==================== decode_edge_pipe
## src/rtl/tdc_deco_pkg.sv

```systemverilog
// Shared constants and helpers for the TDC edge decoder.
// Mode encoding, pipeline latency and the search-position count.
package tdc_deco_pkg;

  typedef enum logic {
    DECO_MODE_RISE = 1'b0,
    DECO_MODE_FALL = 1'b1
  } deco_mode_e;

  localparam int DECO_LATENCY = 2;

  // Positions whose bubble run still fits inside the snapshot.
  function automatic int deco_num_pos(input int num_ff, input int bubble_len);
    return num_ff - bubble_len;
  endfunction

endpackage

```

## src/rtl/decode_prio_enc.sv

```systemverilog
// Highest-index priority encoder: returns index+1 of the top set bit,
// or 0 with none=1 when the vector is empty.
module decode_prio_enc #(
  parameter int N = 124,
  parameter int W = 8
) (
  input  logic [N-1:0] match,
  output logic [W-1:0] bin,
  output logic         none
);

  always_comb begin
    bin = '0;
    for (int i = 0; i < N; i++)
      if (match[i]) bin = W'(i + 1);
  end

  assign none = ~|match;

endmodule

```

## src/rtl/decode_edge_pipe.sv

```systemverilog
// Two-stage thermometer edge decoder: stage 1 registers the match vector,
// stage 2 the encoded bin. Optional multi-edge flag under DECO_MULTIEDGE_EN.
module decode_edge_pipe
  import tdc_deco_pkg::*;
#(
  parameter int NUM_FF     = 128,
  parameter int BITS_DECO  = 8,
  parameter int BUBBLE_LEN = 4
) (
  input  logic                 wClk,
  input  logic                 wRst,
  input  logic                 wDecoValidIn,
  input  logic                 wDecoMode,
  input  logic [NUM_FF-1:0]    wDecoIn,
  output logic                 wDecoValidOut,
  output logic [BITS_DECO-1:0] wDecoOut,
  output logic                 wDecoNoEdge
`ifdef DECO_MULTIEDGE_EN
  ,
  output logic                 wDecoMultiEdge
`endif
);

  localparam int NPOS = deco_num_pos(NUM_FF, BUBBLE_LEN);

  logic [NPOS-1:0]         match_d, match_q;
  logic [DECO_LATENCY:1]   vld_pipe;
  logic [BITS_DECO-1:0]    enc_bin;
  logic                    enc_none;

  generate
    for (genvar i = 0; i < NPOS; i++) begin : g_pos
      logic [BUBBLE_LEN-1:0] run;
      assign run = wDecoIn[i+1 +: BUBBLE_LEN];
      assign match_d[i] = (wDecoMode == DECO_MODE_FALL) ? (~wDecoIn[i] & (&run))
                                                        : ( wDecoIn[i] & ~(|run));
    end
  endgenerate

  // Reset drops every in-flight valid, including a snapshot offered alongside it.
  always_ff @(posedge wClk) begin
    if (wRst) vld_pipe <= '0;
    else      vld_pipe <= {vld_pipe[DECO_LATENCY-1:1], wDecoValidIn};
  end

  // Match data is not reset; it is only ever consumed under its valid bit.
  always_ff @(posedge wClk) begin
    if (wDecoValidIn) match_q <= match_d;
  end

  decode_prio_enc #(.N(NPOS), .W(BITS_DECO)) u_prio (
    .match (match_q),
    .bin   (enc_bin),
    .none  (enc_none)
  );

  always_ff @(posedge wClk) begin
    if (wRst) begin
      wDecoOut    <= '0;
      wDecoNoEdge <= 1'b0;
    end else begin
      wDecoNoEdge <= vld_pipe[1] & enc_none;
      if (vld_pipe[1]) wDecoOut <= enc_bin;
    end
  end

`ifdef DECO_MULTIEDGE_EN
  // Clearing the lowest set bit leaves something only when two or more are set.
  logic multi_d;
  assign multi_d = |(match_q & (match_q - NPOS'(1)));

  always_ff @(posedge wClk) begin
    if (wRst) wDecoMultiEdge <= 1'b0;
    else      wDecoMultiEdge <= vld_pipe[1] & multi_d;
  end
`endif

  assign wDecoValidOut = vld_pipe[DECO_LATENCY];

endmodule

```

## config.mk

```make
export PLATFORM = sky130hd
export DESIGN_NAME = decode_edge_pipe
export DESIGN_NICKNAME = d
export VERILOG_FILES = /design/src/rtl/tdc_deco_pkg.sv /design/src/rtl/decode_prio_enc.sv /design/src/rtl/decode_edge_pipe.sv
export SDC_FILE = /design/constraint.sdc
export NUM_CORES = 1
export LEC_CHECK = 0
export ABC_AREA = 1
export CAP_MARGIN = 40
export CORE_MARGIN = 8
export CORE_UTILIZATION = 55
export DETAILED_ROUTE_END_ITERATION = 10
export GPL_ROUTABILITY_DRIVEN = 1
export PLACE_DENSITY_LB_ADDON = 0.2
export SLEW_MARGIN = 20
export SYNTH_ARGS = -nofsm -noshare
export SYNTH_HDL_FRONTEND = slang
export SYNTH_SLANG_ARGS = --single-unit
```

## constraint.sdc

```tcl
create_clock -name wClk -period 13.31 [get_ports wClk]
set_input_delay 3.993 -clock wClk [delete_from_list [all_inputs] [get_ports wClk]]
set_output_delay 3.993 -clock wClk [all_outputs]
set_load 0.02 [all_outputs]
```

### Sequential cells grouped by signal name, decode_edge_pipe

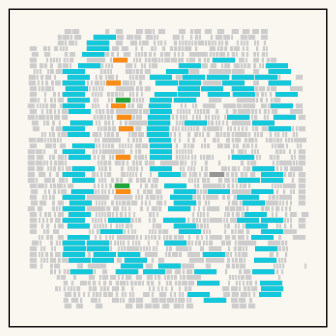
cyan -> match_q  # sequential cells 124
green -> vld_pipe  # sequential cells 2
orange -> wDecoOut  # sequential cells 7
Register Area: 3920 um^2
flop share of the area: 32.2%

### Cell outlines without signal wires, decode_edge_pipe

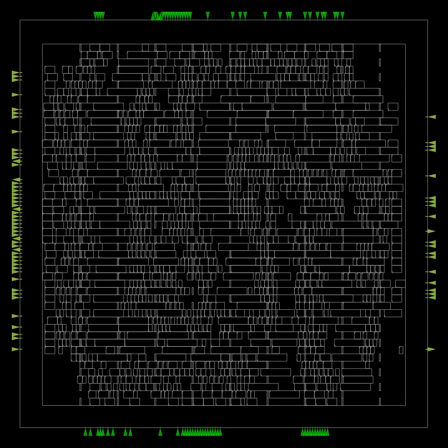
Cell Count, Final, Fillers Out: 1722
filler cell count: 1505
FP Rows: 49
Taps Inserted: 229
Final Util: 68.4%

==> results.sh <==
# flow metrics
export IMPL_cp_num_cells=125
export IMPL_topRoutingLayerUsed="met4"
export IMPL_post_cts_buffers=0
export IMPL_met3_length_um=1620
export IMPL_setup_violations=0
export IMPL_syn_to_final_growth_pct=23.0
export IMPL_outcome="completed"
export IMPL_numCtsBuffers=17
export IMPL_cpMostUsedCell="nand2_1"
export IMPL_place_area_um2=11600
export IMPL_clock_sinks=134
export IMPL_die_area_um2=22600
export IMPL_synthArstFlopShare_pct=0
export IMPL_grt_max_degree=72
export IMPL_worstReg2RegEnd="wDecoOut[0]"
export IMPL_met1_length_um=10600
[flip-flops by register name, indices dropped and copies added, names as in the netlist]
| name | count |
|---|---|
| wDecoOut | 7 |
| vld_pipe | 2 |
| wDecoNoEdge | 1 |
| match_q | 124 |
[worst min-delay path, cell delays in order (launching register included)]
cell     delay [ps]
dfxtp_1         310
nand2_1          60
a21oi_1          60
[cell type report]
type	count	area share (%)
Inverter	313	12.9
Multi-Input combinational cell	870	35.6
Clock inverter	13	1.48
Clock buffer	19	3.63
Tap cell	229	2.35
Sequential cell	134	32.2
Timing Repair Buffer	144	11.9

==================== key_debounce_encoder
### Sequential cells grouped by signal name, key_debounce_encoder

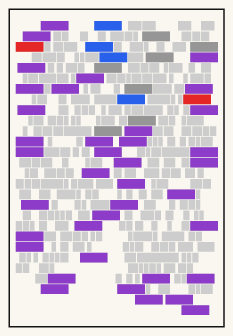
### Met3 routing, key_debounce_encoder

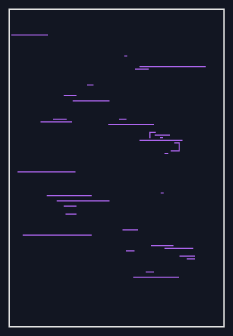
File: config.mk
export PLATFORM = sky130hd
export DESIGN_NAME = key_debounce_encoder
export DESIGN_NICKNAME = d
export VERILOG_FILES = /design/src/rtl/key_pkg.sv /design/src/rtl/key_debounce.sv /design/src/rtl/key_debounce_encoder.sv
export SDC_FILE = /design/constraint.sdc
export NUM_CORES = 1
export LEC_CHECK = 0
export CORE_ASPECT_RATIO = 1.5
export CORE_UTILIZATION = 60
export CTS_BUF_LIST = sky130_fd_sc_hd__clkbuf_8
export CTS_CLUSTER_SIZE = 40
export DETAILED_ROUTE_END_ITERATION = 7
export PLACE_DENSITY = 0.82
export SYNTH_ARGS = -nofsm -noshare
export SYNTH_HDL_FRONTEND = slang
export SYNTH_HIERARCHICAL = 1
export SYNTH_SLANG_ARGS = --single-unit
File: constraint.sdc
create_clock -name Sys_CLK -period 2.5 [get_ports Sys_CLK]
set_input_delay 0.5 -clock Sys_CLK [delete_from_list [all_inputs] [get_ports Sys_CLK]]
set_output_delay 0.5 -clock Sys_CLK [all_outputs]
set_load 0.005 [all_outputs]
File: src/rtl/key_pkg.sv
// key_pkg: shared types and constants for the key debounce/encoder slice.
//   deb_state_t : per-key debounce state (IDLE, PRESS_WAIT, PRESSED, RELEASE_WAIT)
//   KEY_UP/KEY_DN : bit index of each button in Key_In / Key_Press
//   MODE_W      : width of the mode value driven on Key_Out
//   step_mode() : next mode value for a pair of (already gated) key events
package key_pkg;

  typedef enum logic [1:0] {
    IDLE         = 2'd0,
    PRESS_WAIT   = 2'd1,
    PRESSED      = 2'd2,
    RELEASE_WAIT = 2'd3
  } deb_state_t;

  localparam int KEY_UP   = 0;
  localparam int KEY_DN   = 1;
  localparam int NUM_KEYS = 2;
  localparam int MODE_W   = 2;

  // UP alone steps +1, DOWN alone steps -1, both or neither hold.
  // Arithmetic is MODE_W bits wide, so 3->0 and 0->3 wrap naturally.
  function automatic logic [MODE_W-1:0] step_mode(input logic [MODE_W-1:0] mode,
                                                  input logic [NUM_KEYS-1:0] ev);
    logic [MODE_W-1:0] result;
    result = mode;
    if (ev[KEY_UP] && !ev[KEY_DN])
      result = mode + MODE_W'(1);
    else if (ev[KEY_DN] && !ev[KEY_UP])
      result = mode - MODE_W'(1);
    return result;
  endfunction

endpackage

File: src/rtl/key_debounce.sv
// key_debounce: one raw active-low button -> one-cycle press event.
//   Holds a 2-FF synchroniser, the 4-state debounce FSM with its stable-sample
//   counter and, when KEY_AUTOREPEAT_EN is defined, the auto-repeat counter.
// Ports:
//   clk         in  system clock
//   srst_n      in  synchronous active-low reset
//   key_raw     in  raw button level, active-low, asynchronous
//   event_pulse out combinational; high in the cycle whose clock edge confirms a
//                   press (or auto-repeat), so a register fed from it changes on
//                   the same edge the FSM enters PRESSED
// Configuration macro: KEY_AUTOREPEAT_EN
module key_debounce
  import key_pkg::*;
#(
  parameter int DEBOUNCE_CYCLES = 500000,
  parameter int CNT_W           = 19,
  parameter int REPEAT_DELAY    = 25000000,
  parameter int REPEAT_PERIOD   = 5000000
) (
  input  logic clk,
  input  logic srst_n,
  input  logic key_raw,
  output logic event_pulse
);

  // Parameter sanity: counter must be able to hold DEBOUNCE_CYCLES, and the
  // repeat spacing must be at least one cycle.
  if (DEBOUNCE_CYCLES < 2 || (1 << CNT_W) <= DEBOUNCE_CYCLES ||
      REPEAT_DELAY < 1 || REPEAT_PERIOD < 1) begin : g_bad_params
    $error("key_debounce: inconsistent DEBOUNCE/REPEAT parameters");
  end

  localparam logic [CNT_W-1:0] CNT_ONE  = CNT_W'(1);
  localparam logic [CNT_W-1:0] CNT_LAST = CNT_W'(DEBOUNCE_CYCLES - 1);

  logic [1:0]       sync_reg;
  logic             key_sync;
  deb_state_t       state_reg, state_next;
  logic [CNT_W-1:0] cnt_reg, cnt_next;
  logic             press_ev;
  logic             rep_fire;

  // Synchroniser idles at 1 (button released).
  always_ff @(posedge clk) begin
    if (!srst_n) sync_reg <= 2'b11;
    else         sync_reg <= {sync_reg[0], key_raw};
  end
  assign key_sync = sync_reg[1];

  // State register
  always_ff @(posedge clk) begin
    if (!srst_n) begin
      state_reg <= IDLE;
      cnt_reg   <= '0;
    end else begin
      state_reg <= state_next;
      cnt_reg   <= cnt_next;
    end
  end

  // Next-state logic. cnt holds the number of consecutive stable samples seen
  // so far; the sample that would make it DEBOUNCE_CYCLES moves the state on.
  always_comb begin
    state_next = state_reg;
    cnt_next   = cnt_reg;
    case (state_reg)
      IDLE: begin
        if (!key_sync) begin
          state_next = PRESS_WAIT;
          cnt_next   = CNT_ONE;
        end
      end
      PRESS_WAIT: begin
        if (key_sync) begin
          state_next = IDLE;
          cnt_next   = '0;
        end else if (cnt_reg == CNT_LAST) begin
          state_next = PRESSED;
          cnt_next   = '0;
        end else begin
          cnt_next = cnt_reg + CNT_ONE;
        end
      end
      PRESSED: begin
        if (key_sync) begin
          state_next = RELEASE_WAIT;
          cnt_next   = CNT_ONE;
        end
      end
      RELEASE_WAIT: begin
        if (!key_sync) begin
          state_next = PRESSED;
          cnt_next   = '0;
        end else if (cnt_reg == CNT_LAST) begin
          state_next = IDLE;
          cnt_next   = '0;
        end else begin
          cnt_next = cnt_reg + CNT_ONE;
        end
      end
      default: begin
        state_next = IDLE;
        cnt_next   = '0;
      end
    endcase
  end

  // Output logic
  always_comb begin
    press_ev    = (state_reg == PRESS_WAIT) && !key_sync && (cnt_reg == CNT_LAST);
    event_pulse = press_ev | rep_fire;
  end

`ifdef KEY_AUTOREPEAT_EN
  localparam int REP_MAX = (REPEAT_DELAY > REPEAT_PERIOD) ? REPEAT_DELAY : REPEAT_PERIOD;
  localparam int REP_W   = $clog2(REP_MAX + 1);

  logic [REP_W-1:0] rep_cnt_reg, rep_cnt_next;
  logic             rep_armed_reg, rep_armed_next;  // first repeat already fired
  logic [REP_W-1:0] rep_limit;
  logic             rep_hold;

  // Counter starts at 0 on the edge that enters PRESSED, so the value k is seen
  // k cycles after the initial event and fires on reaching limit-1.
  always_comb begin
    rep_hold       = (state_reg == PRESSED) && !key_sync;
    rep_limit      = rep_armed_reg ? REP_W'(REPEAT_PERIOD - 1) : REP_W'(REPEAT_DELAY - 1);
    rep_fire       = rep_hold && (rep_cnt_reg == rep_limit);
    rep_cnt_next   = '0;
    rep_armed_next = 1'b0;
    if (rep_hold) begin
      rep_armed_next = rep_armed_reg | rep_fire;
      rep_cnt_next   = rep_fire ? '0 : rep_cnt_reg + REP_W'(1);
    end
  end

  always_ff @(posedge clk) begin
    if (!srst_n) begin
      rep_cnt_reg   <= '0;
      rep_armed_reg <= 1'b0;
    end else begin
      rep_cnt_reg   <= rep_cnt_next;
      rep_armed_reg <= rep_armed_next;
    end
  end
`else
  assign rep_fire = 1'b0;
`endif

endmodule

File: src/rtl/key_debounce_encoder.sv
// key_debounce_encoder: debounces the UP/DOWN buttons and maintains the 2-bit
// mode value consumed by LED_Nixietube.
// Ports:
//   Sys_CLK   in   system clock
//   Sys_RST   in   synchronous active-low reset
//   EN        in   1 = events are accepted; 0 = events are dropped (FSMs keep running)
//   Key_In    in   [1:0] raw active-low buttons, [0]=UP, [1]=DOWN
//   Key_Out   out  [1:0] mode value
//   Key_Press out  [1:0] one-cycle strobe per accepted event of each key
//   Key_Valid out  one-cycle strobe on the cycle Key_Out has changed
// Configuration macro: KEY_AUTOREPEAT_EN (auto-repeat while a key is held)
module key_debounce_encoder
  import key_pkg::*;
#(
  parameter int DEBOUNCE_CYCLES = 500000,
  parameter int CNT_W           = 19,
  parameter int REPEAT_DELAY    = 25000000,
  parameter int REPEAT_PERIOD   = 5000000
) (
  input  logic              Sys_CLK,
  input  logic              Sys_RST,
  input  logic              EN,
  input  logic [1:0]        Key_In,
  output logic [MODE_W-1:0] Key_Out,
  output logic [1:0]        Key_Press,
  output logic              Key_Valid
);

  logic [NUM_KEYS-1:0] key_ev;
  logic [NUM_KEYS-1:0] ev_gated;
  logic [MODE_W-1:0]   mode_reg, mode_next;
  logic [NUM_KEYS-1:0] press_reg;
  logic                valid_reg;

  for (genvar gi = 0; gi < NUM_KEYS; gi++) begin : g_key
    key_debounce #(
      .DEBOUNCE_CYCLES (DEBOUNCE_CYCLES),
      .CNT_W           (CNT_W),
      .REPEAT_DELAY    (REPEAT_DELAY),
      .REPEAT_PERIOD   (REPEAT_PERIOD)
    ) u_deb (
      .clk         (Sys_CLK),
      .srst_n      (Sys_RST),
      .key_raw     (Key_In[gi]),
      .event_pulse (key_ev[gi])
    );
  end

  // Events arriving while EN is low are dropped, not deferred.
  always_comb begin
    ev_gated  = key_ev & {NUM_KEYS{EN}};
    mode_next = step_mode(mode_reg, ev_gated);
  end

  always_ff @(posedge Sys_CLK) begin
    if (!Sys_RST) begin
      mode_reg  <= '0;
      press_reg <= '0;
      valid_reg <= 1'b0;
    end else begin
      mode_reg  <= mode_next;
      press_reg <= ev_gated;
      valid_reg <= (mode_next != mode_reg);
    end
  end

  assign Key_Out   = mode_reg;
  assign Key_Press = press_reg;
  assign Key_Valid = valid_reg;

endmodule

==> results.sh <==
# flow metrics
export IMPL_cp_num_cells=9
export IMPL_taps=45
export IMPL_finalHoldViolCount=0
export IMPL_rows=28
export IMPL_ff_type="dfxtp_1"
export IMPL_fillerInstances=306
export IMPL_rsz0062_at_grt="false"
export IMPL_grt_pass1_vias=2040
export IMPL_p_switching_mw=0.324
export IMPL_wire_per_inst_um=15.4
export IMPL_combinationalPowerShare_pct=4.4
export IMPL_insertion_delay_ps=300
export IMPL_met2_usage_pct=47.1
export IMPL_slew_violations=0
export IMPL_io_buffers=9
export IMPL_maxCapViolations=0
export IMPL_ys_sh_aoi_pct=20.0
export IMPL_layout_top_cell="dfxtp_1"
export IMPL_final_cell_area_um2=2830
export IMPL_drt_iter0_drc=91
export IMPL_synth_comb_largest_family="simple AND/OR/NAND/NOR gates"
export IMPL_clkSlewWorstSetupHoldPaths_ps=90
export IMPL_post_cts_buffers=0
export IMPL_dominant_cells="combinational gates"
export IMPL_syn_area_um2=2530
export IMPL_overflow=0
export IMPL_drcViolationCount=0
export IMPL_utilization_pct=70.8
export IMPL_wl_met2_um=2990
export IMPL_reg2reg_depth=9
export IMPL_ctsLongestPathBuffers=2
export IMPL_r2r_setup_slack_ps=180
export IMPL_synthesis_nets=299
export IMPL_met3_length_um=190
export IMPL_path_cells="ha_1 -> and4_1 -> and4_4 -> nand3_1 -> nor3_1 -> buf_4 -> xor2_1 -> nand2_1 -> mux2i_1"
export IMPL_hold_class="reg2reg"
export IMPL_slowest_delay_ps=410
export IMPL_power_density_nw_per_um2=530
export IMPL_topRoutingLayerUsed="met4"
export IMPL_outcome="completed"
About 'Sequential cells grouped by signal name' of key_debounce_encoder:
red -> g_key.u_deb/state_reg  # sequential cells 2
blue -> g_key.u_deb/sync_reg  # sequential cells 4, where north
purple -> g_key.u_deb/cnt_reg  # sequential cells 38, where widely spread
not colored = 7
P_seq: 0.829 mW
Register Area: 1020 um^2
flop share of the area: 36.1%

About 'Met3 routing' of key_debounce_encoder:
main direction = horizontal
nets with wire on the layer = 21

==> cell usage after synthesis (3+ instances only) <==
master    count  share of area (%)
nor4_1        4               0.99
nor3_1        6                1.2
xor2_1       13                4.5
mux2i_1       3                1.2
and3_1       13                3.2
nand2b_1      5                1.2
nand4_1       4               0.99
inv_1         8                1.2
nand2_1      30                4.4
a31oi_1      14                3.5
o21ai_0      16                3.2
a21o_1        4                1.2
nor2_1       24                3.6
a21oi_1      17                3.4
a22oi_1       8                2.4
and4_1        4                1.4
dfxtp_1      51                 40
nand3_1      22                4.3
and4_4        4                1.8

==================== tanh_lut_arbiter
### Sequential cells grouped by signal name, tanh_lut_arbiter

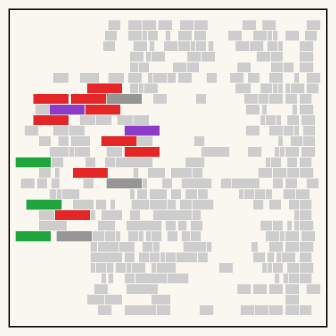
### Port wiring, tanh_lut_arbiter

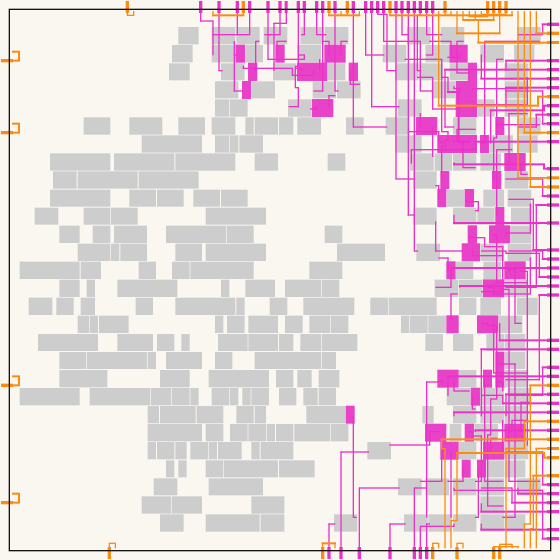
[config.mk]
export PLATFORM = sky130hd
export DESIGN_NAME = tanh_lut_arbiter
export DESIGN_NICKNAME = d
export VERILOG_FILES = /design/src/rtl/tanh_arb_pkg.sv /design/src/rtl/rr_arbiter.sv /design/src/rtl/tanh_lut_arbiter.sv
export SDC_FILE = /design/constraint.sdc
export NUM_CORES = 1
export LEC_CHECK = 0
export ABC_CLOCK_PERIOD_IN_PS = 3700
export CAP_MARGIN = 10
export CORE_UTILIZATION = 31
export CTS_BUF_LIST = sky130_fd_sc_hd__clkbuf_4 sky130_fd_sc_hd__clkbuf_8
export DETAILED_ROUTE_END_ITERATION = 7
export PLACE_DENSITY = 0.8
export SYNTH_ARGS = -nofsm -noshare
export SYNTH_HDL_FRONTEND = slang
export SYNTH_HIERARCHICAL = 1
export SYNTH_SLANG_ARGS = --single-unit
export TNS_END_PERCENT = 50
[constraint.sdc]
create_clock -name clk -period 3.7 [get_ports clk]
set_input_delay 0.37 -clock clk [delete_from_list [all_inputs] [get_ports clk]]
set_output_delay 0.37 -clock clk [all_outputs]
set_load 0.02 [all_outputs]
[src/rtl/tanh_arb_pkg.sv]
// Shared definitions for the tanh LUT arbiter.
//   TANH_LATENCY : enabled-clock latency of the shared tanh pipeline
//   F32_ONE      : fp32 encoding of +1.0 (saturated tanh magnitude)
//   TAG_IDW      : id field width held in every tag (covers up to 16 requesters)
//   tag_t        : per-stage tag {valid, requester id}
package tanh_arb_pkg;

  localparam int unsigned TANH_LATENCY = 4;
  localparam logic [31:0] F32_ONE      = 32'h3F800000;
  localparam int unsigned TAG_IDW      = 4;

  typedef struct packed {
    logic               v;
    logic [TAG_IDW-1:0] id;
  } tag_t;

endpackage

[src/rtl/rr_arbiter.sv]
// Combinational round-robin arbiter.
// Ports:
//   req    in  N    request vector
//   ptr    in  IDW  highest-priority index for this cycle
//   gnt    out N    one-hot grant, zero when no request
//   gnt_id out IDW  index of the granted request (0 when none)
module rr_arbiter #(
  parameter int unsigned N   = 4,
  parameter int unsigned IDW = $clog2(N)
) (
  input  logic [N-1:0]   req,
  input  logic [IDW-1:0] ptr,
  output logic [N-1:0]   gnt,
  output logic [IDW-1:0] gnt_id
);

  always_comb begin
    logic found;
    gnt    = '0;
    gnt_id = '0;
    found  = 1'b0;
    // Walk from ptr upward, wrapping at N-1, and take the first active request.
    for (int unsigned off = 0; off < N; off++) begin
      int unsigned idx;
      idx = (32'(ptr) + off) % N;
      if (!found && req[idx]) begin
        gnt[idx] = 1'b1;
        gnt_id   = IDW'(idx);
        found    = 1'b1;
      end
    end
  end

endmodule

[src/rtl/tanh_lut_arbiter.sv]
// Shares one tanh LUT pipeline between N_REQ requesters.
// A round-robin arbiter accepts at most one request per cycle, a tag shift register follows each
// operand through the pipeline, and results are returned with their requester id. Backpressure on
// the result port freezes the pipeline, the tags and the arbitration pointer.
// Ports:
//   clk, rst_n           clock, asynchronous active-low reset
//   req_valid/req_data   per-requester request and 16-bit operand (slice i = [16*i +: 16])
//   req_ready            per-requester accept (one-hot or zero)
//   rsp_valid/rsp_data   result valid and fp32 result
//   rsp_id/rsp_ready     requester id of the result, downstream accept
//   pipe_en/pipe_din     pipeline enable and operand
//   pipe_dout            pipeline result
//   busy                 at least one valid tag in flight
module tanh_lut_arbiter
  import tanh_arb_pkg::*;
#(
  parameter int unsigned N_REQ   = 4,
  parameter int unsigned LATENCY = TANH_LATENCY,
  parameter int unsigned IDW     = $clog2(N_REQ)
) (
  input  logic                clk,
  input  logic                rst_n,
  input  logic [N_REQ-1:0]    req_valid,
  input  logic [16*N_REQ-1:0] req_data,
  output logic [N_REQ-1:0]    req_ready,
  output logic                rsp_valid,
  output logic [31:0]         rsp_data,
  output logic [IDW-1:0]      rsp_id,
  input  logic                rsp_ready,
  output logic                pipe_en,
  output logic [15:0]         pipe_din,
  input  logic [31:0]         pipe_dout,
  output logic                busy
);

  localparam int unsigned CNT_W = $clog2(LATENCY + 1);

  logic [IDW-1:0]   rr_ptr_q, rr_ptr_d;
  logic [CNT_W-1:0] inflight_q, inflight_d;
  tag_t             tag_q [LATENCY];

  logic [N_REQ-1:0] gnt;
  logic [IDW-1:0]   gnt_id;
  logic             transfer;
  logic             consume;

  rr_arbiter #(
    .N   (N_REQ),
    .IDW (IDW)
  ) u_rr_arbiter (
    .req    (req_valid),
    .ptr    (rr_ptr_q),
    .gnt    (gnt),
    .gnt_id (gnt_id)
  );

  // Stall only when a valid head result is refused; an invalid head never blocks.
  assign rsp_valid = tag_q[LATENCY-1].v;
  assign rsp_id    = tag_q[LATENCY-1].id[IDW-1:0];
  assign rsp_data  = pipe_dout;
  assign consume   = rsp_valid & rsp_ready;
  assign pipe_en   = rst_n & ~(rsp_valid & ~rsp_ready);
  assign req_ready = gnt & {N_REQ{pipe_en}};
  assign transfer  = |(req_valid & req_ready);
  assign busy      = (inflight_q != '0);

  // Upper id bits exist only for wide configurations.
  logic unused_id;
  assign unused_id = ^tag_q[LATENCY-1].id;

  always_comb begin
    pipe_din = 16'h0000;
    for (int unsigned i = 0; i < N_REQ; i++) begin
      if (gnt[i]) begin
        pipe_din = req_data[16*i +: 16];
      end
    end
  end

  always_comb begin
    rr_ptr_d = rr_ptr_q;
    if (transfer) begin
      rr_ptr_d = (gnt_id == IDW'(N_REQ - 1)) ? '0 : gnt_id + IDW'(1);
    end
  end

  always_comb begin
    inflight_d = inflight_q;
    if (transfer && !consume) begin
      inflight_d = inflight_q + CNT_W'(1);
    end else if (!transfer && consume) begin
      inflight_d = inflight_q - CNT_W'(1);
    end
  end

  always_ff @(posedge clk or negedge rst_n) begin
    if (!rst_n) begin
      rr_ptr_q   <= '0;
      inflight_q <= '0;
      for (int unsigned s = 0; s < LATENCY; s++) begin
        tag_q[s] <= '0;
      end
    end else begin
      inflight_q <= inflight_d;
      if (pipe_en) begin
        rr_ptr_q <= rr_ptr_d;
        tag_q[0] <= '{v: transfer, id: TAG_IDW'(gnt_id)};
        for (int unsigned s = 1; s < LATENCY; s++) begin
          tag_q[s] <= tag_q[s-1];
        end
      end
    end
  end

endmodule

==> results.sh <==
# flow metrics
export IMPL_layout_top_cell="clkdlybuf4s50_1"
export IMPL_num_nonclk_buffers=125
export IMPL_track_usage_pct=17.0
export IMPL_clock_sinks=17
export IMPL_slowest_delay_ps=600
export IMPL_common_cells="buf_4 (36), nand2_1 (22), nor2_1 (21), a221oi_1 (19), dfrtp_1 (17)"
export IMPL_fillerInstances=568
export IMPL_ff_type="dfrtp_1"
export IMPL_crit_start="req_valid[0]"
export IMPL_wl_met2_um=3330
export IMPL_overflow=0
export IMPL_cp_max_fo=7
export IMPL_path_cells="clkdlybuf4s50_1 -> mux4_2 -> nand2b_4 -> nor3_4 -> buf_4 -> buf_4 -> o2bb2ai_2 -> buf_4 -> and2_1 -> clkdlybuf4s50_1"
export IMPL_die_w_um=81.4
export IMPL_syn_avg_cell_area_um2=9.09
export IMPL_dr_pass1_iters=6
export IMPL_postSynthSeqShare_pct=21.8
export IMPL_buf_share_pct=39.6
export IMPL_r2r_setup_slack_ps=240
export IMPL_top_area_share_pct=21.8
export IMPL_dominant_cells="combinational gates"
export IMPL_mostFrequentLayoutCells="clkdlybuf4s50_1 (77), buf_4 (27), nand2_1 (22)"
export IMPL_met2_usage_pct=34.5
export IMPL_top_usage_layer="met2"
export IMPL_nClkBuffers=3
export IMPL_outcome="completed"
export IMPL_crit_end="req_ready[3]"
export IMPL_synth_chip_area_um2=1950
export IMPL_setup_violations=0
export IMPL_ctsHtreeMaxLevel=1
export IMPL_clkSlewWorstSetupHoldPaths_ps=70
export IMPL_syn_to_final_growth_pct=53.6
export IMPL_crit_arrival_ps=3140
export IMPL_min_period_ps=3510
export IMPL_grt_max_degree=27
export IMPL_grt_use_met3_pct=3.26
export IMPL_drcViolationCount=0
export IMPL_comb_area_share_pct=40.4
export IMPL_vias=1927
export IMPL_rows=28
export IMPL_dp_cells=368
export IMPL_num_antenna_cells=0
export IMPL_hold_depth=1
export IMPL_post_cts_buffers=0
export IMPL_pre_cts_ws_ps=-177
export IMPL_wire_per_inst_um=16.1
export IMPL_drt_wl_total_um=6000
export IMPL_fin_crit_sh_pct=94.9
export IMPL_yosysUniqueCellTypes=41
export IMPL_cts_resized_gates=18
export IMPL_nMultiInputCombCells=142
export IMPL_ys_sh_adder_pct=5.51
export IMPL_drive_gt1_share_pct=19.2
export IMPL_cts_root_buf="clkbuf_8"
export IMPL_met1_length_um=2140
export IMPL_hold_buffers=0
export IMPL_gp_congestion=0.837
export IMPL_worstReg2RegEnd="inflight_q[2]"
export IMPL_tightestPinTransition_ps=476
export IMPL_worst_setup_path_start_kind="primary input"
export IMPL_ctsLongestPathBuffers=2
export IMPL_fmax_mhz=285
## Picture notes: 'Sequential cells grouped by signal name' of tanh_lut_arbiter
red -> tag_q  # sequential cells 9
green -> inflight_q  # sequential cells 3
purple -> rsp_id  # sequential cells 2
not colored = 3

## Picture notes: 'Port wiring' of tanh_lut_arbiter
magenta -> req_data  # bits 64, direction input, end cells 49, wire 1420 um
orange -> pipe_dout  # bits 32, direction input, end cells 0, wire 374 um
I/O Buffers: 95
I/O pin count: 160

report_power, final:
group,internal [mW],leakage (nW),switching (mW),total [mW]
clock,0.0746,0.0255,0.0613,0.136
combinational,1.33,1.06,1.50,2.83
sequential,0.285,0.202,0.0623,0.348
registers in the layout, indices dropped and copies added, names as in the netlist:
| name | count |
|---|---|
| tag_q | 9 |
| inflight_q | 3 |
| rr_ptr_q | 2 |
| rsp_id | 2 |
| rsp_valid | 1 |
critical path, delay by kind of cell:
family,cells,cell delay [ps]
muxes,1,520
buffers and inverters,5,1570
AOI/OAI and AO/OA,1,160
and+or+nand+nor,3,500

==================== fre_meter_mc
--- config.mk ---
export PLATFORM = sky130hd
export DESIGN_NAME = fre_meter_mc
export DESIGN_NICKNAME = d
export VERILOG_FILES = /design/src/rtl/fre_meter_mc.sv
export SDC_FILE = /design/constraint.sdc
export NUM_CORES = 1
export LEC_CHECK = 0
export CAP_MARGIN = 5
export CELL_PAD_IN_SITES_DETAIL_PLACEMENT = 0
export CELL_PAD_IN_SITES_GLOBAL_PLACEMENT = 1
export CORE_ASPECT_RATIO = 1.4
export CORE_MARGIN = 3
export CORE_UTILIZATION = 50
export CTS_CLUSTER_SIZE = 16
export DETAILED_ROUTE_END_ITERATION = 12
export GPL_ROUTABILITY_DRIVEN = 0
export HOLD_SLACK_MARGIN = 0.03
export PLACE_DENSITY = 0.85
export SLEW_MARGIN = 20
export SYNTH_ARGS = -nofsm -noshare
export SYNTH_HDL_FRONTEND = slang
export SYNTH_SLANG_ARGS = --single-unit
export TNS_END_PERCENT = 20
--- constraint.sdc ---
create_clock -name clk_i -period 9.1 [get_ports clk_i]
set_input_delay 1.365 -clock clk_i [delete_from_list [all_inputs] [get_ports clk_i]]
set_output_delay 1.365 -clock clk_i [all_outputs]
set_load 0.02 [all_outputs]
--- src/rtl/fre_meter_mc.sv ---
// ============================================================================
// Module   : fre_meter_mc
// Brief    : Multi-channel frequency meter with a shared decade-selectable gate
//            window, per-channel saturating counters and a result select mux.
// Revision : 1.0 - initial release
// ============================================================================
`default_nettype none

module fre_meter_mc #(
  parameter  int CH       = 2,
  parameter  int CNT_W    = 24,
  parameter  int GATE_CYC = 50_000_000,
  localparam int SEL_W    = (CH > 1) ? $clog2(CH) : 1
) (
  input  logic                  clk_i,
  input  logic                  rst,
  input  logic                  en_i,
  input  logic [1:0]            gate_sel_i,
  input  logic [CH-1:0]         sig_i,
  input  logic [SEL_W-1:0]      ch_sel_i,
  output logic [CH*CNT_W-1:0]   freq_o,
  output logic [CH-1:0]         ovf_o,
  output logic                  done_o,
  output logic [CNT_W-1:0]      mux_freq_o
);

  localparam int GW = $clog2(GATE_CYC + 1);

  localparam logic [GW-1:0] C_LEN0 = GW'(GATE_CYC);
  localparam logic [GW-1:0] C_LEN1 = GW'(GATE_CYC / 10);
  localparam logic [GW-1:0] C_LEN2 = GW'(GATE_CYC / 100);
  localparam logic [GW-1:0] C_LEN3 = GW'(GATE_CYC / 1000);

  typedef enum logic [1:0] {
    IDLE  = 2'd0,
    RUN   = 2'd1,
    LATCH = 2'd2
  } state_t;

  state_t                    r_state;
  logic [CH-1:0]             r_sync1;
  logic [CH-1:0]             r_sync2;
  logic [CH-1:0]             r_sync3;
  logic [CH-1:0]             r_edge;
  logic [GW-1:0]             r_gate_cnt;
  logic [GW-1:0]             r_gate_len;
  logic [CH-1:0][CNT_W-1:0]  r_cnt;
  logic [CH-1:0]             r_ovf;
  logic [CH*CNT_W-1:0]       r_freq;
  logic [CH-1:0]             r_ovf_out;
  logic                      r_done;
  logic [CNT_W-1:0]          r_mux;

  logic [GW-1:0]             w_sel_len;
  logic [GW-1:0]             w_cur_len;
  logic                      w_last;
  logic [CNT_W-1:0]          w_mux;

  always_comb begin
    w_sel_len = C_LEN0;
    case (gate_sel_i)
      2'b00:   w_sel_len = C_LEN0;
      2'b01:   w_sel_len = C_LEN1;
      2'b10:   w_sel_len = C_LEN2;
      default: w_sel_len = C_LEN3;
    endcase
  end

  // The first gate cycle uses the live selection so it takes effect immediately.
  assign w_cur_len = (r_gate_cnt == '0) ? w_sel_len : r_gate_len;
  assign w_last    = (r_gate_cnt == (w_cur_len - GW'(1)));

  always_ff @(posedge clk_i or posedge rst) begin
    if (rst) begin
      r_sync1 <= '0;
      r_sync2 <= '0;
      r_sync3 <= '0;
      r_edge  <= '0;
    end else begin
      r_sync1 <= sig_i;
      r_sync2 <= r_sync1;
      r_sync3 <= r_sync2;
      r_edge  <= r_sync2 & ~r_sync3;
    end
  end

  always_ff @(posedge clk_i or posedge rst) begin
    if (rst) begin
      r_state    <= IDLE;
      r_gate_cnt <= '0;
      r_gate_len <= '0;
      r_cnt      <= '0;
      r_ovf      <= '0;
      r_freq     <= '0;
      r_ovf_out  <= '0;
      r_done     <= 1'b0;
    end else begin
      r_done <= 1'b0;
      case (r_state)
        IDLE: begin
          r_gate_cnt <= '0;
          r_cnt      <= '0;
          r_ovf      <= '0;
          if (en_i) begin
            r_state <= RUN;
          end
        end
        RUN, LATCH: begin
          if (!en_i) begin
            r_state    <= IDLE;
            r_gate_cnt <= '0;
            r_cnt      <= '0;
            r_ovf      <= '0;
          end else begin
            if (r_gate_cnt == '0) begin
              r_gate_len <= w_sel_len;
            end
            if (w_last) begin
              // The pulse arriving on the final cycle still belongs to this gate.
              for (int k = 0; k < CH; k++) begin
                if (r_edge[k] && (&r_cnt[k])) begin
                  r_freq[k*CNT_W +: CNT_W] <= '1;
                  r_ovf_out[k]             <= 1'b1;
                end else begin
                  r_freq[k*CNT_W +: CNT_W] <= r_cnt[k] + CNT_W'(r_edge[k]);
                  r_ovf_out[k]             <= r_ovf[k];
                end
              end
              r_cnt      <= '0;
              r_ovf      <= '0;
              r_gate_cnt <= '0;
              r_done     <= 1'b1;
              r_state    <= LATCH;
            end else begin
              for (int k = 0; k < CH; k++) begin
                if (r_edge[k]) begin
                  if (&r_cnt[k]) begin
                    r_ovf[k] <= 1'b1;
                  end else begin
                    r_cnt[k] <= r_cnt[k] + CNT_W'(1);
                  end
                end
              end
              r_gate_cnt <= r_gate_cnt + GW'(1);
              r_state    <= RUN;
            end
          end
        end
        default: r_state <= IDLE;
      endcase
    end
  end

  // Out-of-range selections fall back to channel 0.
  always_comb begin
    w_mux = r_freq[0 +: CNT_W];
    for (int k = 0; k < CH; k++) begin
      if (ch_sel_i == SEL_W'(k)) begin
        w_mux = r_freq[k*CNT_W +: CNT_W];
      end
    end
  end

  always_ff @(posedge clk_i or posedge rst) begin
    if (rst) begin
      r_mux <= '0;
    end else begin
      r_mux <= w_mux;
    end
  end

  assign freq_o     = r_freq;
  assign ovf_o      = r_ovf_out;
  assign done_o     = r_done;
  assign mux_freq_o = r_mux;

endmodule

`default_nettype wire

### Met3 routing, fre_meter_mc

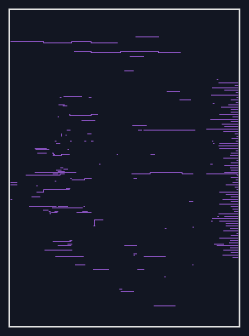
wire length on this layer = 1080 um
longest straight run = 28.8 um
main direction = horizontal
grt met3 use: 3.89%
vias post-DR: 7800
Total Routed Length: 25400 um

==> results.sh <==
# flow metrics
export IMPL_outcome="completed"
export IMPL_grt_pass1_vias=7560
export IMPL_ys_sh_xor_pct=10.8
export IMPL_netlist_instances=1065
export IMPL_warning_count=34
export IMPL_clkSlewWorstSetupHoldPaths_ps=60
export IMPL_dp_hpwl_um=18600
export IMPL_num_nonclk_buffers=85
export IMPL_yosys_warnings=0
export IMPL_slowest_delay_ps=730
export IMPL_fin_cells=1372
export IMPL_clock_skew_ps=10.3
export IMPL_met2_usage_pct=39.9
export IMPL_most_common_cell="dfrtp_1"
export IMPL_hold_class="reg2reg"
export IMPL_die_w_um=128
export IMPL_met1_usage_pct=27.4
export IMPL_drive_gt1_share_pct=11.3
export IMPL_p_switching_mw=0.666
export IMPL_vdd_ir_drop_max_mv=0.124
export IMPL_yosysUniqueCellTypes=67
export IMPL_insertion_delay_ps=430
export IMPL_nClkBuffers=21
export IMPL_synth_comb_largest_family="simple AND/OR/NAND/NOR gates"
export IMPL_grt_pass1_wl_um=40700
export IMPL_fin_crit_sh_pct=63.0
export IMPL_setup_violations=0
export IMPL_reg2reg_depth=16
export IMPL_yosys_stat_cells=1065
export IMPL_die_height_um=177
export IMPL_numCtsBuffers=17
export IMPL_rows=62
export IMPL_yosys_register_bits=187
export IMPL_syn_area_um2=10500
export IMPL_taps=256
export IMPL_syn_to_final_growth_pct=13.5
export IMPL_post_cts_buffers=0
export IMPL_sw_frac_of_total_pct=31.6
export IMPL_largest_area_cell="dfrtp_1"
export IMPL_cts_resized_gates=0
export IMPL_area_leaders="dfrtp_1 (45%), mux2_4 (6.9%), xor2_1 (5.9%)"
export IMPL_topRoutingLayerUsed="met4"
export IMPL_num_nonclk_inverters=14
export IMPL_fin_setup_tns_ps=0
export IMPL_crit_arrival_ps=6050
export IMPL_wire_per_inst_um=18.5
export IMPL_routed_via_density=5.69
export IMPL_rsz0062_at_grt="false"
export IMPL_syn_avg_cell_area_um2=9.83
export IMPL_finalPower_mw=2.10
export IMPL_buf_share_pct=7.08
export IMPL_final_cell_area_um2=11900
export IMPL_ys_sh_mux_pct=10.1
export IMPL_place_area_um2=11300
export IMPL_power_leakage_nw=5.41
export IMPL_met1_length_um=10300
export IMPL_edf_count=0
export IMPL_pre_cts_ws_ps=3430
export IMPL_regArea_um2=4680
export IMPL_crit_end="freq_o[9]"
export IMPL_worst_setup_path_start_kind="register"
export IMPL_fp_util_pct=50.9
export IMPL_ys_sh_adder_pct=1.91
export IMPL_utilization_pct=57.8
export IMPL_sh_seq_area_pct=39.4
export IMPL_antenna_left=0
export IMPL_ctsLongestPathBuffers=2
export IMPL_min_period_ps=5740
export IMPL_antenna_found_initial=0
### Wire density map, fre_meter_mc

26 x 35 tiles, from black (low) to pale yellow (high), scaled to the fullest tile. Values are wire area over tile area, all layers added.
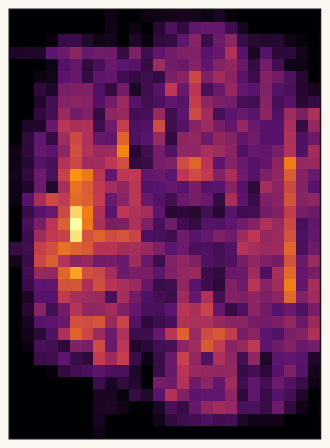
densest ninth of the die = west
fullest tile = 0.69
mean over tiles = 0.18
tiles over half the peak = 9.6%
nearly empty tiles = 15%

## worst max-delay path: cells and delay by family, from the launching register on
family	cells	cell delay (ps)
AND-OR/OR-AND	1	380
XOR/XNOR	1	200
adder cells (fa/ha/maj)	2	560
buffers and inverters	1	90
flip-flops	1	480
multiplexers	2	610
AND/OR/NAND/NOR	9	3210
## cells by family after synthesis
| kind of cell | count (synthesis) |
|---|---|
| AND/OR/NAND/NOR | 476 |
| flip-flops | 187 |
| XOR/XNOR | 129 |
| AND-OR/OR-AND | 100 |
| buffers and inverters | 79 |
| multiplexers | 78 |
| adder cells (fa/ha/maj) | 16 |

==================== output_display
### src/rtl/output_display_pkg.sv
// rtl/output_display_pkg.sv - shared state type, glyph table and blank code for output_display
package output_display_pkg;

  typedef enum logic [1:0] {
    S_BLANK = 2'd0,
    S_SHOW  = 2'd1,
    S_HALT  = 2'd2
  } state_t;

  localparam logic [6:0] SEG_BLANK = 7'h7F;

  // Active-low, bit 6..0 = g..a
  localparam logic [6:0] GLYPHS [0:15] = '{
    7'h40, 7'h79, 7'h24, 7'h30, 7'h19, 7'h12, 7'h02, 7'h78,
    7'h00, 7'h10, 7'h08, 7'h03, 7'h46, 7'h21, 7'h06, 7'h0E
  };

endpackage

### src/rtl/output_display_hex_to_seg7.sv
// rtl/output_display_hex_to_seg7.sv - hex nibble to active-low seven-segment glyph
module hex_to_seg7
  import output_display_pkg::*;
(
  input  logic [3:0] nibble,
  output logic [6:0] seg_n
);

  assign seg_n = GLYPHS[nibble];

endmodule

### src/rtl/output_display.sv
// rtl/output_display.sv - debounced CPU output port shown on a multiplexed seven-segment display
// Optional leading-zero blanking: define OUTPUT_DISPLAY_LZB_EN.
module output_display
  import output_display_pkg::*;
#(
  parameter int NUM_DIGITS    = 8,
  parameter int REFRESH_DIV   = 50000,
  parameter int STABLE_CYCLES = 2,
  parameter int BLINK_FRAMES  = 64
) (
  input  logic                  Clock,
  input  logic                  Reset,
  input  logic [31:0]           Output_Data,
  input  logic                  Run,
  output logic [6:0]            Seg_N,
  output logic                  Dp_N,
  output logic [NUM_DIGITS-1:0] Digit_En_N,
  output logic                  Halt_LED
);

  localparam int IW = (NUM_DIGITS > 1) ? $clog2(NUM_DIGITS) : 1;
  localparam int PW = (REFRESH_DIV > 1) ? $clog2(REFRESH_DIV) : 1;
  localparam int CW = (STABLE_CYCLES > 1) ? $clog2(STABLE_CYCLES) : 1;
  localparam int BW = (BLINK_FRAMES > 1) ? $clog2(BLINK_FRAMES) : 1;

  state_t          state, state_next;
  logic [31:0]     candidate, shown;
  logic [CW-1:0]   stable_cnt;
  logic [PW-1:0]   presc;
  logic [IW-1:0]   idx;
  logic [BW-1:0]   blink_cnt;
  logic            blink_on;
  logic            capture, presc_tc, frame_done, lead_blank;
  logic [3:0]      nibble;
  logic [6:0]      glyph;

  // Input must still match the candidate so a change lasting exactly
  // STABLE_CYCLES cycles is rejected.
  assign capture    = (stable_cnt == CW'(STABLE_CYCLES - 1)) &&
                      (Output_Data == candidate) && (candidate != shown);
  assign presc_tc   = (presc == PW'(REFRESH_DIV - 1));
  assign frame_done = presc_tc && (idx == IW'(NUM_DIGITS - 1));
  assign nibble     = 4'(shown >> {idx, 2'b00});
  assign Halt_LED   = (state == S_HALT);

`ifdef OUTPUT_DISPLAY_LZB_EN
  logic [IW-1:0] msd;

  always_comb begin
    msd = '0;
    for (int i = 1; i < NUM_DIGITS; i++) begin
      if (4'(shown >> (4 * i)) != 4'h0) msd = IW'(i);
    end
  end

  assign lead_blank = (idx > msd);
`else
  assign lead_blank = 1'b0;
`endif

  hex_to_seg7 u_hex_to_seg7 (
    .nibble (nibble),
    .seg_n  (glyph)
  );

  always_comb begin
    state_next = state;
    case (state)
      S_BLANK: if (capture) state_next = S_SHOW;
      S_SHOW:  if (!Run)    state_next = S_HALT;
      S_HALT:  if (Run)     state_next = S_SHOW;
      default:              state_next = S_BLANK;
    endcase
  end

  always_ff @(posedge Clock) begin
    if (Reset) begin
      state      <= S_BLANK;
      candidate  <= '0;
      shown      <= '0;
      stable_cnt <= '0;
      presc      <= '0;
      idx        <= '0;
      blink_cnt  <= '0;
      blink_on   <= 1'b0;
      Seg_N      <= SEG_BLANK;
      Dp_N       <= 1'b1;
      Digit_En_N <= '1;
    end else begin
      state <= state_next;

      if (Output_Data != candidate) begin
        candidate  <= Output_Data;
        stable_cnt <= '0;
      end else if (stable_cnt != CW'(STABLE_CYCLES - 1)) begin
        stable_cnt <= stable_cnt + CW'(1);
      end

      // Halt freezes the display while the filter keeps tracking.
      if (capture && state != S_HALT) shown <= candidate;

      if (presc_tc) begin
        presc <= '0;
        idx   <= (idx == IW'(NUM_DIGITS - 1)) ? '0 : idx + IW'(1);
      end else begin
        presc <= presc + PW'(1);
      end

      if (state != S_HALT && state_next == S_HALT) begin
        blink_cnt <= '0;
        blink_on  <= 1'b0;
      end else if (state == S_HALT && frame_done) begin
        if (blink_cnt == BW'(BLINK_FRAMES - 1)) begin
          blink_cnt <= '0;
          blink_on  <= ~blink_on;
        end else begin
          blink_cnt <= blink_cnt + BW'(1);
        end
      end

      Seg_N      <= (state == S_BLANK || lead_blank) ? SEG_BLANK : glyph;
      Digit_En_N <= ~(NUM_DIGITS'(1) << idx);
      Dp_N       <= ~((state == S_HALT) && blink_on);
    end
  end

endmodule
### config.mk
export PLATFORM = sky130hd
export DESIGN_NAME = output_display
export DESIGN_NICKNAME = d
export VERILOG_FILES = /design/src/rtl/output_display_pkg.sv /design/src/rtl/output_display_hex_to_seg7.sv /design/src/rtl/output_display.sv
export SDC_FILE = /design/constraint.sdc
export NUM_CORES = 1
export LEC_CHECK = 0
export CORE_ASPECT_RATIO = 1.75
export CORE_MARGIN = 2
export CORE_UTILIZATION = 51
export CTS_CLUSTER_DIAMETER = 40
export DETAILED_ROUTE_END_ITERATION = 16
export PLACE_DENSITY = 0.76
export SETUP_SLACK_MARGIN = 0.2
export SLEW_MARGIN = 20
export SYNTH_ARGS = -nofsm -noshare
export SYNTH_HDL_FRONTEND = slang
export SYNTH_SLANG_ARGS = --single-unit
### constraint.sdc
create_clock -name Clock -period 2.16 [get_ports Clock]
set_input_delay 0.432 -clock Clock [delete_from_list [all_inputs] [get_ports Clock]]
set_output_delay 0.432 -clock Clock [all_outputs]
set_load 0.02 [all_outputs]
==> results.sh <==
# flow metrics
export IMPL_outcome="completed"
export IMPL_finalPower_mw=4.02
export IMPL_clock_sinks=109
export IMPL_sw_frac_of_total_pct=21.9
export IMPL_grt_use_met3_pct=3.50
export IMPL_ys_sh_adder_pct=3.40
export IMPL_crit_end="shown[28]"
export IMPL_die_w_um=80.0
export IMPL_num_antenna_cells=0
export IMPL_reg2reg_depth=8
export IMPL_critPathTopFamily="simple AND/OR/NAND/NOR gates"
export IMPL_io_buffers=51
export IMPL_grt_pass1_vias=4009
export IMPL_synthArstFlopShare_pct=0
export IMPL_crit_start="candidate[26]"
export IMPL_critical_path_class="reg2reg"
export IMPL_finalHoldViolCount=0
export IMPL_cpMostUsedCell="buf_6"
export IMPL_simple_gate_area_share_pct=24.1
export IMPL_syn_area_um2=5160
export IMPL_ys_sh_mux_pct=11.3
export IMPL_pre_cts_ws_ps=-611
export IMPL_grt_max_degree=51
export IMPL_holdWs_ps=358
-- cells by family (layout without fill, tap and decap cells) --
logic type / count (synthesis) / in the layout
AND-OR/OR-AND: 22 / 22
XOR/XNOR: 81 / 81
adder cells (fa/ha/maj): 14 / 14
buffers and inverters: 30 / 111
flip-flops: 109 / 109
multiplexers: 48 / 48
AND/OR/NAND/NOR: 216 / 216
-- layout make-up --
type / instances / share of cell area [%]
clock buffer: 12 / 3.67
clock inverter: 2 / 0.522
inverter: 7 / 0.503
multi-input combinational: 381 / 47.1
sequential: 109 / 32.9
tap: 125 / 2.33
timing repair buffer: 90 / 13.0
### Port wiring, output_display

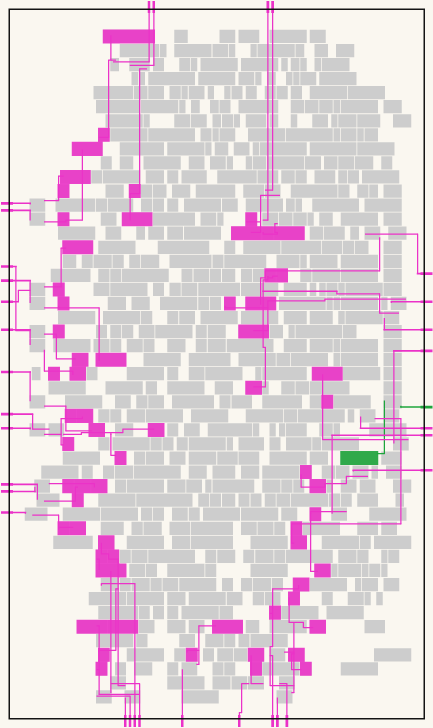
green -> Dp_N  # bits 1, direction output, end cells 1, wire 15.7 um
magenta -> Output_Data  # bits 32, direction input, end cells 64, wire 1080 um


==================== enc16
**config.mk**
```make
export PLATFORM = sky130hd
export DESIGN_NAME = enc16
export DESIGN_NICKNAME = d
export VERILOG_FILES = /design/src/rtl/enc16.sv
export SDC_FILE = /design/constraint.sdc
export NUM_CORES = 1
export LEC_CHECK = 0
export CAP_MARGIN = 20
export CORE_UTILIZATION = 30
export DETAILED_ROUTE_END_ITERATION = 6
export PLACE_DENSITY_LB_ADDON = 0.2
export SYNTH_ARGS = -nofsm -noshare
export SYNTH_HDL_FRONTEND = slang
export SYNTH_SLANG_ARGS = --single-unit
```
**constraint.sdc**
```tcl
create_clock -name clk -period 5 [get_ports clk]
set_input_delay 0.5 -clock clk [delete_from_list [all_inputs] [get_ports clk]]
set_output_delay 0.5 -clock clk [all_outputs]
set_load 0.005 [all_outputs]
```
**src/rtl/enc16.sv**
```systemverilog
// enc16: registered 16-to-4 one-hot encoder with valid/ready handshake, hot-count flags and saturating error count
module enc16 #(
  parameter int CNT_W     = 8,
  parameter bit PRIO_HIGH = 1'b0
) (
  input  logic             clk,
  input  logic             rst_n,
  input  logic             in_valid,
  output logic             in_ready,
  input  logic [15:0]      onehot,
  output logic             out_valid,
  input  logic             out_ready,
  output logic [3:0]       code,
  output logic             zero_hot,
  output logic             multi_hot,
  output logic [CNT_W-1:0] err_cnt,
  input  logic             clr_err
);
  typedef enum logic {EMPTY = 1'b0, FULL = 1'b1} state_t;
  state_t           state_q, state_d;
  logic [3:0]       code_q, code_d, idx;
  logic             zero_hot_q, zero_hot_d, multi_hot_q, multi_hot_d;
  logic [CNT_W-1:0] err_cnt_q, err_cnt_d;
  logic [4:0]       n;
  logic             acc;
  assign out_valid = state_q == FULL;
  assign in_ready  = !out_valid || out_ready;
  assign acc       = in_valid && in_ready;
  assign code      = code_q;
  assign zero_hot  = zero_hot_q;
  assign multi_hot = multi_hot_q;
  assign err_cnt   = err_cnt_q;
  // running popcount; the first set bit is taken unless the highest one is preferred
  always_comb begin
    n   = '0;
    idx = '0;
    for (int i = 0; i < 16; i++) begin
      n = n + 5'(onehot[i]);
      if (onehot[i] && (PRIO_HIGH || n == 5'd1)) idx = 4'(i);
    end
  end
  // next state, held result and saturating error count (clear wins over increment)
  always_comb begin
    state_d     = state_q;
    code_d      = code_q;
    zero_hot_d  = zero_hot_q;
    multi_hot_d = multi_hot_q;
    if (acc) begin
      state_d     = FULL;
      code_d      = idx;
      zero_hot_d  = n == 5'd0;
      multi_hot_d = n > 5'd1;
    end else if (out_ready) begin
      state_d = EMPTY;
    end
    err_cnt_d = clr_err ? '0 :
                (acc && n != 5'd1 && err_cnt_q != '1) ? err_cnt_q + CNT_W'(1) : err_cnt_q;
  end
  // state registers, cleared asynchronously
  always_ff @(posedge clk or negedge rst_n) begin
    if (!rst_n) begin
      state_q     <= EMPTY;
      code_q      <= '0;
      zero_hot_q  <= 1'b0;
      multi_hot_q <= 1'b0;
      err_cnt_q   <= '0;
    end else begin
      state_q     <= state_d;
      code_q      <= code_d;
      zero_hot_q  <= zero_hot_d;
      multi_hot_q <= multi_hot_d;
      err_cnt_q   <= err_cnt_d;
    end
  end
endmodule

```
### Met3 routing, enc16

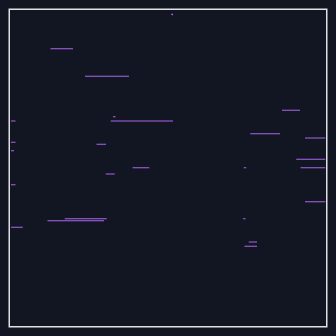
main direction = horizontal
nets with wire on the layer = 20

### Sequential cells grouped by signal name, enc16

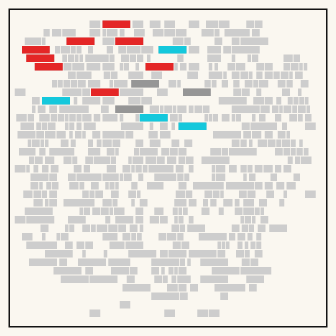
cyan -> code  # sequential cells 4
red -> err_cnt  # sequential cells 8
not colored = 3
Final Util: 53.4%
flop share of the area: 7.50%

==> results.sh <==
# flow metrics
export IMPL_cp_max_fo=6
export IMPL_met1_usage_pct=21.6
export IMPL_postSynthSeqShare_pct=12.7
export IMPL_logic_area_um2=3120
export IMPL_clock_tree_area_fraction_pct=0.900
export IMPL_finalWorstSetupSlack_ps=-907
export IMPL_syn_area_um2=2950
export IMPL_crit_start="onehot[0]"
export IMPL_buf_share_pct=25.7
export IMPL_finalNetCount=589
export IMPL_ctsHtreeMaxLevel=1
export IMPL_yosys_stat_cells=390
export IMPL_drt_iter0_drc=106
export IMPL_num_nonclk_buffers=155
export IMPL_topRoutingLayerUsed="met4"
export IMPL_final_cell_area_um2=5000
export IMPL_setup_violations=14
export IMPL_top_usage_layer="met2"
export IMPL_yosys_warnings=0
export IMPL_dp_hpwl_um=7240
export IMPL_min_from="multi_hot"
export IMPL_critPathTopFamily="adder cells"
export IMPL_drt_wl_total_um=8870
export IMPL_slowest_stage="fa_2"
export IMPL_pre_cts_ws_ps=-1830
export IMPL_required_ps=5170
export IMPL_wire_per_inst_um=13.3
export IMPL_critical_path_class="in2reg"
export IMPL_area_leaders="dfrtp_1 (13%), ha_1 (13%), nand2_1 (6.0%)"
export IMPL_ys_sh_xor_pct=12.1
export IMPL_regArea_um2=375
export IMPL_fin_crit_sh_pct=118
export IMPL_endpoint_kind="register"
export IMPL_overflow=0
export IMPL_ff_type="dfrtp_1"
export IMPL_routed_via_density=5.06
export IMPL_hold_buffers=0
export IMPL_grt_pass1_vias=3381
export IMPL_outcome="complete, but fails checks"
export IMPL_worst_setup_path_start_kind="primary input"
export IMPL_gp_congestion=0.833
export IMPL_cpMostUsedCell="ha_4"
export IMPL_netlist_instances=390
export IMPL_wl_met2_um=4660
export IMPL_tightestPinTransition_ps=724
export IMPL_reg2reg_depth=6
export IMPL_min_to="multi_hot"
export IMPL_violations="negative setup slack"
export IMPL_r2r_setup_slack_ps=3160
export IMPL_vias=3362
export IMPL_edf_count=0
export IMPL_dp_cells=650
export IMPL_clock_skew_ps=2.90
export IMPL_largest_register_ffs=8
export IMPL_die_area_um2=10200
export IMPL_met1_length_um=3970
export IMPL_clkSlewWorstSetupHoldPaths_ps=60
export IMPL_maxCapViolations=0
layout by cell type, fill, tap and decap left out, drive strengths merged, types with 8 or more instances in the layout:
master	count
nand2	47
nor3	22
dfrtp	15
o211ai	9
nor2	31
nor2b	8
o21ai	27
nand2b	9
ha	30
xnor2	21
clkdlybuf4s50	33
a21oi	18
nand3	23
buf	122
and2	11
per-stage QoR:
stage               hold WS [ps]  setup TNS [ps]
floorplan                    204          -13450
global placement             472          -22520
detailed placement           471          -23970
CTS                          485          -11070
global route                 550          -14100
finish                       507          -11380

==================== neuro_cfg_sequencer
$ cat src/rtl/neuro_pkg.sv
// neuro_pkg: shared command/state encodings and header-byte field positions
//   for the neurochip configuration sequencer.
package neuro_pkg;
   localparam int CMD_MSB = 7;
   localparam int CMD_LSB = 6;
   localparam int ARG_W   = 6;
   typedef enum logic [1:0] {CMD_NOP, CMD_LOAD, CMD_RUN, CMD_HALT} cmd_e;
   typedef enum logic [1:0] {ST_IDLE, ST_LOAD, ST_WRITE, ST_RUN} state_e;
endpackage

$ cat src/rtl/neuro_step_timer.sv
// neuro_step_timer: divides the clock into evenly spaced step pulses and
//   counts issued steps against an optional limit.
//   clk_i/rst_ni   clock, synchronous active-low reset
//   ena_i          low freezes all state
//   start_i        (re)start a run with limit count_i (0 = free-run)
//   halt_i         stop the run; suppresses a step due on the same edge
//   step_o         registered step pulse (ungated)
//   done_o         high with the step that reached the limit
//   steps_done_o   steps issued in the current/last run, modulo 256
module neuro_step_timer
   import neuro_pkg::*;
#(
   parameter int STEP_DIV = 4
) (
   input  logic             clk_i,
   input  logic             rst_ni,
   input  logic             ena_i,
   input  logic             start_i,
   input  logic             halt_i,
   input  logic [ARG_W-1:0] count_i,
   output logic             step_o,
   output logic             done_o,
   output logic [7:0]       steps_done_o
);
   localparam int DW = $clog2(STEP_DIV);
   localparam logic [DW-1:0] LAST = DW'(STEP_DIV - 1);
   logic [DW-1:0]    div_q;
   logic [ARG_W-1:0] rem_q;
   logic [7:0]       steps_q, steps_d;
   logic             active_q, step_q, done_q;
   assign steps_d      = steps_q + 8'd1;
   assign step_o       = step_q;
   assign done_o       = done_q;
   assign steps_done_o = steps_q;
   always_ff @(posedge clk_i) begin
      if (!rst_ni) begin
         div_q    <= '0;
         rem_q    <= '0;
         steps_q  <= '0;
         active_q <= 1'b0;
         step_q   <= 1'b0;
         done_q   <= 1'b0;
      end else if (ena_i) begin
         step_q <= 1'b0;
         done_q <= 1'b0;
         if (start_i) begin
            div_q    <= '0;
            rem_q    <= count_i;
            steps_q  <= '0;
            active_q <= 1'b1;
         end else if (halt_i) begin
            active_q <= 1'b0;
         end else if (active_q) begin
            div_q <= (div_q == LAST) ? '0 : div_q + 1'b1;
            if (div_q == LAST) begin
               step_q  <= 1'b1;
               steps_q <= steps_d;
               // limit reached: stop counting, the controller leaves RUN next edge
               if (rem_q != '0 && steps_d == {2'b00, rem_q}) begin
                  done_q   <= 1'b1;
                  active_q <= 1'b0;
               end
            end
         end
      end
   end
endmodule

$ cat src/rtl/neuro_cfg_sequencer.sv
// neuro_cfg_sequencer: byte-stream command controller for the neuron/weight
//   array; LOAD writes weight bytes sequentially, RUN/HALT sequence steps.
//   clk_i/rst_ni          clock, synchronous active-low reset
//   ena_i                 low freezes all state, masks cfg_ready_o and step_o
//   cfg_valid_i/cfg_data_i/cfg_ready_o  command byte handshake
//   cell_addr_o/cell_wdata_o/cell_we_o  array write port
//   step_o                single-cycle array update pulse
//   running_o/loaded_o/err_o/steps_done_o  status
module neuro_cfg_sequencer
   import neuro_pkg::*;
#(
   parameter int NUM_CELLS = 16,
   parameter int CELL_AW   = 4,
   parameter int STEP_DIV  = 4
) (
   input  logic               clk_i,
   input  logic               rst_ni,
   input  logic               ena_i,
   input  logic               cfg_valid_i,
   input  logic [7:0]         cfg_data_i,
   output logic               cfg_ready_o,
   output logic [CELL_AW-1:0] cell_addr_o,
   output logic [7:0]         cell_wdata_o,
   output logic               cell_we_o,
   output logic               step_o,
   output logic               running_o,
   output logic               loaded_o,
   output logic               err_o,
   output logic [7:0]         steps_done_o
);
   localparam logic [ARG_W:0] NCELLS = (ARG_W + 1)'(NUM_CELLS);
   state_e             state_q;
   logic [ARG_W:0]     len_q, cnt_q, cnt_d;
   logic [CELL_AW-1:0] addr_q;
   logic [7:0]         wdata_q;
   logic               we_q, running_q, loaded_q, err_q;
   logic               xfer, in_range, t_start, t_halt, t_step, t_done;
   cmd_e               cmd;
   logic [ARG_W-1:0]   arg;
   assign cmd          = cmd_e'(cfg_data_i[CMD_MSB:CMD_LSB]);
   assign arg          = cfg_data_i[ARG_W-1:0];
   assign cfg_ready_o  = ena_i & (state_q != ST_WRITE);
   assign xfer         = cfg_valid_i & cfg_ready_o;
   assign cnt_d        = cnt_q + 1'b1;
   assign in_range     = cnt_q < NCELLS;
   assign t_start      = xfer & (state_q == ST_IDLE) & (cmd == CMD_RUN) & loaded_q;
   assign t_halt       = xfer & (state_q == ST_RUN) & (cmd == CMD_HALT);
   assign cell_addr_o  = addr_q;
   assign cell_wdata_o = wdata_q;
   assign cell_we_o    = we_q;
   assign step_o       = t_step & ena_i;
   assign running_o    = running_q;
   assign loaded_o     = loaded_q;
   assign err_o        = err_q;
   neuro_step_timer #(.STEP_DIV(STEP_DIV)) u_timer (
      .clk_i        (clk_i),
      .rst_ni       (rst_ni),
      .ena_i        (ena_i),
      .start_i      (t_start),
      .halt_i       (t_halt),
      .count_i      (arg),
      .step_o       (t_step),
      .done_o       (t_done),
      .steps_done_o (steps_done_o)
   );
   always_ff @(posedge clk_i) begin
      if (!rst_ni) begin
         state_q   <= ST_IDLE;
         len_q     <= '0;
         cnt_q     <= '0;
         addr_q    <= '0;
         wdata_q   <= '0;
         we_q      <= 1'b0;
         running_q <= 1'b0;
         loaded_q  <= 1'b0;
         err_q     <= 1'b0;
      end else if (ena_i) begin
         we_q <= 1'b0;
         case (state_q)
            ST_IDLE: if (xfer) begin
               case (cmd)
                  CMD_NOP: err_q <= 1'b0;
                  CMD_LOAD: begin
                     len_q    <= {1'b0, arg} + 1'b1;
                     cnt_q    <= '0;
                     loaded_q <= 1'b0;
                     state_q  <= ST_LOAD;
                  end
                  CMD_RUN: begin
                     running_q <= loaded_q;
                     err_q     <= err_q | ~loaded_q;
                     state_q   <= loaded_q ? ST_RUN : ST_IDLE;
                  end
                  default: ;
               endcase
            end
            ST_LOAD: if (xfer) begin
               // bytes past the array end are consumed but never written
               addr_q  <= cnt_q[CELL_AW-1:0];
               wdata_q <= cfg_data_i;
               we_q    <= in_range;
               err_q   <= err_q | ~in_range;
               state_q <= ST_WRITE;
            end
            ST_WRITE: begin
               cnt_q    <= cnt_d;
               loaded_q <= (cnt_d == len_q) & (len_q <= NCELLS);
               state_q  <= (cnt_d == len_q) ? ST_IDLE : ST_LOAD;
            end
            ST_RUN: begin
               if (xfer && cmd != CMD_HALT) err_q <= 1'b1;
               if (t_halt || t_done) begin
                  running_q <= 1'b0;
                  state_q   <= ST_IDLE;
               end
            end
            default: state_q <= ST_IDLE;
         endcase
      end
   end
endmodule

$ cat config.mk
export PLATFORM = sky130hd
export DESIGN_NAME = neuro_cfg_sequencer
export DESIGN_NICKNAME = d
export VERILOG_FILES = /design/src/rtl/neuro_pkg.sv /design/src/rtl/neuro_step_timer.sv /design/src/rtl/neuro_cfg_sequencer.sv
export SDC_FILE = /design/constraint.sdc
export NUM_CORES = 1
export LEC_CHECK = 0
export ABC_AREA = 1
export CAP_MARGIN = 40
export CORE_ASPECT_RATIO = 1.25
export CORE_MARGIN = 2
export CORE_UTILIZATION = 42
export CTS_BUF_LIST = sky130_fd_sc_hd__clkbuf_2 sky130_fd_sc_hd__clkbuf_4 sky130_fd_sc_hd__clkbuf_8
export CTS_CLUSTER_SIZE = 8
export DETAILED_ROUTE_END_ITERATION = 7
export SLEW_MARGIN = 15
export SYNTH_ARGS = -nofsm -noshare
export SYNTH_HDL_FRONTEND = slang
export SYNTH_SLANG_ARGS = --single-unit
$ cat constraint.sdc
create_clock -name clk_i -period 2 [get_ports clk_i]
set_input_delay 0.5 -clock clk_i [delete_from_list [all_inputs] [get_ports clk_i]]
set_output_delay 0.5 -clock clk_i [all_outputs]
set_load 0.02 [all_outputs]
==> results.sh <==
# flow metrics
export IMPL_outcome="completed"
export IMPL_sw_frac_of_total_pct=25.8
export IMPL_crit_end="steps_done_o[2]"
export IMPL_fin_cells=563
export IMPL_fp_util_pct=43.2
export IMPL_slew_headroom_pct=78.1
export IMPL_crit_buf_inv=1
export IMPL_top_area_share_pct=36.2
export IMPL_grt_pass1_vias=2591
export IMPL_drt_iter0_drc=139
export IMPL_clkSlewWorstSetupHoldPaths_ps=100
export IMPL_worst_setup_path_start_kind="register"
export IMPL_layout_top_cell="nand2_1"
export IMPL_setup_violations=0
export IMPL_yosys_stat_cells=416
export IMPL_overflow=0
export IMPL_dp_cells=555
export IMPL_reg2reg_from="state_q[0]"
export IMPL_power_group_top="sequential cells"
export IMPL_num_antenna_cells=0
export IMPL_endpoint_kind="output port"
export IMPL_seq_power_mw=1.04
export IMPL_clock_skew_ps=11.3
export IMPL_drive_gt1_share_pct=12.8
export IMPL_worstReg2RegEnd="cnt_q[0]"
export IMPL_fillerInstances=686
export IMPL_rsz0062_at_grt="false"
export IMPL_tightestPinTransition_ps=326
export IMPL_cts_root_buf="clkbuf_8"
export IMPL_synth_chip_area_um2=2820
export IMPL_ys_sh_xor_pct=1.24
export IMPL_cts_tree="yes"
export IMPL_cp_max_fo=7
==> final cells by class <==
class | count | area (um^2) | share of cell area, %
sequential | 51 | 1020 | 28.6
multi-input combinational | 305 | 1560 | 43.7
clock buffer | 5 | 68.8 | 1.93
clock inverter | 3 | 43.8 | 1.23
inverter | 48 | 184 | 5.15
tap | 87 | 109 | 3.05
timing repair buffer | 64 | 583 | 16.3
==> stage by stage <==
step                cell area (um^2)  TNS, ps
global route                    3570        0
global placement                3450    -4380
floorplan                       2820        0
finish                          3570        0
detailed placement              3450    -4590
CTS                             3560        0
### Met3 routing, neuro_cfg_sequencer

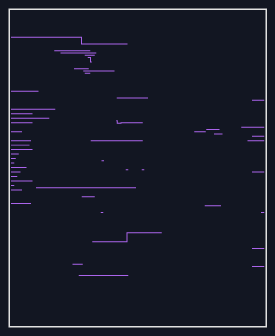
longest straight run = 29.9 um
wire length on this layer = 323 um
main direction = horizontal
nets with wire on the layer = 45
share of all routed wire = 4.7%

### Port wiring, neuro_cfg_sequencer

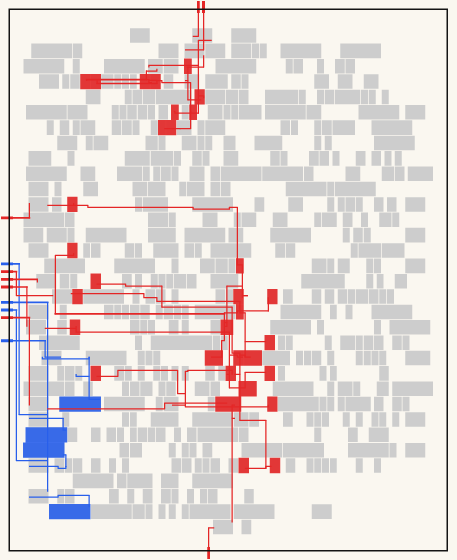
blue -> cell_addr_o  # bits 4, direction output, end cells 4, wire 169 um
red -> cfg_data_i  # bits 8, direction input, end cells 32, wire 571 um


==================== sobel_line_sched
--- src/rtl/sobel_pkg.sv ---
// Shared types and defaults for the Sobel three-line-buffer scheduler.
package sobel_pkg;

   localparam int DEF_LINE_LEN    = 640;
   localparam int DEF_FRAME_LINES = 480;

   typedef enum logic [2:0] {
      IDLE,
      FILL,
      STREAM,
      EOL,
      FLUSH,
      DONE
   } state_e;

   typedef enum logic [1:0] {
      PAD_NONE = 2'b00,
      PAD_TOP  = 2'b01,
      PAD_BOT  = 2'b10
   } pad_e;

   function automatic pad_e pad_for(input logic is_top, input logic is_bot);
      if (is_top)      return PAD_TOP;
      else if (is_bot) return PAD_BOT;
      else             return PAD_NONE;
   endfunction

endpackage

--- src/rtl/mod3_counter.sv ---
// Wrap-around 0..2 counter selecting one of the three rotating line buffers.
module mod3_counter (
   input  logic       clk_i,
   input  logic       rst_i,
   input  logic       clr_i,
   input  logic       adv_i,
   output logic [1:0] val_o
);

   logic [1:0] val_q, val_d;

   // NOTE: every variable assigned in always_comb gets a default first, so no latch is inferred.
   always_comb begin
      val_d = val_q;
      if (clr_i)      val_d = 2'd0;
      else if (adv_i) val_d = (val_q == 2'd2) ? 2'd0 : val_q + 2'd1;
   end

   // NOTE: sequential state uses non-blocking assignments so all flops update together.
   always_ff @(posedge clk_i) begin
      if (rst_i) val_q <= 2'd0;
      else       val_q <= val_d;
   end

   assign val_o = val_q;

endmodule

--- src/rtl/sobel_line_sched.sv ---
// Frame scheduler for the Sobel line buffers: rotates writes over three RAMs and issues centre-line reads.
// Optional stall statistics are compiled in when SOBEL_LINE_SCHED_STATS_EN is defined.
module sobel_line_sched
   import sobel_pkg::*;
#(
   parameter int DATA_WD     = 8,
   parameter int ADDR_WD     = 10,
   parameter int LINE_LEN    = DEF_LINE_LEN,
   parameter int FRAME_LINES = DEF_FRAME_LINES,
   parameter int LINE_WD     = 9
) (
   input  logic               clk_i,
   input  logic               rst_i,
   input  logic               start_i,
   input  logic               pix_valid_i,
   input  logic [DATA_WD-1:0] pix_data_i,
   output logic               pix_ready_o,
   input  logic               out_ready_i,
   output logic               wr_en_o,
   output logic [1:0]         wr_buf_o,
   output logic [ADDR_WD-1:0] waddr_o,
   output logic [DATA_WD-1:0] wdata_o,
   output logic               r_en_o,
   output logic [ADDR_WD-1:0] raddr_o,
   output logic [1:0]         rd_center_o,
   output logic [1:0]         row_pad_o,
   output logic               frame_done_o,
   output logic [15:0]        stall_cnt_o
);

   localparam logic [ADDR_WD-1:0] LAST_COL  = ADDR_WD'(LINE_LEN - 1);
   localparam logic [LINE_WD-1:0] LAST_LINE = LINE_WD'(FRAME_LINES - 1);

   state_e             state_q, state_d;
   logic [ADDR_WD-1:0] col_q, col_d;
   logic [LINE_WD-1:0] line_q, line_d;
   logic [1:0]         wbuf, cbuf;
   logic               buf_clr, wbuf_adv, cbuf_adv;
   logic               accept, col_last;

   logic               wr_en_q, wr_en_d, r_en_q, r_en_d, done_q, done_d;
   logic [1:0]         wr_buf_q, wr_buf_d, rd_center_q, rd_center_d;
   logic [ADDR_WD-1:0] waddr_q, waddr_d, raddr_q, raddr_d;
   logic [DATA_WD-1:0] wdata_q, wdata_d;
   pad_e               row_pad_q, row_pad_d;
   logic [LINE_WD-1:0] centre_line;

   mod3_counter u_wbuf (.clk_i(clk_i), .rst_i(rst_i), .clr_i(buf_clr), .adv_i(wbuf_adv), .val_o(wbuf));
   mod3_counter u_cbuf (.clk_i(clk_i), .rst_i(rst_i), .clr_i(buf_clr), .adv_i(cbuf_adv), .val_o(cbuf));

   assign pix_ready_o = (state_q == FILL) || ((state_q == STREAM) && out_ready_i);
   assign accept      = pix_valid_i && pix_ready_o;
   assign col_last    = (col_q == LAST_COL);

   always_ff @(posedge clk_i) begin
      if (rst_i) begin
         state_q     <= IDLE;
         col_q       <= '0;
         line_q      <= '0;
         wr_en_q     <= 1'b0;
         wr_buf_q    <= 2'd0;
         waddr_q     <= '0;
         wdata_q     <= '0;
         r_en_q      <= 1'b0;
         raddr_q     <= '0;
         rd_center_q <= 2'd0;
         row_pad_q   <= PAD_NONE;
         done_q      <= 1'b0;
      end else begin
         state_q     <= state_d;
         col_q       <= col_d;
         line_q      <= line_d;
         wr_en_q     <= wr_en_d;
         wr_buf_q    <= wr_buf_d;
         waddr_q     <= waddr_d;
         wdata_q     <= wdata_d;
         r_en_q      <= r_en_d;
         raddr_q     <= raddr_d;
         rd_center_q <= rd_center_d;
         row_pad_q   <= row_pad_d;
         done_q      <= done_d;
      end
   end

   always_comb begin
      state_d  = state_q;
      col_d    = col_q;
      line_d   = line_q;
      buf_clr  = 1'b0;
      wbuf_adv = 1'b0;
      cbuf_adv = 1'b0;
      unique case (state_q)
         IDLE: if (start_i) begin
            state_d = FILL;
            col_d   = '0;
            line_d  = '0;
            buf_clr = 1'b1;
         end
         FILL: if (accept) begin
            if (col_last) begin
               state_d  = STREAM;
               col_d    = '0;
               line_d   = LINE_WD'(1);
               wbuf_adv = 1'b1;
            end else col_d = col_q + ADDR_WD'(1);
         end
         STREAM: if (accept) begin
            if (col_last) state_d = EOL;
            else          col_d   = col_q + ADDR_WD'(1);
         end
         EOL: if (out_ready_i) begin
            col_d    = '0;
            cbuf_adv = 1'b1;
            if (line_q == LAST_LINE) state_d = FLUSH;
            else begin
               state_d  = STREAM;
               line_d   = line_q + LINE_WD'(1);
               wbuf_adv = 1'b1;
            end
         end
         FLUSH: if (out_ready_i) begin
            if (col_last) begin
               state_d = DONE;
               col_d   = '0;
            end else col_d = col_q + ADDR_WD'(1);
         end
         DONE:    state_d = IDLE;
         default: state_d = IDLE;
      endcase
   end

   // Centre line trails the line being written by one; during FLUSH it is the last line.
   assign centre_line = (state_q == FLUSH) ? LAST_LINE : line_q - LINE_WD'(1);

   always_comb begin
      wr_en_d     = 1'b0;
      wr_buf_d    = wr_buf_q;
      waddr_d     = waddr_q;
      wdata_d     = wdata_q;
      r_en_d      = 1'b0;
      raddr_d     = raddr_q;
      rd_center_d = rd_center_q;
      row_pad_d   = PAD_NONE;
      done_d      = (state_q == DONE);
      if (accept) begin
         wr_en_d  = 1'b1;
         wr_buf_d = wbuf;
         waddr_d  = col_q;
         wdata_d  = pix_data_i;
      end
      unique case (state_q)
         STREAM: if (accept && (col_q != '0)) begin
            r_en_d  = 1'b1;
            raddr_d = col_q - ADDR_WD'(1);
         end
         EOL: if (out_ready_i) begin
            r_en_d  = 1'b1;
            raddr_d = LAST_COL;
         end
         FLUSH: if (out_ready_i) begin
            r_en_d  = 1'b1;
            raddr_d = col_q;
         end
         default: r_en_d = 1'b0;
      endcase
      if (r_en_d) begin
         rd_center_d = cbuf;
         row_pad_d   = pad_for(centre_line == '0, centre_line == LAST_LINE);
      end
   end

`ifdef SOBEL_LINE_SCHED_STATS_EN
   logic [15:0] stall_q;
   logic        stalled;

   assign stalled = !out_ready_i && ((state_q == STREAM) || (state_q == EOL) || (state_q == FLUSH));

   always_ff @(posedge clk_i) begin
      if (rst_i)                               stall_q <= '0;
      else if ((state_q == IDLE) && start_i)   stall_q <= '0;
      else if (stalled && (stall_q != 16'hFFFF)) stall_q <= stall_q + 16'd1;
   end

   assign stall_cnt_o = stall_q;
`else
   assign stall_cnt_o = 16'd0;
`endif

   assign wr_en_o      = wr_en_q;
   assign wr_buf_o     = wr_buf_q;
   assign waddr_o      = waddr_q;
   assign wdata_o      = wdata_q;
   assign r_en_o       = r_en_q;
   assign raddr_o      = raddr_q;
   assign rd_center_o  = rd_center_q;
   assign row_pad_o    = row_pad_q;
   assign frame_done_o = done_q;

endmodule

--- config.mk ---
export PLATFORM = sky130hd
export DESIGN_NAME = sobel_line_sched
export DESIGN_NICKNAME = d
export VERILOG_FILES = /design/src/rtl/sobel_pkg.sv /design/src/rtl/mod3_counter.sv /design/src/rtl/sobel_line_sched.sv
export SDC_FILE = /design/constraint.sdc
export NUM_CORES = 1
export LEC_CHECK = 0
export CAP_MARGIN = 20
export CORE_ASPECT_RATIO = 0.6
export CORE_MARGIN = 3
export CORE_UTILIZATION = 52
export CTS_BUF_LIST = sky130_fd_sc_hd__clkbuf_16
export DETAILED_ROUTE_END_ITERATION = 10
export GPL_ROUTABILITY_DRIVEN = 0
export PLACE_DENSITY_LB_ADDON = 0.05
export SLEW_MARGIN = 15
export SYNTH_ARGS = -nofsm -noshare
export SYNTH_HDL_FRONTEND = slang
export SYNTH_SLANG_ARGS = --single-unit
export TNS_END_PERCENT = 1
--- constraint.sdc ---
create_clock -name clk_i -period 2.6 [get_ports clk_i]
set_clock_uncertainty 0.2 [all_clocks]
set_input_delay 0.26 -clock clk_i [delete_from_list [all_inputs] [get_ports clk_i]]
set_output_delay 0.26 -clock clk_i [all_outputs]
set_load 0.02 [all_outputs]
### Met3 routing, sobel_line_sched

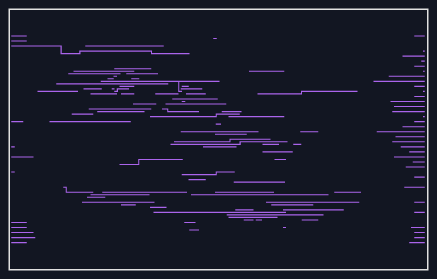
share of all routed wire = 11%
main direction = horizontal
nets with wire on the layer = 100

==> results.sh <==
# flow metrics
export IMPL_outcome="completed"
export IMPL_num_antenna_cells=0
export IMPL_clock_tree_area_fraction_pct=7.39
export IMPL_insertion_delay_ps=330
export IMPL_slew_headroom_pct=60.5
export IMPL_io_buffers=50
export IMPL_maxCapViolations=0
export IMPL_p_seq_share_pct=38.3
export IMPL_buf_share_pct=16.1
export IMPL_power_group_top="clock"
export IMPL_cts_resized_gates=0
export IMPL_top_usage_layer="met1"
export IMPL_synthArstFlopShare_pct=0
export IMPL_critPathTopFamily="buffers and inverters"
export IMPL_common_cells="dfxtp_1 (63), nand2_1 (56), a21oi_1 (50), nand3_1 (25), nor2_1 (22)"
export IMPL_fmax_mhz=407
export IMPL_finalHoldViolCount=0
export IMPL_taps=84
export IMPL_worst_setup_path_start_kind="register"
export IMPL_seq_cells=63
export IMPL_nMultiInputCombCells=340
export IMPL_num_nonclk_inverters=11
export IMPL_path_cells="buf_4 -> nand2b_1 -> a21oi_1 -> clkdlybuf4s50_1"
export IMPL_crit_start="state_q[0]"
export IMPL_comb_area_share_pct=45.0
export IMPL_yosys_register_bits=63
export IMPL_yosysUniqueCellTypes=58
export IMPL_nClkBuffers=9
export IMPL_vdd_ir_drop_max_mv=0.477
export IMPL_die_w_um=113
export IMPL_power_density_nw_per_um2=576
export IMPL_met1_length_um=4720
export IMPL_p_int_mw=1.99
export IMPL_cts_tree="yes"
export IMPL_hold_class="reg2reg"
export IMPL_netlist_instances=451
export IMPL_drcViolationCount=0
export IMPL_largest_area_cell="dfxtp_1"
export IMPL_crit_arrival_ps=2000
export IMPL_met2_usage_pct=31.7
export IMPL_slowest_stage="clkdlybuf4s50_1"
export IMPL_reg2reg_from="col_q[0]"
export IMPL_wl_met2_um=3730
export IMPL_synth_chip_area_um2=3540
export IMPL_ctsLongestPathBuffers=2
export IMPL_met1_usage_pct=36.7
export IMPL_met3_length_um=1070
export IMPL_edf_count=0
export IMPL_endpoint_kind="output port"
export IMPL_p_switching_mw=0.579
export IMPL_ctsHtreeMaxLevel=3
export IMPL_numCtsBuffers=9
export IMPL_syn_area_um2=3540
export IMPL_yosys_stat_cells=451
export IMPL_min_from="waddr_o[1]"
export IMPL_num_io_pins=67
export IMPL_finalNetCount=522
export IMPL_rows=22
export IMPL_fillerInstances=517
export IMPL_die_height_um=69.9
metrics by stage:
stage               hold slack [ps]  setup WS (ps)  area (um^2)  std cells  util, %
floorplan                       196            417         3600        466        -
global placement                242           83.6         4130        577     65.0
detailed placement              246           31.3         4130        577     65.0
CTS                             253           87.2         4460        593     70.1
global route                    271           10.8         4470        593     70.2
finish                          249            142         4470        593     70.2
final timing paths:
path | end | cells after the start | slack (ps)
setup / recovery | pix_ready_o | 4 | 140
hold / removal | waddr_o[1] | 2 | 250
setup reg to reg | line_q[7] | 6 | 180
hold reg to reg | waddr_o[1] | 2 | 250

==================== pc_sequencer
### Met3 routing, pc_sequencer

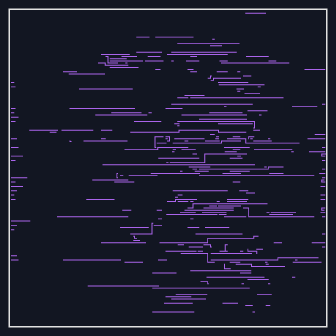
### Cell outlines without signal wires, pc_sequencer

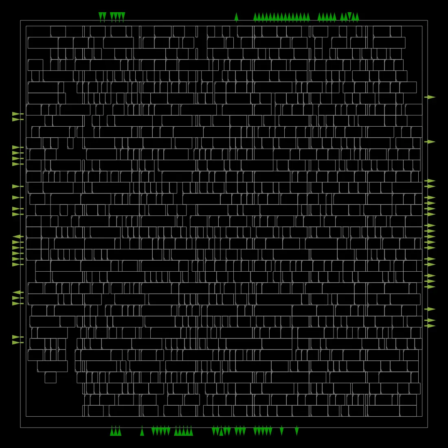
`src/rtl/pc_sequencer.sv`:
```
// pc_sequencer: fetch program counter with a one-instruction branch delay slot.
//
// Each unstalled cycle pc advances by INCR, or, one cycle after an accepted
// redirect (the delay slot), loads the latched redirect target. When pc is
// loaded with HALT_ADDR, fetch stops and halt stays set until reset.
//
// Optional feature, enabled by defining PC_SEQUENCER_EXCEPTION_EN: the
// exception entry (exc_valid, EXC_VECTOR, epc, exc_bd).
//
// Ports:
//   clk              rising-edge clock
//   reset            synchronous, active-high reset
//   stall            holds all state while high
//   redirect_valid   branch/jump taken by the instruction at pc
//   redirect_target  destination of the redirect
//   exc_valid        (optional) exception request, has priority over redirect
//   pc               current fetch address (registered)
//   pc_next_seq      pc + INCR, combinational (link address source)
//   epc              (optional) exception return address
//   exc_bd           (optional) exception was taken in a delay slot
//   in_delay_slot    current pc is a delay-slot fetch
//   halt             sticky, set once pc has loaded HALT_ADDR
//   redirect_err     one-cycle pulse for a redirect issued from a delay slot

module pc_sequencer #(
    parameter int unsigned       ADDR_W       = 32,
`ifdef PC_SEQUENCER_EXCEPTION_EN
    parameter logic [ADDR_W-1:0] EXC_VECTOR   = 32'hBFC00380,
`endif
    parameter logic [ADDR_W-1:0] RESET_VECTOR = 32'hBFC00000,
    parameter logic [ADDR_W-1:0] HALT_ADDR    = 32'h00000000,
    parameter int unsigned       INCR         = 4
) (
    input  logic              clk,
    input  logic              reset,
    input  logic              stall,
    input  logic              redirect_valid,
    input  logic [ADDR_W-1:0] redirect_target,
`ifdef PC_SEQUENCER_EXCEPTION_EN
    input  logic              exc_valid,
    output logic [ADDR_W-1:0] epc,
    output logic              exc_bd,
`endif
    output logic [ADDR_W-1:0] pc,
    output logic [ADDR_W-1:0] pc_next_seq,
    output logic              in_delay_slot,
    output logic              halt,
    output logic              redirect_err
);

    localparam logic [ADDR_W-1:0] IncrW = ADDR_W'(INCR);

    typedef enum logic [1:0] {StRun, StDelay, StHalted} state_e;

    state_e            state_q, state_d;
    logic [ADDR_W-1:0] pc_q, pc_d;
    logic [ADDR_W-1:0] target_q, target_d;
    logic              in_ds_q, in_ds_d;
    logic              halt_q, halt_d;
    logic              rerr_q, rerr_d;
`ifdef PC_SEQUENCER_EXCEPTION_EN
    logic [ADDR_W-1:0] epc_q, epc_d;
    logic              exc_bd_q, exc_bd_d;
`endif

    // Wraps silently at the top of the address space.
    assign pc_next_seq = pc_q + IncrW;

    always_comb begin
        state_d  = state_q;
        pc_d     = pc_q;
        target_d = target_q;
        in_ds_d  = in_ds_q;
        halt_d   = halt_q;
        rerr_d   = 1'b0;
`ifdef PC_SEQUENCER_EXCEPTION_EN
        epc_d    = epc_q;
        exc_bd_d = exc_bd_q;
`endif
        if (!stall && state_q != StHalted) begin
`ifdef PC_SEQUENCER_EXCEPTION_EN
            if (exc_valid) begin
                pc_d     = EXC_VECTOR;
                state_d  = StRun;
                target_d = '0;
                in_ds_d  = 1'b0;
                if (state_q == StDelay) begin
                    // The branch owning this slot sits one instruction back.
                    epc_d    = pc_q - IncrW;
                    exc_bd_d = 1'b1;
                end else begin
                    epc_d    = pc_q;
                    exc_bd_d = 1'b0;
                end
            end else
`endif
            if (state_q == StDelay) begin
                // A redirect from a delay slot is illegal: drop it, flag it.
                pc_d    = target_q;
                in_ds_d = 1'b0;
                state_d = StRun;
                rerr_d  = redirect_valid;
            end else if (redirect_valid) begin
                pc_d     = pc_next_seq;
                target_d = redirect_target;
                in_ds_d  = 1'b1;
                state_d  = StDelay;
            end else begin
                pc_d    = pc_next_seq;
                in_ds_d = 1'b0;
            end

            // Any load of the halt address stops fetch on the same edge.
            if (pc_d == HALT_ADDR) begin
                halt_d  = 1'b1;
                state_d = StHalted;
            end
        end
    end

    always_ff @(posedge clk) begin
        if (reset) begin
            state_q  <= StRun;
            pc_q     <= RESET_VECTOR;
            target_q <= '0;
            in_ds_q  <= 1'b0;
            halt_q   <= 1'b0;
            rerr_q   <= 1'b0;
`ifdef PC_SEQUENCER_EXCEPTION_EN
            epc_q    <= '0;
            exc_bd_q <= 1'b0;
`endif
        end else begin
            state_q  <= state_d;
            pc_q     <= pc_d;
            target_q <= target_d;
            in_ds_q  <= in_ds_d;
            halt_q   <= halt_d;
            rerr_q   <= rerr_d;
`ifdef PC_SEQUENCER_EXCEPTION_EN
            epc_q    <= epc_d;
            exc_bd_q <= exc_bd_d;
`endif
        end
    end

    assign pc            = pc_q;
    assign in_delay_slot = in_ds_q;
    assign halt          = halt_q;
    assign redirect_err  = rerr_q;
`ifdef PC_SEQUENCER_EXCEPTION_EN
    assign epc           = epc_q;
    assign exc_bd        = exc_bd_q;
`endif

endmodule

```
`config.mk`:
```
export PLATFORM = sky130hd
export DESIGN_NAME = pc_sequencer
export DESIGN_NICKNAME = d
export VERILOG_FILES = /design/src/rtl/pc_sequencer.sv
export SDC_FILE = /design/constraint.sdc
export NUM_CORES = 1
export LEC_CHECK = 0
export ABC_AREA = 1
export CORE_UTILIZATION = 45
export CTS_BUF_LIST = sky130_fd_sc_hd__clkbuf_16
export DETAILED_ROUTE_END_ITERATION = 7
export HOLD_SLACK_MARGIN = 0.1
export MAX_ROUTING_LAYER = met4
export PLACE_DENSITY = 0.78
export RECOVER_POWER = 25
export SYNTH_ARGS = -nofsm -noshare
export SYNTH_HDL_FRONTEND = slang
export SYNTH_SLANG_ARGS = --single-unit
```
`constraint.sdc`:
```
create_clock -name clk -period 2 [get_ports clk]
set_input_delay 0.6 -clock clk [delete_from_list [all_inputs] [get_ports clk]]
set_output_delay 0.6 -clock clk [all_outputs]
set_load 0.005 [all_outputs]
```
==> results.sh <==
# flow metrics
export IMPL_common_cells="nand2_1 (199), nor2_1 (87), dfxtp_1 (69), inv_1 (66), o21ai_0 (66)"
export IMPL_min_period_ps=2450
export IMPL_die_w_um=99.3
export IMPL_rsz0062_at_grt="true"
export IMPL_hold_class="reg2reg"
export IMPL_warning_count=28
export IMPL_area_leaders="dfxtp_1 (32%), nand2_1 (18%), o21ai_0 (7.8%)"
export IMPL_required_ps=1400
export IMPL_fin_crit_sh_pct=123
export IMPL_sh_seq_area_pct=18.3
export IMPL_violations="negative setup slack"
export IMPL_clock_skew_ps=8.65
export IMPL_numCtsBuffers=9
export IMPL_buf_share_pct=32.5
export IMPL_clock_tree_area_fraction_pct=4.15
export IMPL_drcViolationCount=0
export IMPL_simple_gate_area_share_pct=41.7
export IMPL_comb_area_share_pct=39.8
export IMPL_post_cts_buffers=48
export IMPL_mostFrequentLayoutCells="nand2_1 (143), buf_4 (141), clkdlybuf4s50_1 (65)"
export IMPL_insertion_delay_ps=340
export IMPL_gp_congestion=0.945
export IMPL_cp_num_cells=9
export IMPL_tightestPinTransition_ps=344
export IMPL_layout_top_cell="nand2_1"
export IMPL_grt_pass1_vias=5696
export IMPL_hold_buffers=0
export IMPL_met3_length_um=1670
export IMPL_r2r_setup_slack_ps=-420
export IMPL_overflow=0
export IMPL_finalWorstSetupSlack_ps=-455
export IMPL_top_usage_layer="met2"
export IMPL_dr_pass1_iters=5
export IMPL_fin_cells=1073
export IMPL_dp_hpwl_um=12100
export IMPL_outcome="complete, but fails checks"
export IMPL_ys_sh_adder_pct=0.294
export IMPL_yosysUniqueCellTypes=31
export IMPL_cp_max_fo=4
export IMPL_worst_setup_path_start_kind="register"
export IMPL_crit_buf_inv=3
export IMPL_ctsLongestPathBuffers=2
export IMPL_wire_per_inst_um=18.6
export IMPL_p_int_mw=3.17
export IMPL_hold_depth=2
export IMPL_fin_setup_tns_ps=-9870
export IMPL_netlist_instances=687
export IMPL_drt_iter0_drc=566
export IMPL_setup_violations=49
export IMPL_nMultiInputCombCells=518
export IMPL_combinationalPowerShare_pct=27.4
## Picture notes: 'Met3 routing' of pc_sequencer
share of all routed wire = 8.4%
nets with wire on the layer = 176
Total Routed Length: 19900 um
vias post-DR: 6008
grt met3 use: 4.71%

## Picture notes: 'Cell outlines without signal wires' of pc_sequencer
FF+latch count: 69
core area: 9200 um^2
FP Rows: 35

tightest hold or removal path: cells and delay by family, from the launching register on:
kind / cells / cell delay, ps
flops: 1 / 310
buf+inv: 1 / 50
compound gates: 1 / 50
flip-flops by register name, summed over array words and instances (netlist names):
name / flops
halt: 1
in_delay_slot: 1
pc: 32
redirect_err: 1
state_q: 2
target_q: 32
cell families after synthesis:
kind of cell,after synthesis
xor+xnor,2
buf+inv,100
compound gates,127
fa+ha+maj,1
flops,69
mux,1
simple gates,387
path summary, 6_finish.rpt:
path                     end
max          pc_next_seq[26]
min             target_q[24]
max reg2reg       state_q[0]
min reg2reg     target_q[24]

==================== bus_ctrl_flat
$ cat config.mk
export PLATFORM = sky130hd
export DESIGN_NAME = bus_ctrl_flat
export DESIGN_NICKNAME = d
export VERILOG_FILES = /design/src/rtl/gb_pkg.sv /design/src/rtl/bus_ctrl_if.sv /design/src/rtl/program_counter.sv /design/src/rtl/bus_ctrl.sv /design/src/flat_wrapper.sv
export SDC_FILE = /design/constraint.sdc
export NUM_CORES = 1
export LEC_CHECK = 0
export ABC_AREA = 1
export CAP_MARGIN = 20
export CORE_ASPECT_RATIO = 0.7
export CORE_MARGIN = 2
export CORE_UTILIZATION = 44
export CTS_CLUSTER_DIAMETER = 30
export CTS_CLUSTER_SIZE = 16
export DETAILED_ROUTE_END_ITERATION = 16
export PLACE_DENSITY_LB_ADDON = 0.1
export RECOVER_POWER = 50
export SYNTH_ARGS = -nofsm -noshare
export SYNTH_HDL_FRONTEND = slang
export SYNTH_HIERARCHICAL = 1
export SYNTH_SLANG_ARGS = --single-unit
$ cat constraint.sdc
create_clock -name clk -period 1.9 [get_ports clk]
set_input_delay 0.57 -clock clk [delete_from_list [all_inputs] [get_ports clk]]
set_output_delay 0.57 -clock clk [all_outputs]
set_load 0.01 [all_outputs]
$ cat src/rtl/gb_pkg.sv
`default_nettype none
// +----------------------------------------------------------------------+
// | gb_pkg: shared types and constants for the memory bus controller.    |
// | Rev 1.0                                                              |
// +----------------------------------------------------------------------+
package gb_pkg;

   typedef enum logic [1:0] {
      BUS_IDLE  = 2'b00,
      BUS_READ  = 2'b01,
      BUS_WRITE = 2'b10
   } bus_state_e;

   typedef enum logic [2:0] {
      REG_B      = 3'b000,
      REG_C      = 3'b001,
      REG_D      = 3'b010,
      REG_E      = 3'b011,
      REG_H      = 3'b100,
      REG_L      = 3'b101,
      REG_HL_IND = 3'b110,
      REG_A      = 3'b111
   } reg_sel_e;

   typedef enum logic [1:0] {
      DBUS_SBUS  = 2'b00,
      DBUS_ALU   = 2'b01,
      DBUS_MEM   = 2'b10,
      DBUS_DEBUG = 2'b11
   } dbus_sel_e;

   localparam logic [15:0] RESET_PC = 16'h0000;

   function automatic logic bus_active(input bus_state_e s);
      return (s == BUS_READ) || (s == BUS_WRITE);
   endfunction

endpackage
`default_nettype wire

$ cat src/rtl/bus_ctrl_if.sv
`default_nettype none
// +----------------------------------------------------------------------+
// | bus_ctrl_if: decoder request side and external memory bus signals.   |
// | Rev 1.0                                                              |
// +----------------------------------------------------------------------+
interface bus_ctrl_if #(
   parameter int ADDR_W = 16,
   parameter int DATA_W = 8
);
   logic [1:0]        t_cycle;
   logic              rd;
   logic              wr;
   logic              reg_drive_addr;
   logic [ADDR_W-1:0] reg_addr_in;
   logic [DATA_W-1:0] wr_data;
   logic              pc_load;
   logic [ADDR_W-1:0] pc_load_val;
   logic [DATA_W-1:0] mem_data_in;
   logic              mem_ready;
   logic [ADDR_W-1:0] mem_addr;
   logic              mem_rd_n;
   logic              mem_wr_n;
   logic [DATA_W-1:0] mem_data_out;
   logic              mem_data_oe;
   logic [DATA_W-1:0] data_bus_out;
   logic [ADDR_W-1:0] pc;
   logic              stall;
   logic              bus_err;

   modport master (
      input  t_cycle, rd, wr, reg_drive_addr, reg_addr_in, wr_data,
             pc_load, pc_load_val, mem_data_in, mem_ready,
      output mem_addr, mem_rd_n, mem_wr_n, mem_data_out, mem_data_oe,
             data_bus_out, pc, stall, bus_err
   );

   modport slave (
      output t_cycle, rd, wr, reg_drive_addr, reg_addr_in, wr_data,
             pc_load, pc_load_val, mem_data_in, mem_ready,
      input  mem_addr, mem_rd_n, mem_wr_n, mem_data_out, mem_data_oe,
             data_bus_out, pc, stall, bus_err
   );
endinterface
`default_nettype wire

$ cat src/rtl/program_counter.sv
`default_nettype none
// +----------------------------------------------------------------------+
// | program_counter: PC register, priority load > increment > hold.      |
// | Rev 1.0                                                              |
// +----------------------------------------------------------------------+
module program_counter #(
   parameter int                ADDR_W    = 16,
   parameter logic [ADDR_W-1:0] RESET_VAL = '0
) (
   input  wire logic              clk,
   input  wire logic              rst,
   input  wire logic              load_i,
   input  wire logic [ADDR_W-1:0] load_val_i,
   input  wire logic              inc_i,
   output logic      [ADDR_W-1:0] pc_o
);
   logic [ADDR_W-1:0] pc_q;
   logic [ADDR_W-1:0] pc_d;

   always_comb begin
      pc_d = pc_q;
      if (load_i) begin
         pc_d = load_val_i;
      end else if (inc_i) begin
         pc_d = pc_q + ADDR_W'(1);
      end
   end

   always_ff @(posedge clk) begin
      if (rst) begin
         pc_q <= RESET_VAL;
      end else begin
         pc_q <= pc_d;
      end
   end

   assign pc_o = pc_q;
endmodule
`default_nettype wire

$ cat src/rtl/bus_ctrl.sv
`default_nettype none
// +----------------------------------------------------------------------+
// | bus_ctrl: memory bus controller feeding the decoder, with waits.     |
// | Rev 1.0                                                              |
// +----------------------------------------------------------------------+
module bus_ctrl #(
   parameter int                ADDR_W   = 16,
   parameter int                DATA_W   = 8,
   parameter int                WAIT_MAX = 15,
   parameter logic [ADDR_W-1:0] RESET_PC = ADDR_W'(gb_pkg::RESET_PC)
) (
   input wire logic   clk,
   input wire logic   rst,
   bus_ctrl_if.master bus
);
   import gb_pkg::*;

   // Abort fires on the edge that ends the WAIT_MAX-th consecutive wait cycle
   localparam logic [3:0] c_wait_last = 4'(WAIT_MAX - 1);

   bus_state_e        state_q, state_d;
   logic [ADDR_W-1:0] addr_q, addr_d;
   logic              addr_is_pc_q, addr_is_pc_d;
   logic [DATA_W-1:0] wdata_q, wdata_d;
   logic [DATA_W-1:0] dbuf_q, dbuf_d;
   logic [3:0]        wait_q, wait_d;
   logic              err_q, err_d;
   logic              w_pc_inc;
   logic [ADDR_W-1:0] w_pc;

   program_counter #(
      .ADDR_W    (ADDR_W),
      .RESET_VAL (RESET_PC)
   ) u_pc (
      .clk        (clk),
      .rst        (rst),
      .load_i     (bus.pc_load),
      .load_val_i (bus.pc_load_val),
      .inc_i      (w_pc_inc),
      .pc_o       (w_pc)
   );

   always_comb begin
      state_d      = state_q;
      addr_d       = addr_q;
      addr_is_pc_d = addr_is_pc_q;
      wdata_d      = wdata_q;
      dbuf_d       = dbuf_q;
      wait_d       = wait_q;
      err_d        = err_q;
      w_pc_inc     = 1'b0;

      case (state_q)
         BUS_IDLE: begin
            if (bus.t_cycle == 2'b01) begin
               addr_d       = bus.reg_drive_addr ? bus.reg_addr_in : w_pc;
               addr_is_pc_d = ~bus.reg_drive_addr;
            end
            if (bus.rd) begin
               state_d = BUS_READ;
               if (bus.wr) begin
                  err_d = 1'b1;
               end
            end else if (bus.wr) begin
               state_d = BUS_WRITE;
               wdata_d = bus.wr_data;
            end
         end
         BUS_READ: begin
            if (bus.mem_ready) begin
               dbuf_d   = bus.mem_data_in;
               w_pc_inc = addr_is_pc_q;
               wait_d   = '0;
               state_d  = BUS_IDLE;
            end else if (wait_q == c_wait_last) begin
               dbuf_d  = {DATA_W{1'b1}};
               err_d   = 1'b1;
               wait_d  = '0;
               state_d = BUS_IDLE;
            end else begin
               wait_d = wait_q + 4'd1;
            end
         end
         BUS_WRITE: begin
            if (bus.mem_ready) begin
               wait_d  = '0;
               state_d = BUS_IDLE;
            end else if (wait_q == c_wait_last) begin
               err_d   = 1'b1;
               wait_d  = '0;
               state_d = BUS_IDLE;
            end else begin
               wait_d = wait_q + 4'd1;
            end
         end
         default: begin
            state_d = BUS_IDLE;
            wait_d  = '0;
         end
      endcase
   end

   always_ff @(posedge clk) begin
      if (rst) begin
         state_q      <= BUS_IDLE;
         addr_q       <= '0;
         addr_is_pc_q <= 1'b1;
         wdata_q      <= '0;
         dbuf_q       <= '0;
         wait_q       <= '0;
         err_q        <= 1'b0;
      end else begin
         state_q      <= state_d;
         addr_q       <= addr_d;
         addr_is_pc_q <= addr_is_pc_d;
         wdata_q      <= wdata_d;
         dbuf_q       <= dbuf_d;
         wait_q       <= wait_d;
         err_q        <= err_d;
      end
   end

   // Strobes decode straight from the state register so reset releases them at once
   assign bus.mem_addr     = addr_q;
   assign bus.mem_rd_n     = (state_q != BUS_READ);
   assign bus.mem_wr_n     = (state_q != BUS_WRITE);
   assign bus.mem_data_out = wdata_q;
   assign bus.mem_data_oe  = (state_q == BUS_WRITE);
   assign bus.data_bus_out = dbuf_q;
   assign bus.pc           = w_pc;
   assign bus.stall        = bus_active(state_q) && !bus.mem_ready;
   assign bus.bus_err      = err_q;
endmodule
`default_nettype wire

$ cat src/flat_wrapper.sv
// flat-port wrapper written by rule: the top's interface ports become plain ports
module bus_ctrl_flat import gb_pkg::*;
#(
   parameter int                ADDR_W   = 16,
   parameter int                DATA_W   = 8,
   parameter int                WAIT_MAX = 15,
   parameter logic [ADDR_W-1:0] RESET_PC = ADDR_W'(gb_pkg::RESET_PC)
)
  (clk, rst, bus_t_cycle, bus_rd, bus_wr, bus_reg_drive_addr, bus_reg_addr_in, bus_wr_data, bus_pc_load, bus_pc_load_val, bus_mem_data_in, bus_mem_ready, bus_mem_addr, bus_mem_rd_n, bus_mem_wr_n, bus_mem_data_out, bus_mem_data_oe, bus_data_bus_out, bus_pc, bus_stall, bus_bus_err);
  bus_ctrl_if #(.ADDR_W(ADDR_W), .DATA_W(DATA_W)) bus_i ();
  input wire logic clk;
  input wire logic rst;
  input wire logic [$bits(bus_i.t_cycle)-1:0] bus_t_cycle;
  input wire logic [$bits(bus_i.rd)-1:0] bus_rd;
  input wire logic [$bits(bus_i.wr)-1:0] bus_wr;
  input wire logic [$bits(bus_i.reg_drive_addr)-1:0] bus_reg_drive_addr;
  input wire logic [$bits(bus_i.reg_addr_in)-1:0] bus_reg_addr_in;
  input wire logic [$bits(bus_i.wr_data)-1:0] bus_wr_data;
  input wire logic [$bits(bus_i.pc_load)-1:0] bus_pc_load;
  input wire logic [$bits(bus_i.pc_load_val)-1:0] bus_pc_load_val;
  input wire logic [$bits(bus_i.mem_data_in)-1:0] bus_mem_data_in;
  input wire logic [$bits(bus_i.mem_ready)-1:0] bus_mem_ready;
  output wire logic [$bits(bus_i.mem_addr)-1:0] bus_mem_addr;
  output wire logic [$bits(bus_i.mem_rd_n)-1:0] bus_mem_rd_n;
  output wire logic [$bits(bus_i.mem_wr_n)-1:0] bus_mem_wr_n;
  output wire logic [$bits(bus_i.mem_data_out)-1:0] bus_mem_data_out;
  output wire logic [$bits(bus_i.mem_data_oe)-1:0] bus_mem_data_oe;
  output wire logic [$bits(bus_i.data_bus_out)-1:0] bus_data_bus_out;
  output wire logic [$bits(bus_i.pc)-1:0] bus_pc;
  output wire logic [$bits(bus_i.stall)-1:0] bus_stall;
  output wire logic [$bits(bus_i.bus_err)-1:0] bus_bus_err;
  assign bus_i.t_cycle = bus_t_cycle;
  assign bus_i.rd = bus_rd;
  assign bus_i.wr = bus_wr;
  assign bus_i.reg_drive_addr = bus_reg_drive_addr;
  assign bus_i.reg_addr_in = bus_reg_addr_in;
  assign bus_i.wr_data = bus_wr_data;
  assign bus_i.pc_load = bus_pc_load;
  assign bus_i.pc_load_val = bus_pc_load_val;
  assign bus_i.mem_data_in = bus_mem_data_in;
  assign bus_i.mem_ready = bus_mem_ready;
  assign bus_mem_addr = bus_i.mem_addr;
  assign bus_mem_rd_n = bus_i.mem_rd_n;
  assign bus_mem_wr_n = bus_i.mem_wr_n;
  assign bus_mem_data_out = bus_i.mem_data_out;
  assign bus_mem_data_oe = bus_i.mem_data_oe;
  assign bus_data_bus_out = bus_i.data_bus_out;
  assign bus_pc = bus_i.pc;
  assign bus_stall = bus_i.stall;
  assign bus_bus_err = bus_i.bus_err;
  bus_ctrl #(.ADDR_W(ADDR_W), .DATA_W(DATA_W), .WAIT_MAX(WAIT_MAX), .RESET_PC(RESET_PC)) u_core (.clk(clk), .rst(rst), .bus(bus_i));
endmodule
### Wire density map, bus_ctrl_flat

20 x 14 tiles, from black (low) to pale yellow (high), scaled to the fullest tile. Values are wire area over tile area, all layers added.
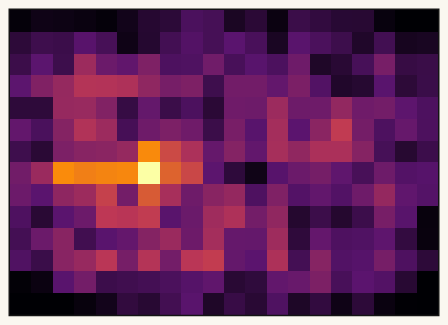
fullest tile = 0.74
nearly empty tiles = 3.9%
mean over tiles = 0.19
tiles over half the peak = 5.0%
densest ninth of the die = west

### Sequential cells grouped by signal name, bus_ctrl_flat

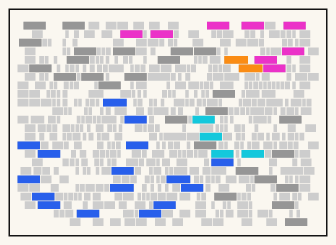
orange -> u_core/state_q  # sequential cells 2
cyan -> u_core/wait_q  # sequential cells 4
blue -> u_core/u_pc/pc_o  # sequential cells 16
magenta -> u_core/bus.mem_data_out  # sequential cells 8
Final Util: 69.6%
Register Area: 1130 um^2
flop share of the area: 25.8%
P_seq: 1.35 mW

### Port wiring, bus_ctrl_flat

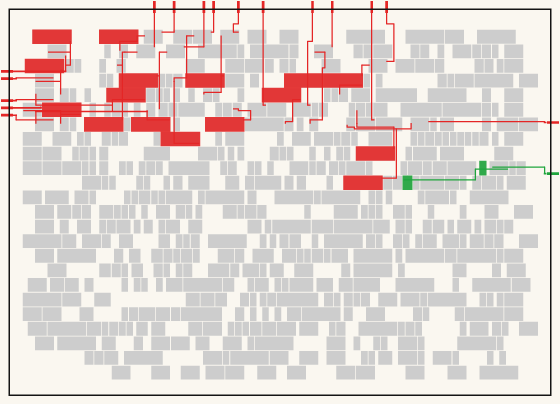
red -> bus_mem_addr  # bits 16, direction output, end cells 16, wire 418 um
green -> bus_rd  # bits 1, direction input, end cells 2, wire 32.4 um

==> results.sh <==
# flow metrics
export IMPL_outcome="completed"
export IMPL_yosys_warnings=6
export IMPL_finalHoldViolCount=0
export IMPL_drcViolationCount=0
export IMPL_syn_area_um2=2870
export IMPL_slew_violations=0
export IMPL_top_usage_layer="met2"
export IMPL_cts_tree="yes"
export IMPL_slew_headroom_pct=62.1
export IMPL_p_seq_share_pct=45.9
export IMPL_ctsHtreeMaxLevel=2
export IMPL_antenna_left=0
export IMPL_power_group_top="sequential cells"
export IMPL_slowest_delay_ps=450
export IMPL_r2r_setup_slack_ps=270
Yosys cell counts, drive strengths merged:
library cell / number / area [um^2]
nor2: 75 / 312
nand2: 70 / 283
inv: 64 / 243
dfxtp: 56 / 1120
o21ai: 55 / 279
a21oi: 26 / 130
nand3: 20 / 105
a22oi: 10 / 75.1
buf: 9 / 61.3
ha: 8 / 100
xor2: 6 / 52.6
clkbuf: 4 / 15.0
nand4: 4 / 25.0
o21bai: 4 / 33.8
nor3: 3 / 15.0
xnor2: 2 / 17.5
a31oi: 1 / 6.26

==================== vote_tally_engine
### Cell outlines without signal wires, vote_tally_engine

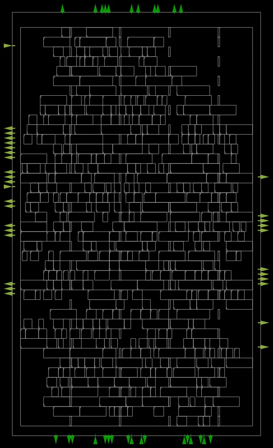
### Port wiring, vote_tally_engine

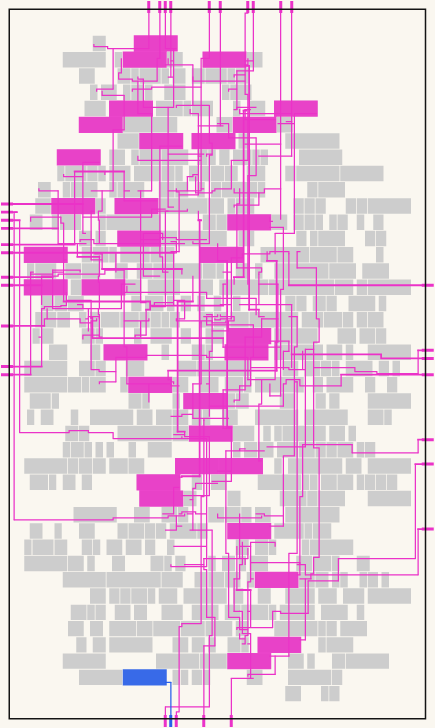
===== src/rtl/vote_pkg.sv =====
// Shared types and width helpers for the vote tally engine and its counters.
package vote_pkg;

    typedef enum logic [1:0] {
        ST_IDLE  = 2'd0,
        ST_OPEN  = 2'd1,
        ST_TALLY = 2'd2,
        ST_DONE  = 2'd3
    } poll_state_t;

    localparam int STATE_W = 2;

    // Candidate index width; never below 1 so a single-candidate build still has a port.
    function automatic int idx_w(input int num_cand);
        return (num_cand > 1) ? $clog2(num_cand) : 1;
    endfunction

    // Wide enough for every counter saturated at once, so the sum never wraps.
    function automatic int total_w(input int num_cand, input int cnt_w);
        return cnt_w + $clog2(num_cand);
    endfunction

endpackage


===== src/rtl/vote_counter_sat.sv =====
// Per-candidate saturating vote counter; clr wins over inc, reset wins over both.
module vote_counter_sat
    import vote_pkg::*;
#(
    parameter int CNT_W = 8
) (
    input  logic             clock,
    input  logic             reset,
    input  logic             clr,
    input  logic             inc,
    output logic [CNT_W-1:0] count,
    output logic             at_max
);

    logic [CNT_W-1:0] count_q;

    always_ff @(posedge clock) begin
        if (reset) begin
            count_q <= '0;
        end else if (clr) begin
            count_q <= '0;
        end else if (inc && !at_max) begin
            count_q <= count_q + CNT_W'(1);
        end
    end

    assign at_max = &count_q;
    assign count  = count_q;

endmodule


===== src/rtl/vote_tally_engine.sv =====
// Poll session FSM with one-hot vote validation, saturating per-candidate counts
// and a one-candidate-per-cycle winner/tie scan when the poll closes.
module vote_tally_engine
    import vote_pkg::*;
#(
    parameter int NUM_CAND = 4,
    parameter int CNT_W    = 8
) (
    input  logic                                 clock,
    input  logic                                 reset,
    input  logic                                 open_poll,
    input  logic                                 close_poll,
    input  logic [NUM_CAND-1:0]                  vote_valid,
    output logic                                 vote_accept,
    output logic                                 vote_reject,
    output logic [NUM_CAND*CNT_W-1:0]            count_flat,
    output logic [total_w(NUM_CAND, CNT_W)-1:0]  total_votes,
    output logic [STATE_W-1:0]                   poll_state,
    output logic                                 sat_flag,
    output logic                                 result_valid,
    output logic [idx_w(NUM_CAND)-1:0]           winner_idx,
    output logic                                 tie
);

    localparam int IDX_W  = idx_w(NUM_CAND);
    localparam int TOT_W  = total_w(NUM_CAND, CNT_W);
    localparam int SCAN_W = IDX_W + 1;

    poll_state_t       state_q;
    logic              vote_accept_q;
    logic              vote_reject_q;
    logic [TOT_W-1:0]  total_q;
    logic              sat_q;
    logic              result_valid_q;
    logic [IDX_W-1:0]  winner_q;
    logic              tie_q;
    logic [CNT_W-1:0]  max_q;
    logic [SCAN_W-1:0] scan_idx_q;

    logic [CNT_W-1:0]    cnt [NUM_CAND];
    logic [NUM_CAND-1:0] at_max_vec;
    logic [NUM_CAND-1:0] inc_vec;
    logic                is_open;
    logic                one_hot;
    logic                hit_max;
    logic                do_accept;
    logic                do_sat;
    logic                do_reject;
    logic                clr_counts;
    logic                scan_done;
    logic [CNT_W-1:0]    cur_cnt;

    // A vote is only counted for exactly one bit set; multi-bit ballots are refused outright.
    assign is_open    = (state_q == ST_OPEN);
    assign one_hot    = ($countones(vote_valid) == 1);
    assign hit_max    = |(vote_valid & at_max_vec);
    assign do_accept  = is_open && one_hot && !hit_max;
    assign do_sat     = is_open && one_hot && hit_max;
    assign do_reject  = (|vote_valid) && !do_accept;
    assign inc_vec    = do_accept ? vote_valid : '0;
    assign clr_counts = open_poll && ((state_q == ST_IDLE) || (state_q == ST_DONE));
    assign scan_done  = (scan_idx_q == SCAN_W'(NUM_CAND));
    assign cur_cnt    = cnt[scan_idx_q[IDX_W-1:0]];

    for (genvar i = 0; i < NUM_CAND; i++) begin : g_cand
        vote_counter_sat #(
            .CNT_W (CNT_W)
        ) u_cnt (
            .clock  (clock),
            .reset  (reset),
            .clr    (clr_counts),
            .inc    (inc_vec[i]),
            .count  (cnt[i]),
            .at_max (at_max_vec[i])
        );
        assign count_flat[i*CNT_W +: CNT_W] = cnt[i];
    end

    always_ff @(posedge clock) begin
        if (reset) begin
            state_q        <= ST_IDLE;
            vote_accept_q  <= 1'b0;
            vote_reject_q  <= 1'b0;
            total_q        <= '0;
            sat_q          <= 1'b0;
            result_valid_q <= 1'b0;
            winner_q       <= '0;
            tie_q          <= 1'b0;
            max_q          <= '0;
            scan_idx_q     <= '0;
        end else begin
            vote_accept_q <= do_accept;
            vote_reject_q <= do_reject;
            if (do_accept) begin
                total_q <= total_q + TOT_W'(1);
            end
            if (do_sat) begin
                sat_q <= 1'b1;
            end

            case (state_q)
                ST_IDLE: begin
                    if (open_poll) begin
                        state_q <= ST_OPEN;
                        total_q <= '0;
                        sat_q   <= 1'b0;
                    end
                end
                ST_OPEN: begin
                    if (close_poll) begin
                        state_q    <= ST_TALLY;
                        scan_idx_q <= '0;
                    end
                end
                ST_TALLY: begin
                    // Candidate 0 seeds the running max; later equals only raise tie.
                    if (scan_done) begin
                        state_q        <= ST_DONE;
                        result_valid_q <= 1'b1;
                    end else begin
                        scan_idx_q <= scan_idx_q + SCAN_W'(1);
                        if (scan_idx_q == '0) begin
                            max_q    <= cur_cnt;
                            winner_q <= '0;
                            tie_q    <= 1'b0;
                        end else if (cur_cnt > max_q) begin
                            max_q    <= cur_cnt;
                            winner_q <= scan_idx_q[IDX_W-1:0];
                            tie_q    <= 1'b0;
                        end else if (cur_cnt == max_q) begin
                            tie_q <= 1'b1;
                        end
                    end
                end
                ST_DONE: begin
                    if (open_poll) begin
                        state_q        <= ST_OPEN;
                        result_valid_q <= 1'b0;
                        total_q        <= '0;
                        sat_q          <= 1'b0;
                    end
                end
                default: state_q <= ST_IDLE;
            endcase
        end
    end

    assign vote_accept  = vote_accept_q;
    assign vote_reject  = vote_reject_q;
    assign total_votes  = total_q;
    assign poll_state   = state_q;
    assign sat_flag     = sat_q;
    assign result_valid = result_valid_q;
    assign winner_idx   = winner_q;
    assign tie          = tie_q;

endmodule

===== config.mk =====
export PLATFORM = sky130hd
export DESIGN_NAME = vote_tally_engine
export DESIGN_NICKNAME = d
export VERILOG_FILES = /design/src/rtl/vote_pkg.sv /design/src/rtl/vote_counter_sat.sv /design/src/rtl/vote_tally_engine.sv
export SDC_FILE = /design/constraint.sdc
export NUM_CORES = 1
export LEC_CHECK = 0
export CAP_MARGIN = 30
export CORE_ASPECT_RATIO = 1.75
export CORE_MARGIN = 2
export CORE_UTILIZATION = 50
export DETAILED_ROUTE_END_ITERATION = 10
export DONT_BUFFER_PORTS = 1
export PLACE_DENSITY = 0.68
export SYNTH_ARGS = -nofsm -noshare
export SYNTH_HDL_FRONTEND = slang
export SYNTH_SLANG_ARGS = --single-unit

===== constraint.sdc =====
create_clock -name clock -period 2.91 [get_ports clock]
set_input_delay 0.291 -clock clock [delete_from_list [all_inputs] [get_ports clock]]
set_output_delay 0.291 -clock clock [all_outputs]
set_load 0.02 [all_outputs]

==> results.sh <==
# flow metrics
export IMPL_clkSlewWorstSetupHoldPaths_ps=50
export IMPL_ys_sh_adder_pct=7.55
export IMPL_dp_hpwl_um=8090
export IMPL_fin_setup_tns_ps=0
export IMPL_crit_buf_inv=2
export IMPL_worst_setup_path_start_kind="register"
export IMPL_required_ps=3170
export IMPL_setup_violations=0
export IMPL_cts_tree="yes"
export IMPL_antenna_found_initial=0
export IMPL_critical_path_class="reg2reg"
export IMPL_outcome="completed"
export IMPL_min_from="reset"
export IMPL_routed_via_density=6.42
export IMPL_crit_arrival_ps=2940
export IMPL_cp_num_cells=9
export IMPL_fin_crit_sh_pct=92.0
export IMPL_top_area_share_pct=33.1
export IMPL_insertion_delay_ps=330
export IMPL_dp_cells=547
export IMPL_ctsHtreeMaxLevel=3
export IMPL_syn_area_um2=3740
export IMPL_crit_end="max_q[3]"
export IMPL_syn_to_final_growth_pct=16.8
export IMPL_num_antenna_cells=0
export IMPL_slew_violations=0
export IMPL_die_height_um=118
export IMPL_crit_start="scan_idx_q[0]"
export IMPL_hold_buffers=0
## Picture notes: 'Cell outlines without signal wires' of vote_tally_engine
flop share of the area: 28.4%
filler cell count: 615
Final Util: 60.5%
FP Rows: 41

## Picture notes: 'Port wiring' of vote_tally_engine
magenta -> count_flat  # bits 32, direction output, end cells 32, wire 2790 um
blue -> vote_accept  # bits 1, direction output, end cells 1, wire 6.50 um
I/O Buffers: 0
I/O pin count: 59

## metrics by stage
| stage | setup slack (ps) | cell area (um^2) |
|---|---|---|
| after CTS | 162 | 4370 |
| after global placement | 148 | 4060 |
| after floorplan | 206 | 3740 |
| final | 234 | 4380 |
| after detailed placement | 61.5 | 4070 |
| after global routing | 0.449 | 4380 |
## power breakdown
group / internal (mW) / switching [mW]
logic: 0.189 / 0.330
clock network: 0.705 / 0.381
registers: 0.878 / 0.0609
total: 1.77 / 0.771
## metal layers
metal  routed length (um)  GRT usage, %
met1                 4030          27.8
met2                 5850          48.7
met3                  737          7.08
met4                  397          14.0
met5                    0             0


==> screenshots <==
Met3 routing.
(a)
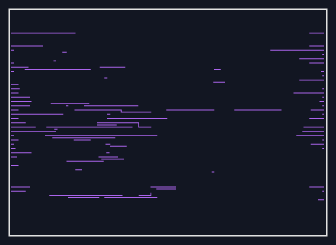
(b)
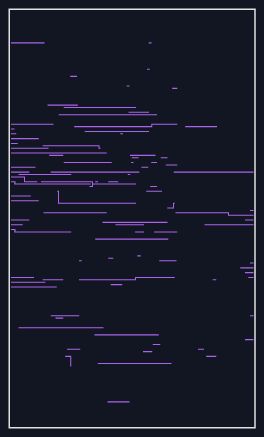
(c)
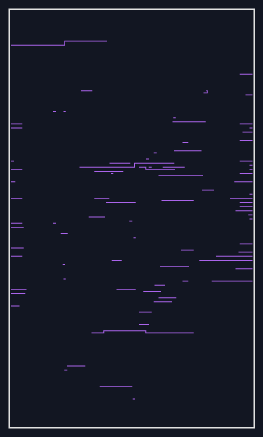
(d)
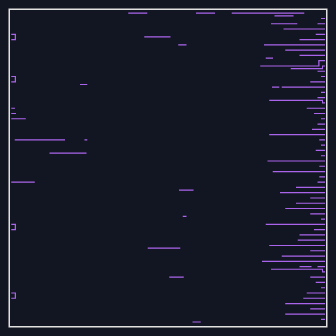
(e)
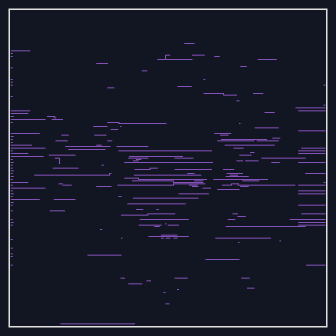
(c) -> output_display
(a) -> bus_ctrl_flat
(e) -> decode_edge_pipe
(d) -> tanh_lut_arbiter
(b) -> vote_tally_engine


==> notes/layouts.md <==
Pictures saved along the way, in no particular order.

Port wiring.
shot_01.png
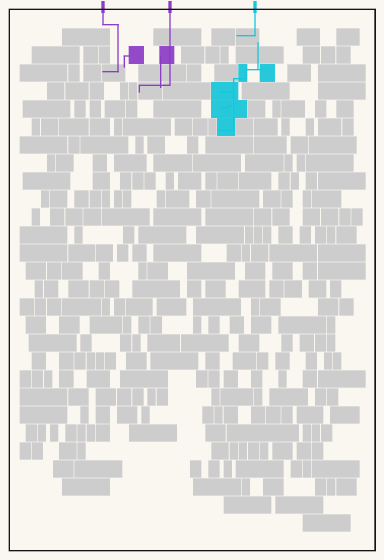
shot_02.png
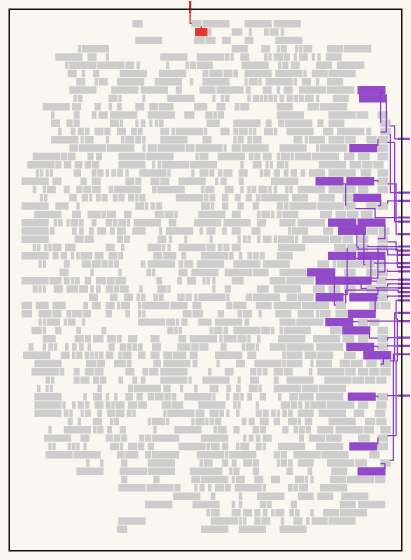
shot_03.png
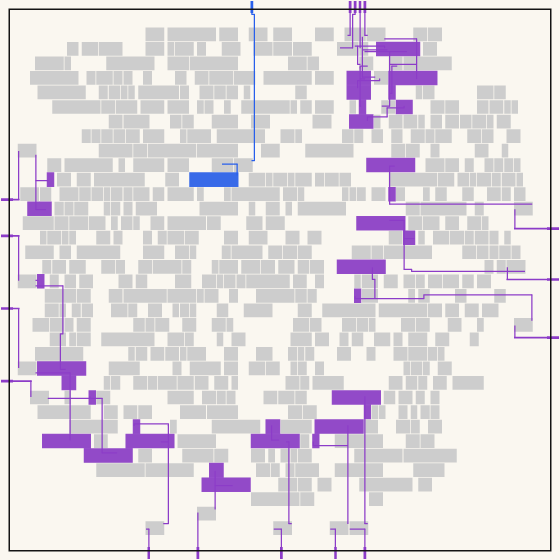
shot_04.png
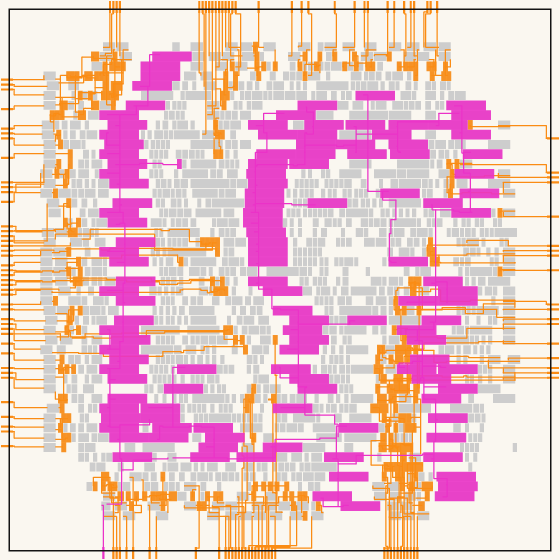
shot_05.png
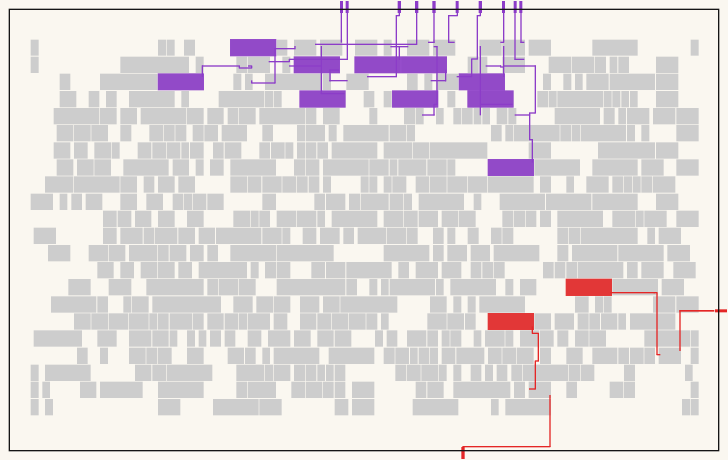
shot_06.png
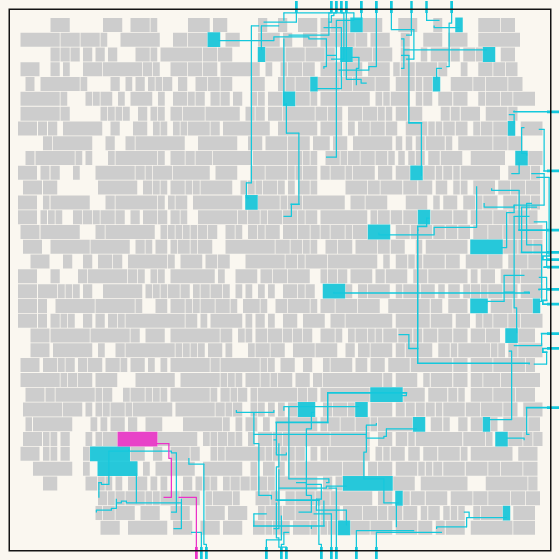
key_debounce_encoder is shot_01.png.
enc16 is shot_03.png.
sobel_line_sched is shot_05.png.
pc_sequencer is shot_06.png.
fre_meter_mc is shot_02.png.
decode_edge_pipe is shot_04.png.
The one with the most cells is shot_04.png.

Key to shot_02.png:
purple -> mux_freq_o  # bits 24, direction output, end cells 24, wire 494 um
red -> rst  # bits 1, direction input, end cells 1, wire 6.60 um

Power and IR drop assume default switching activity.
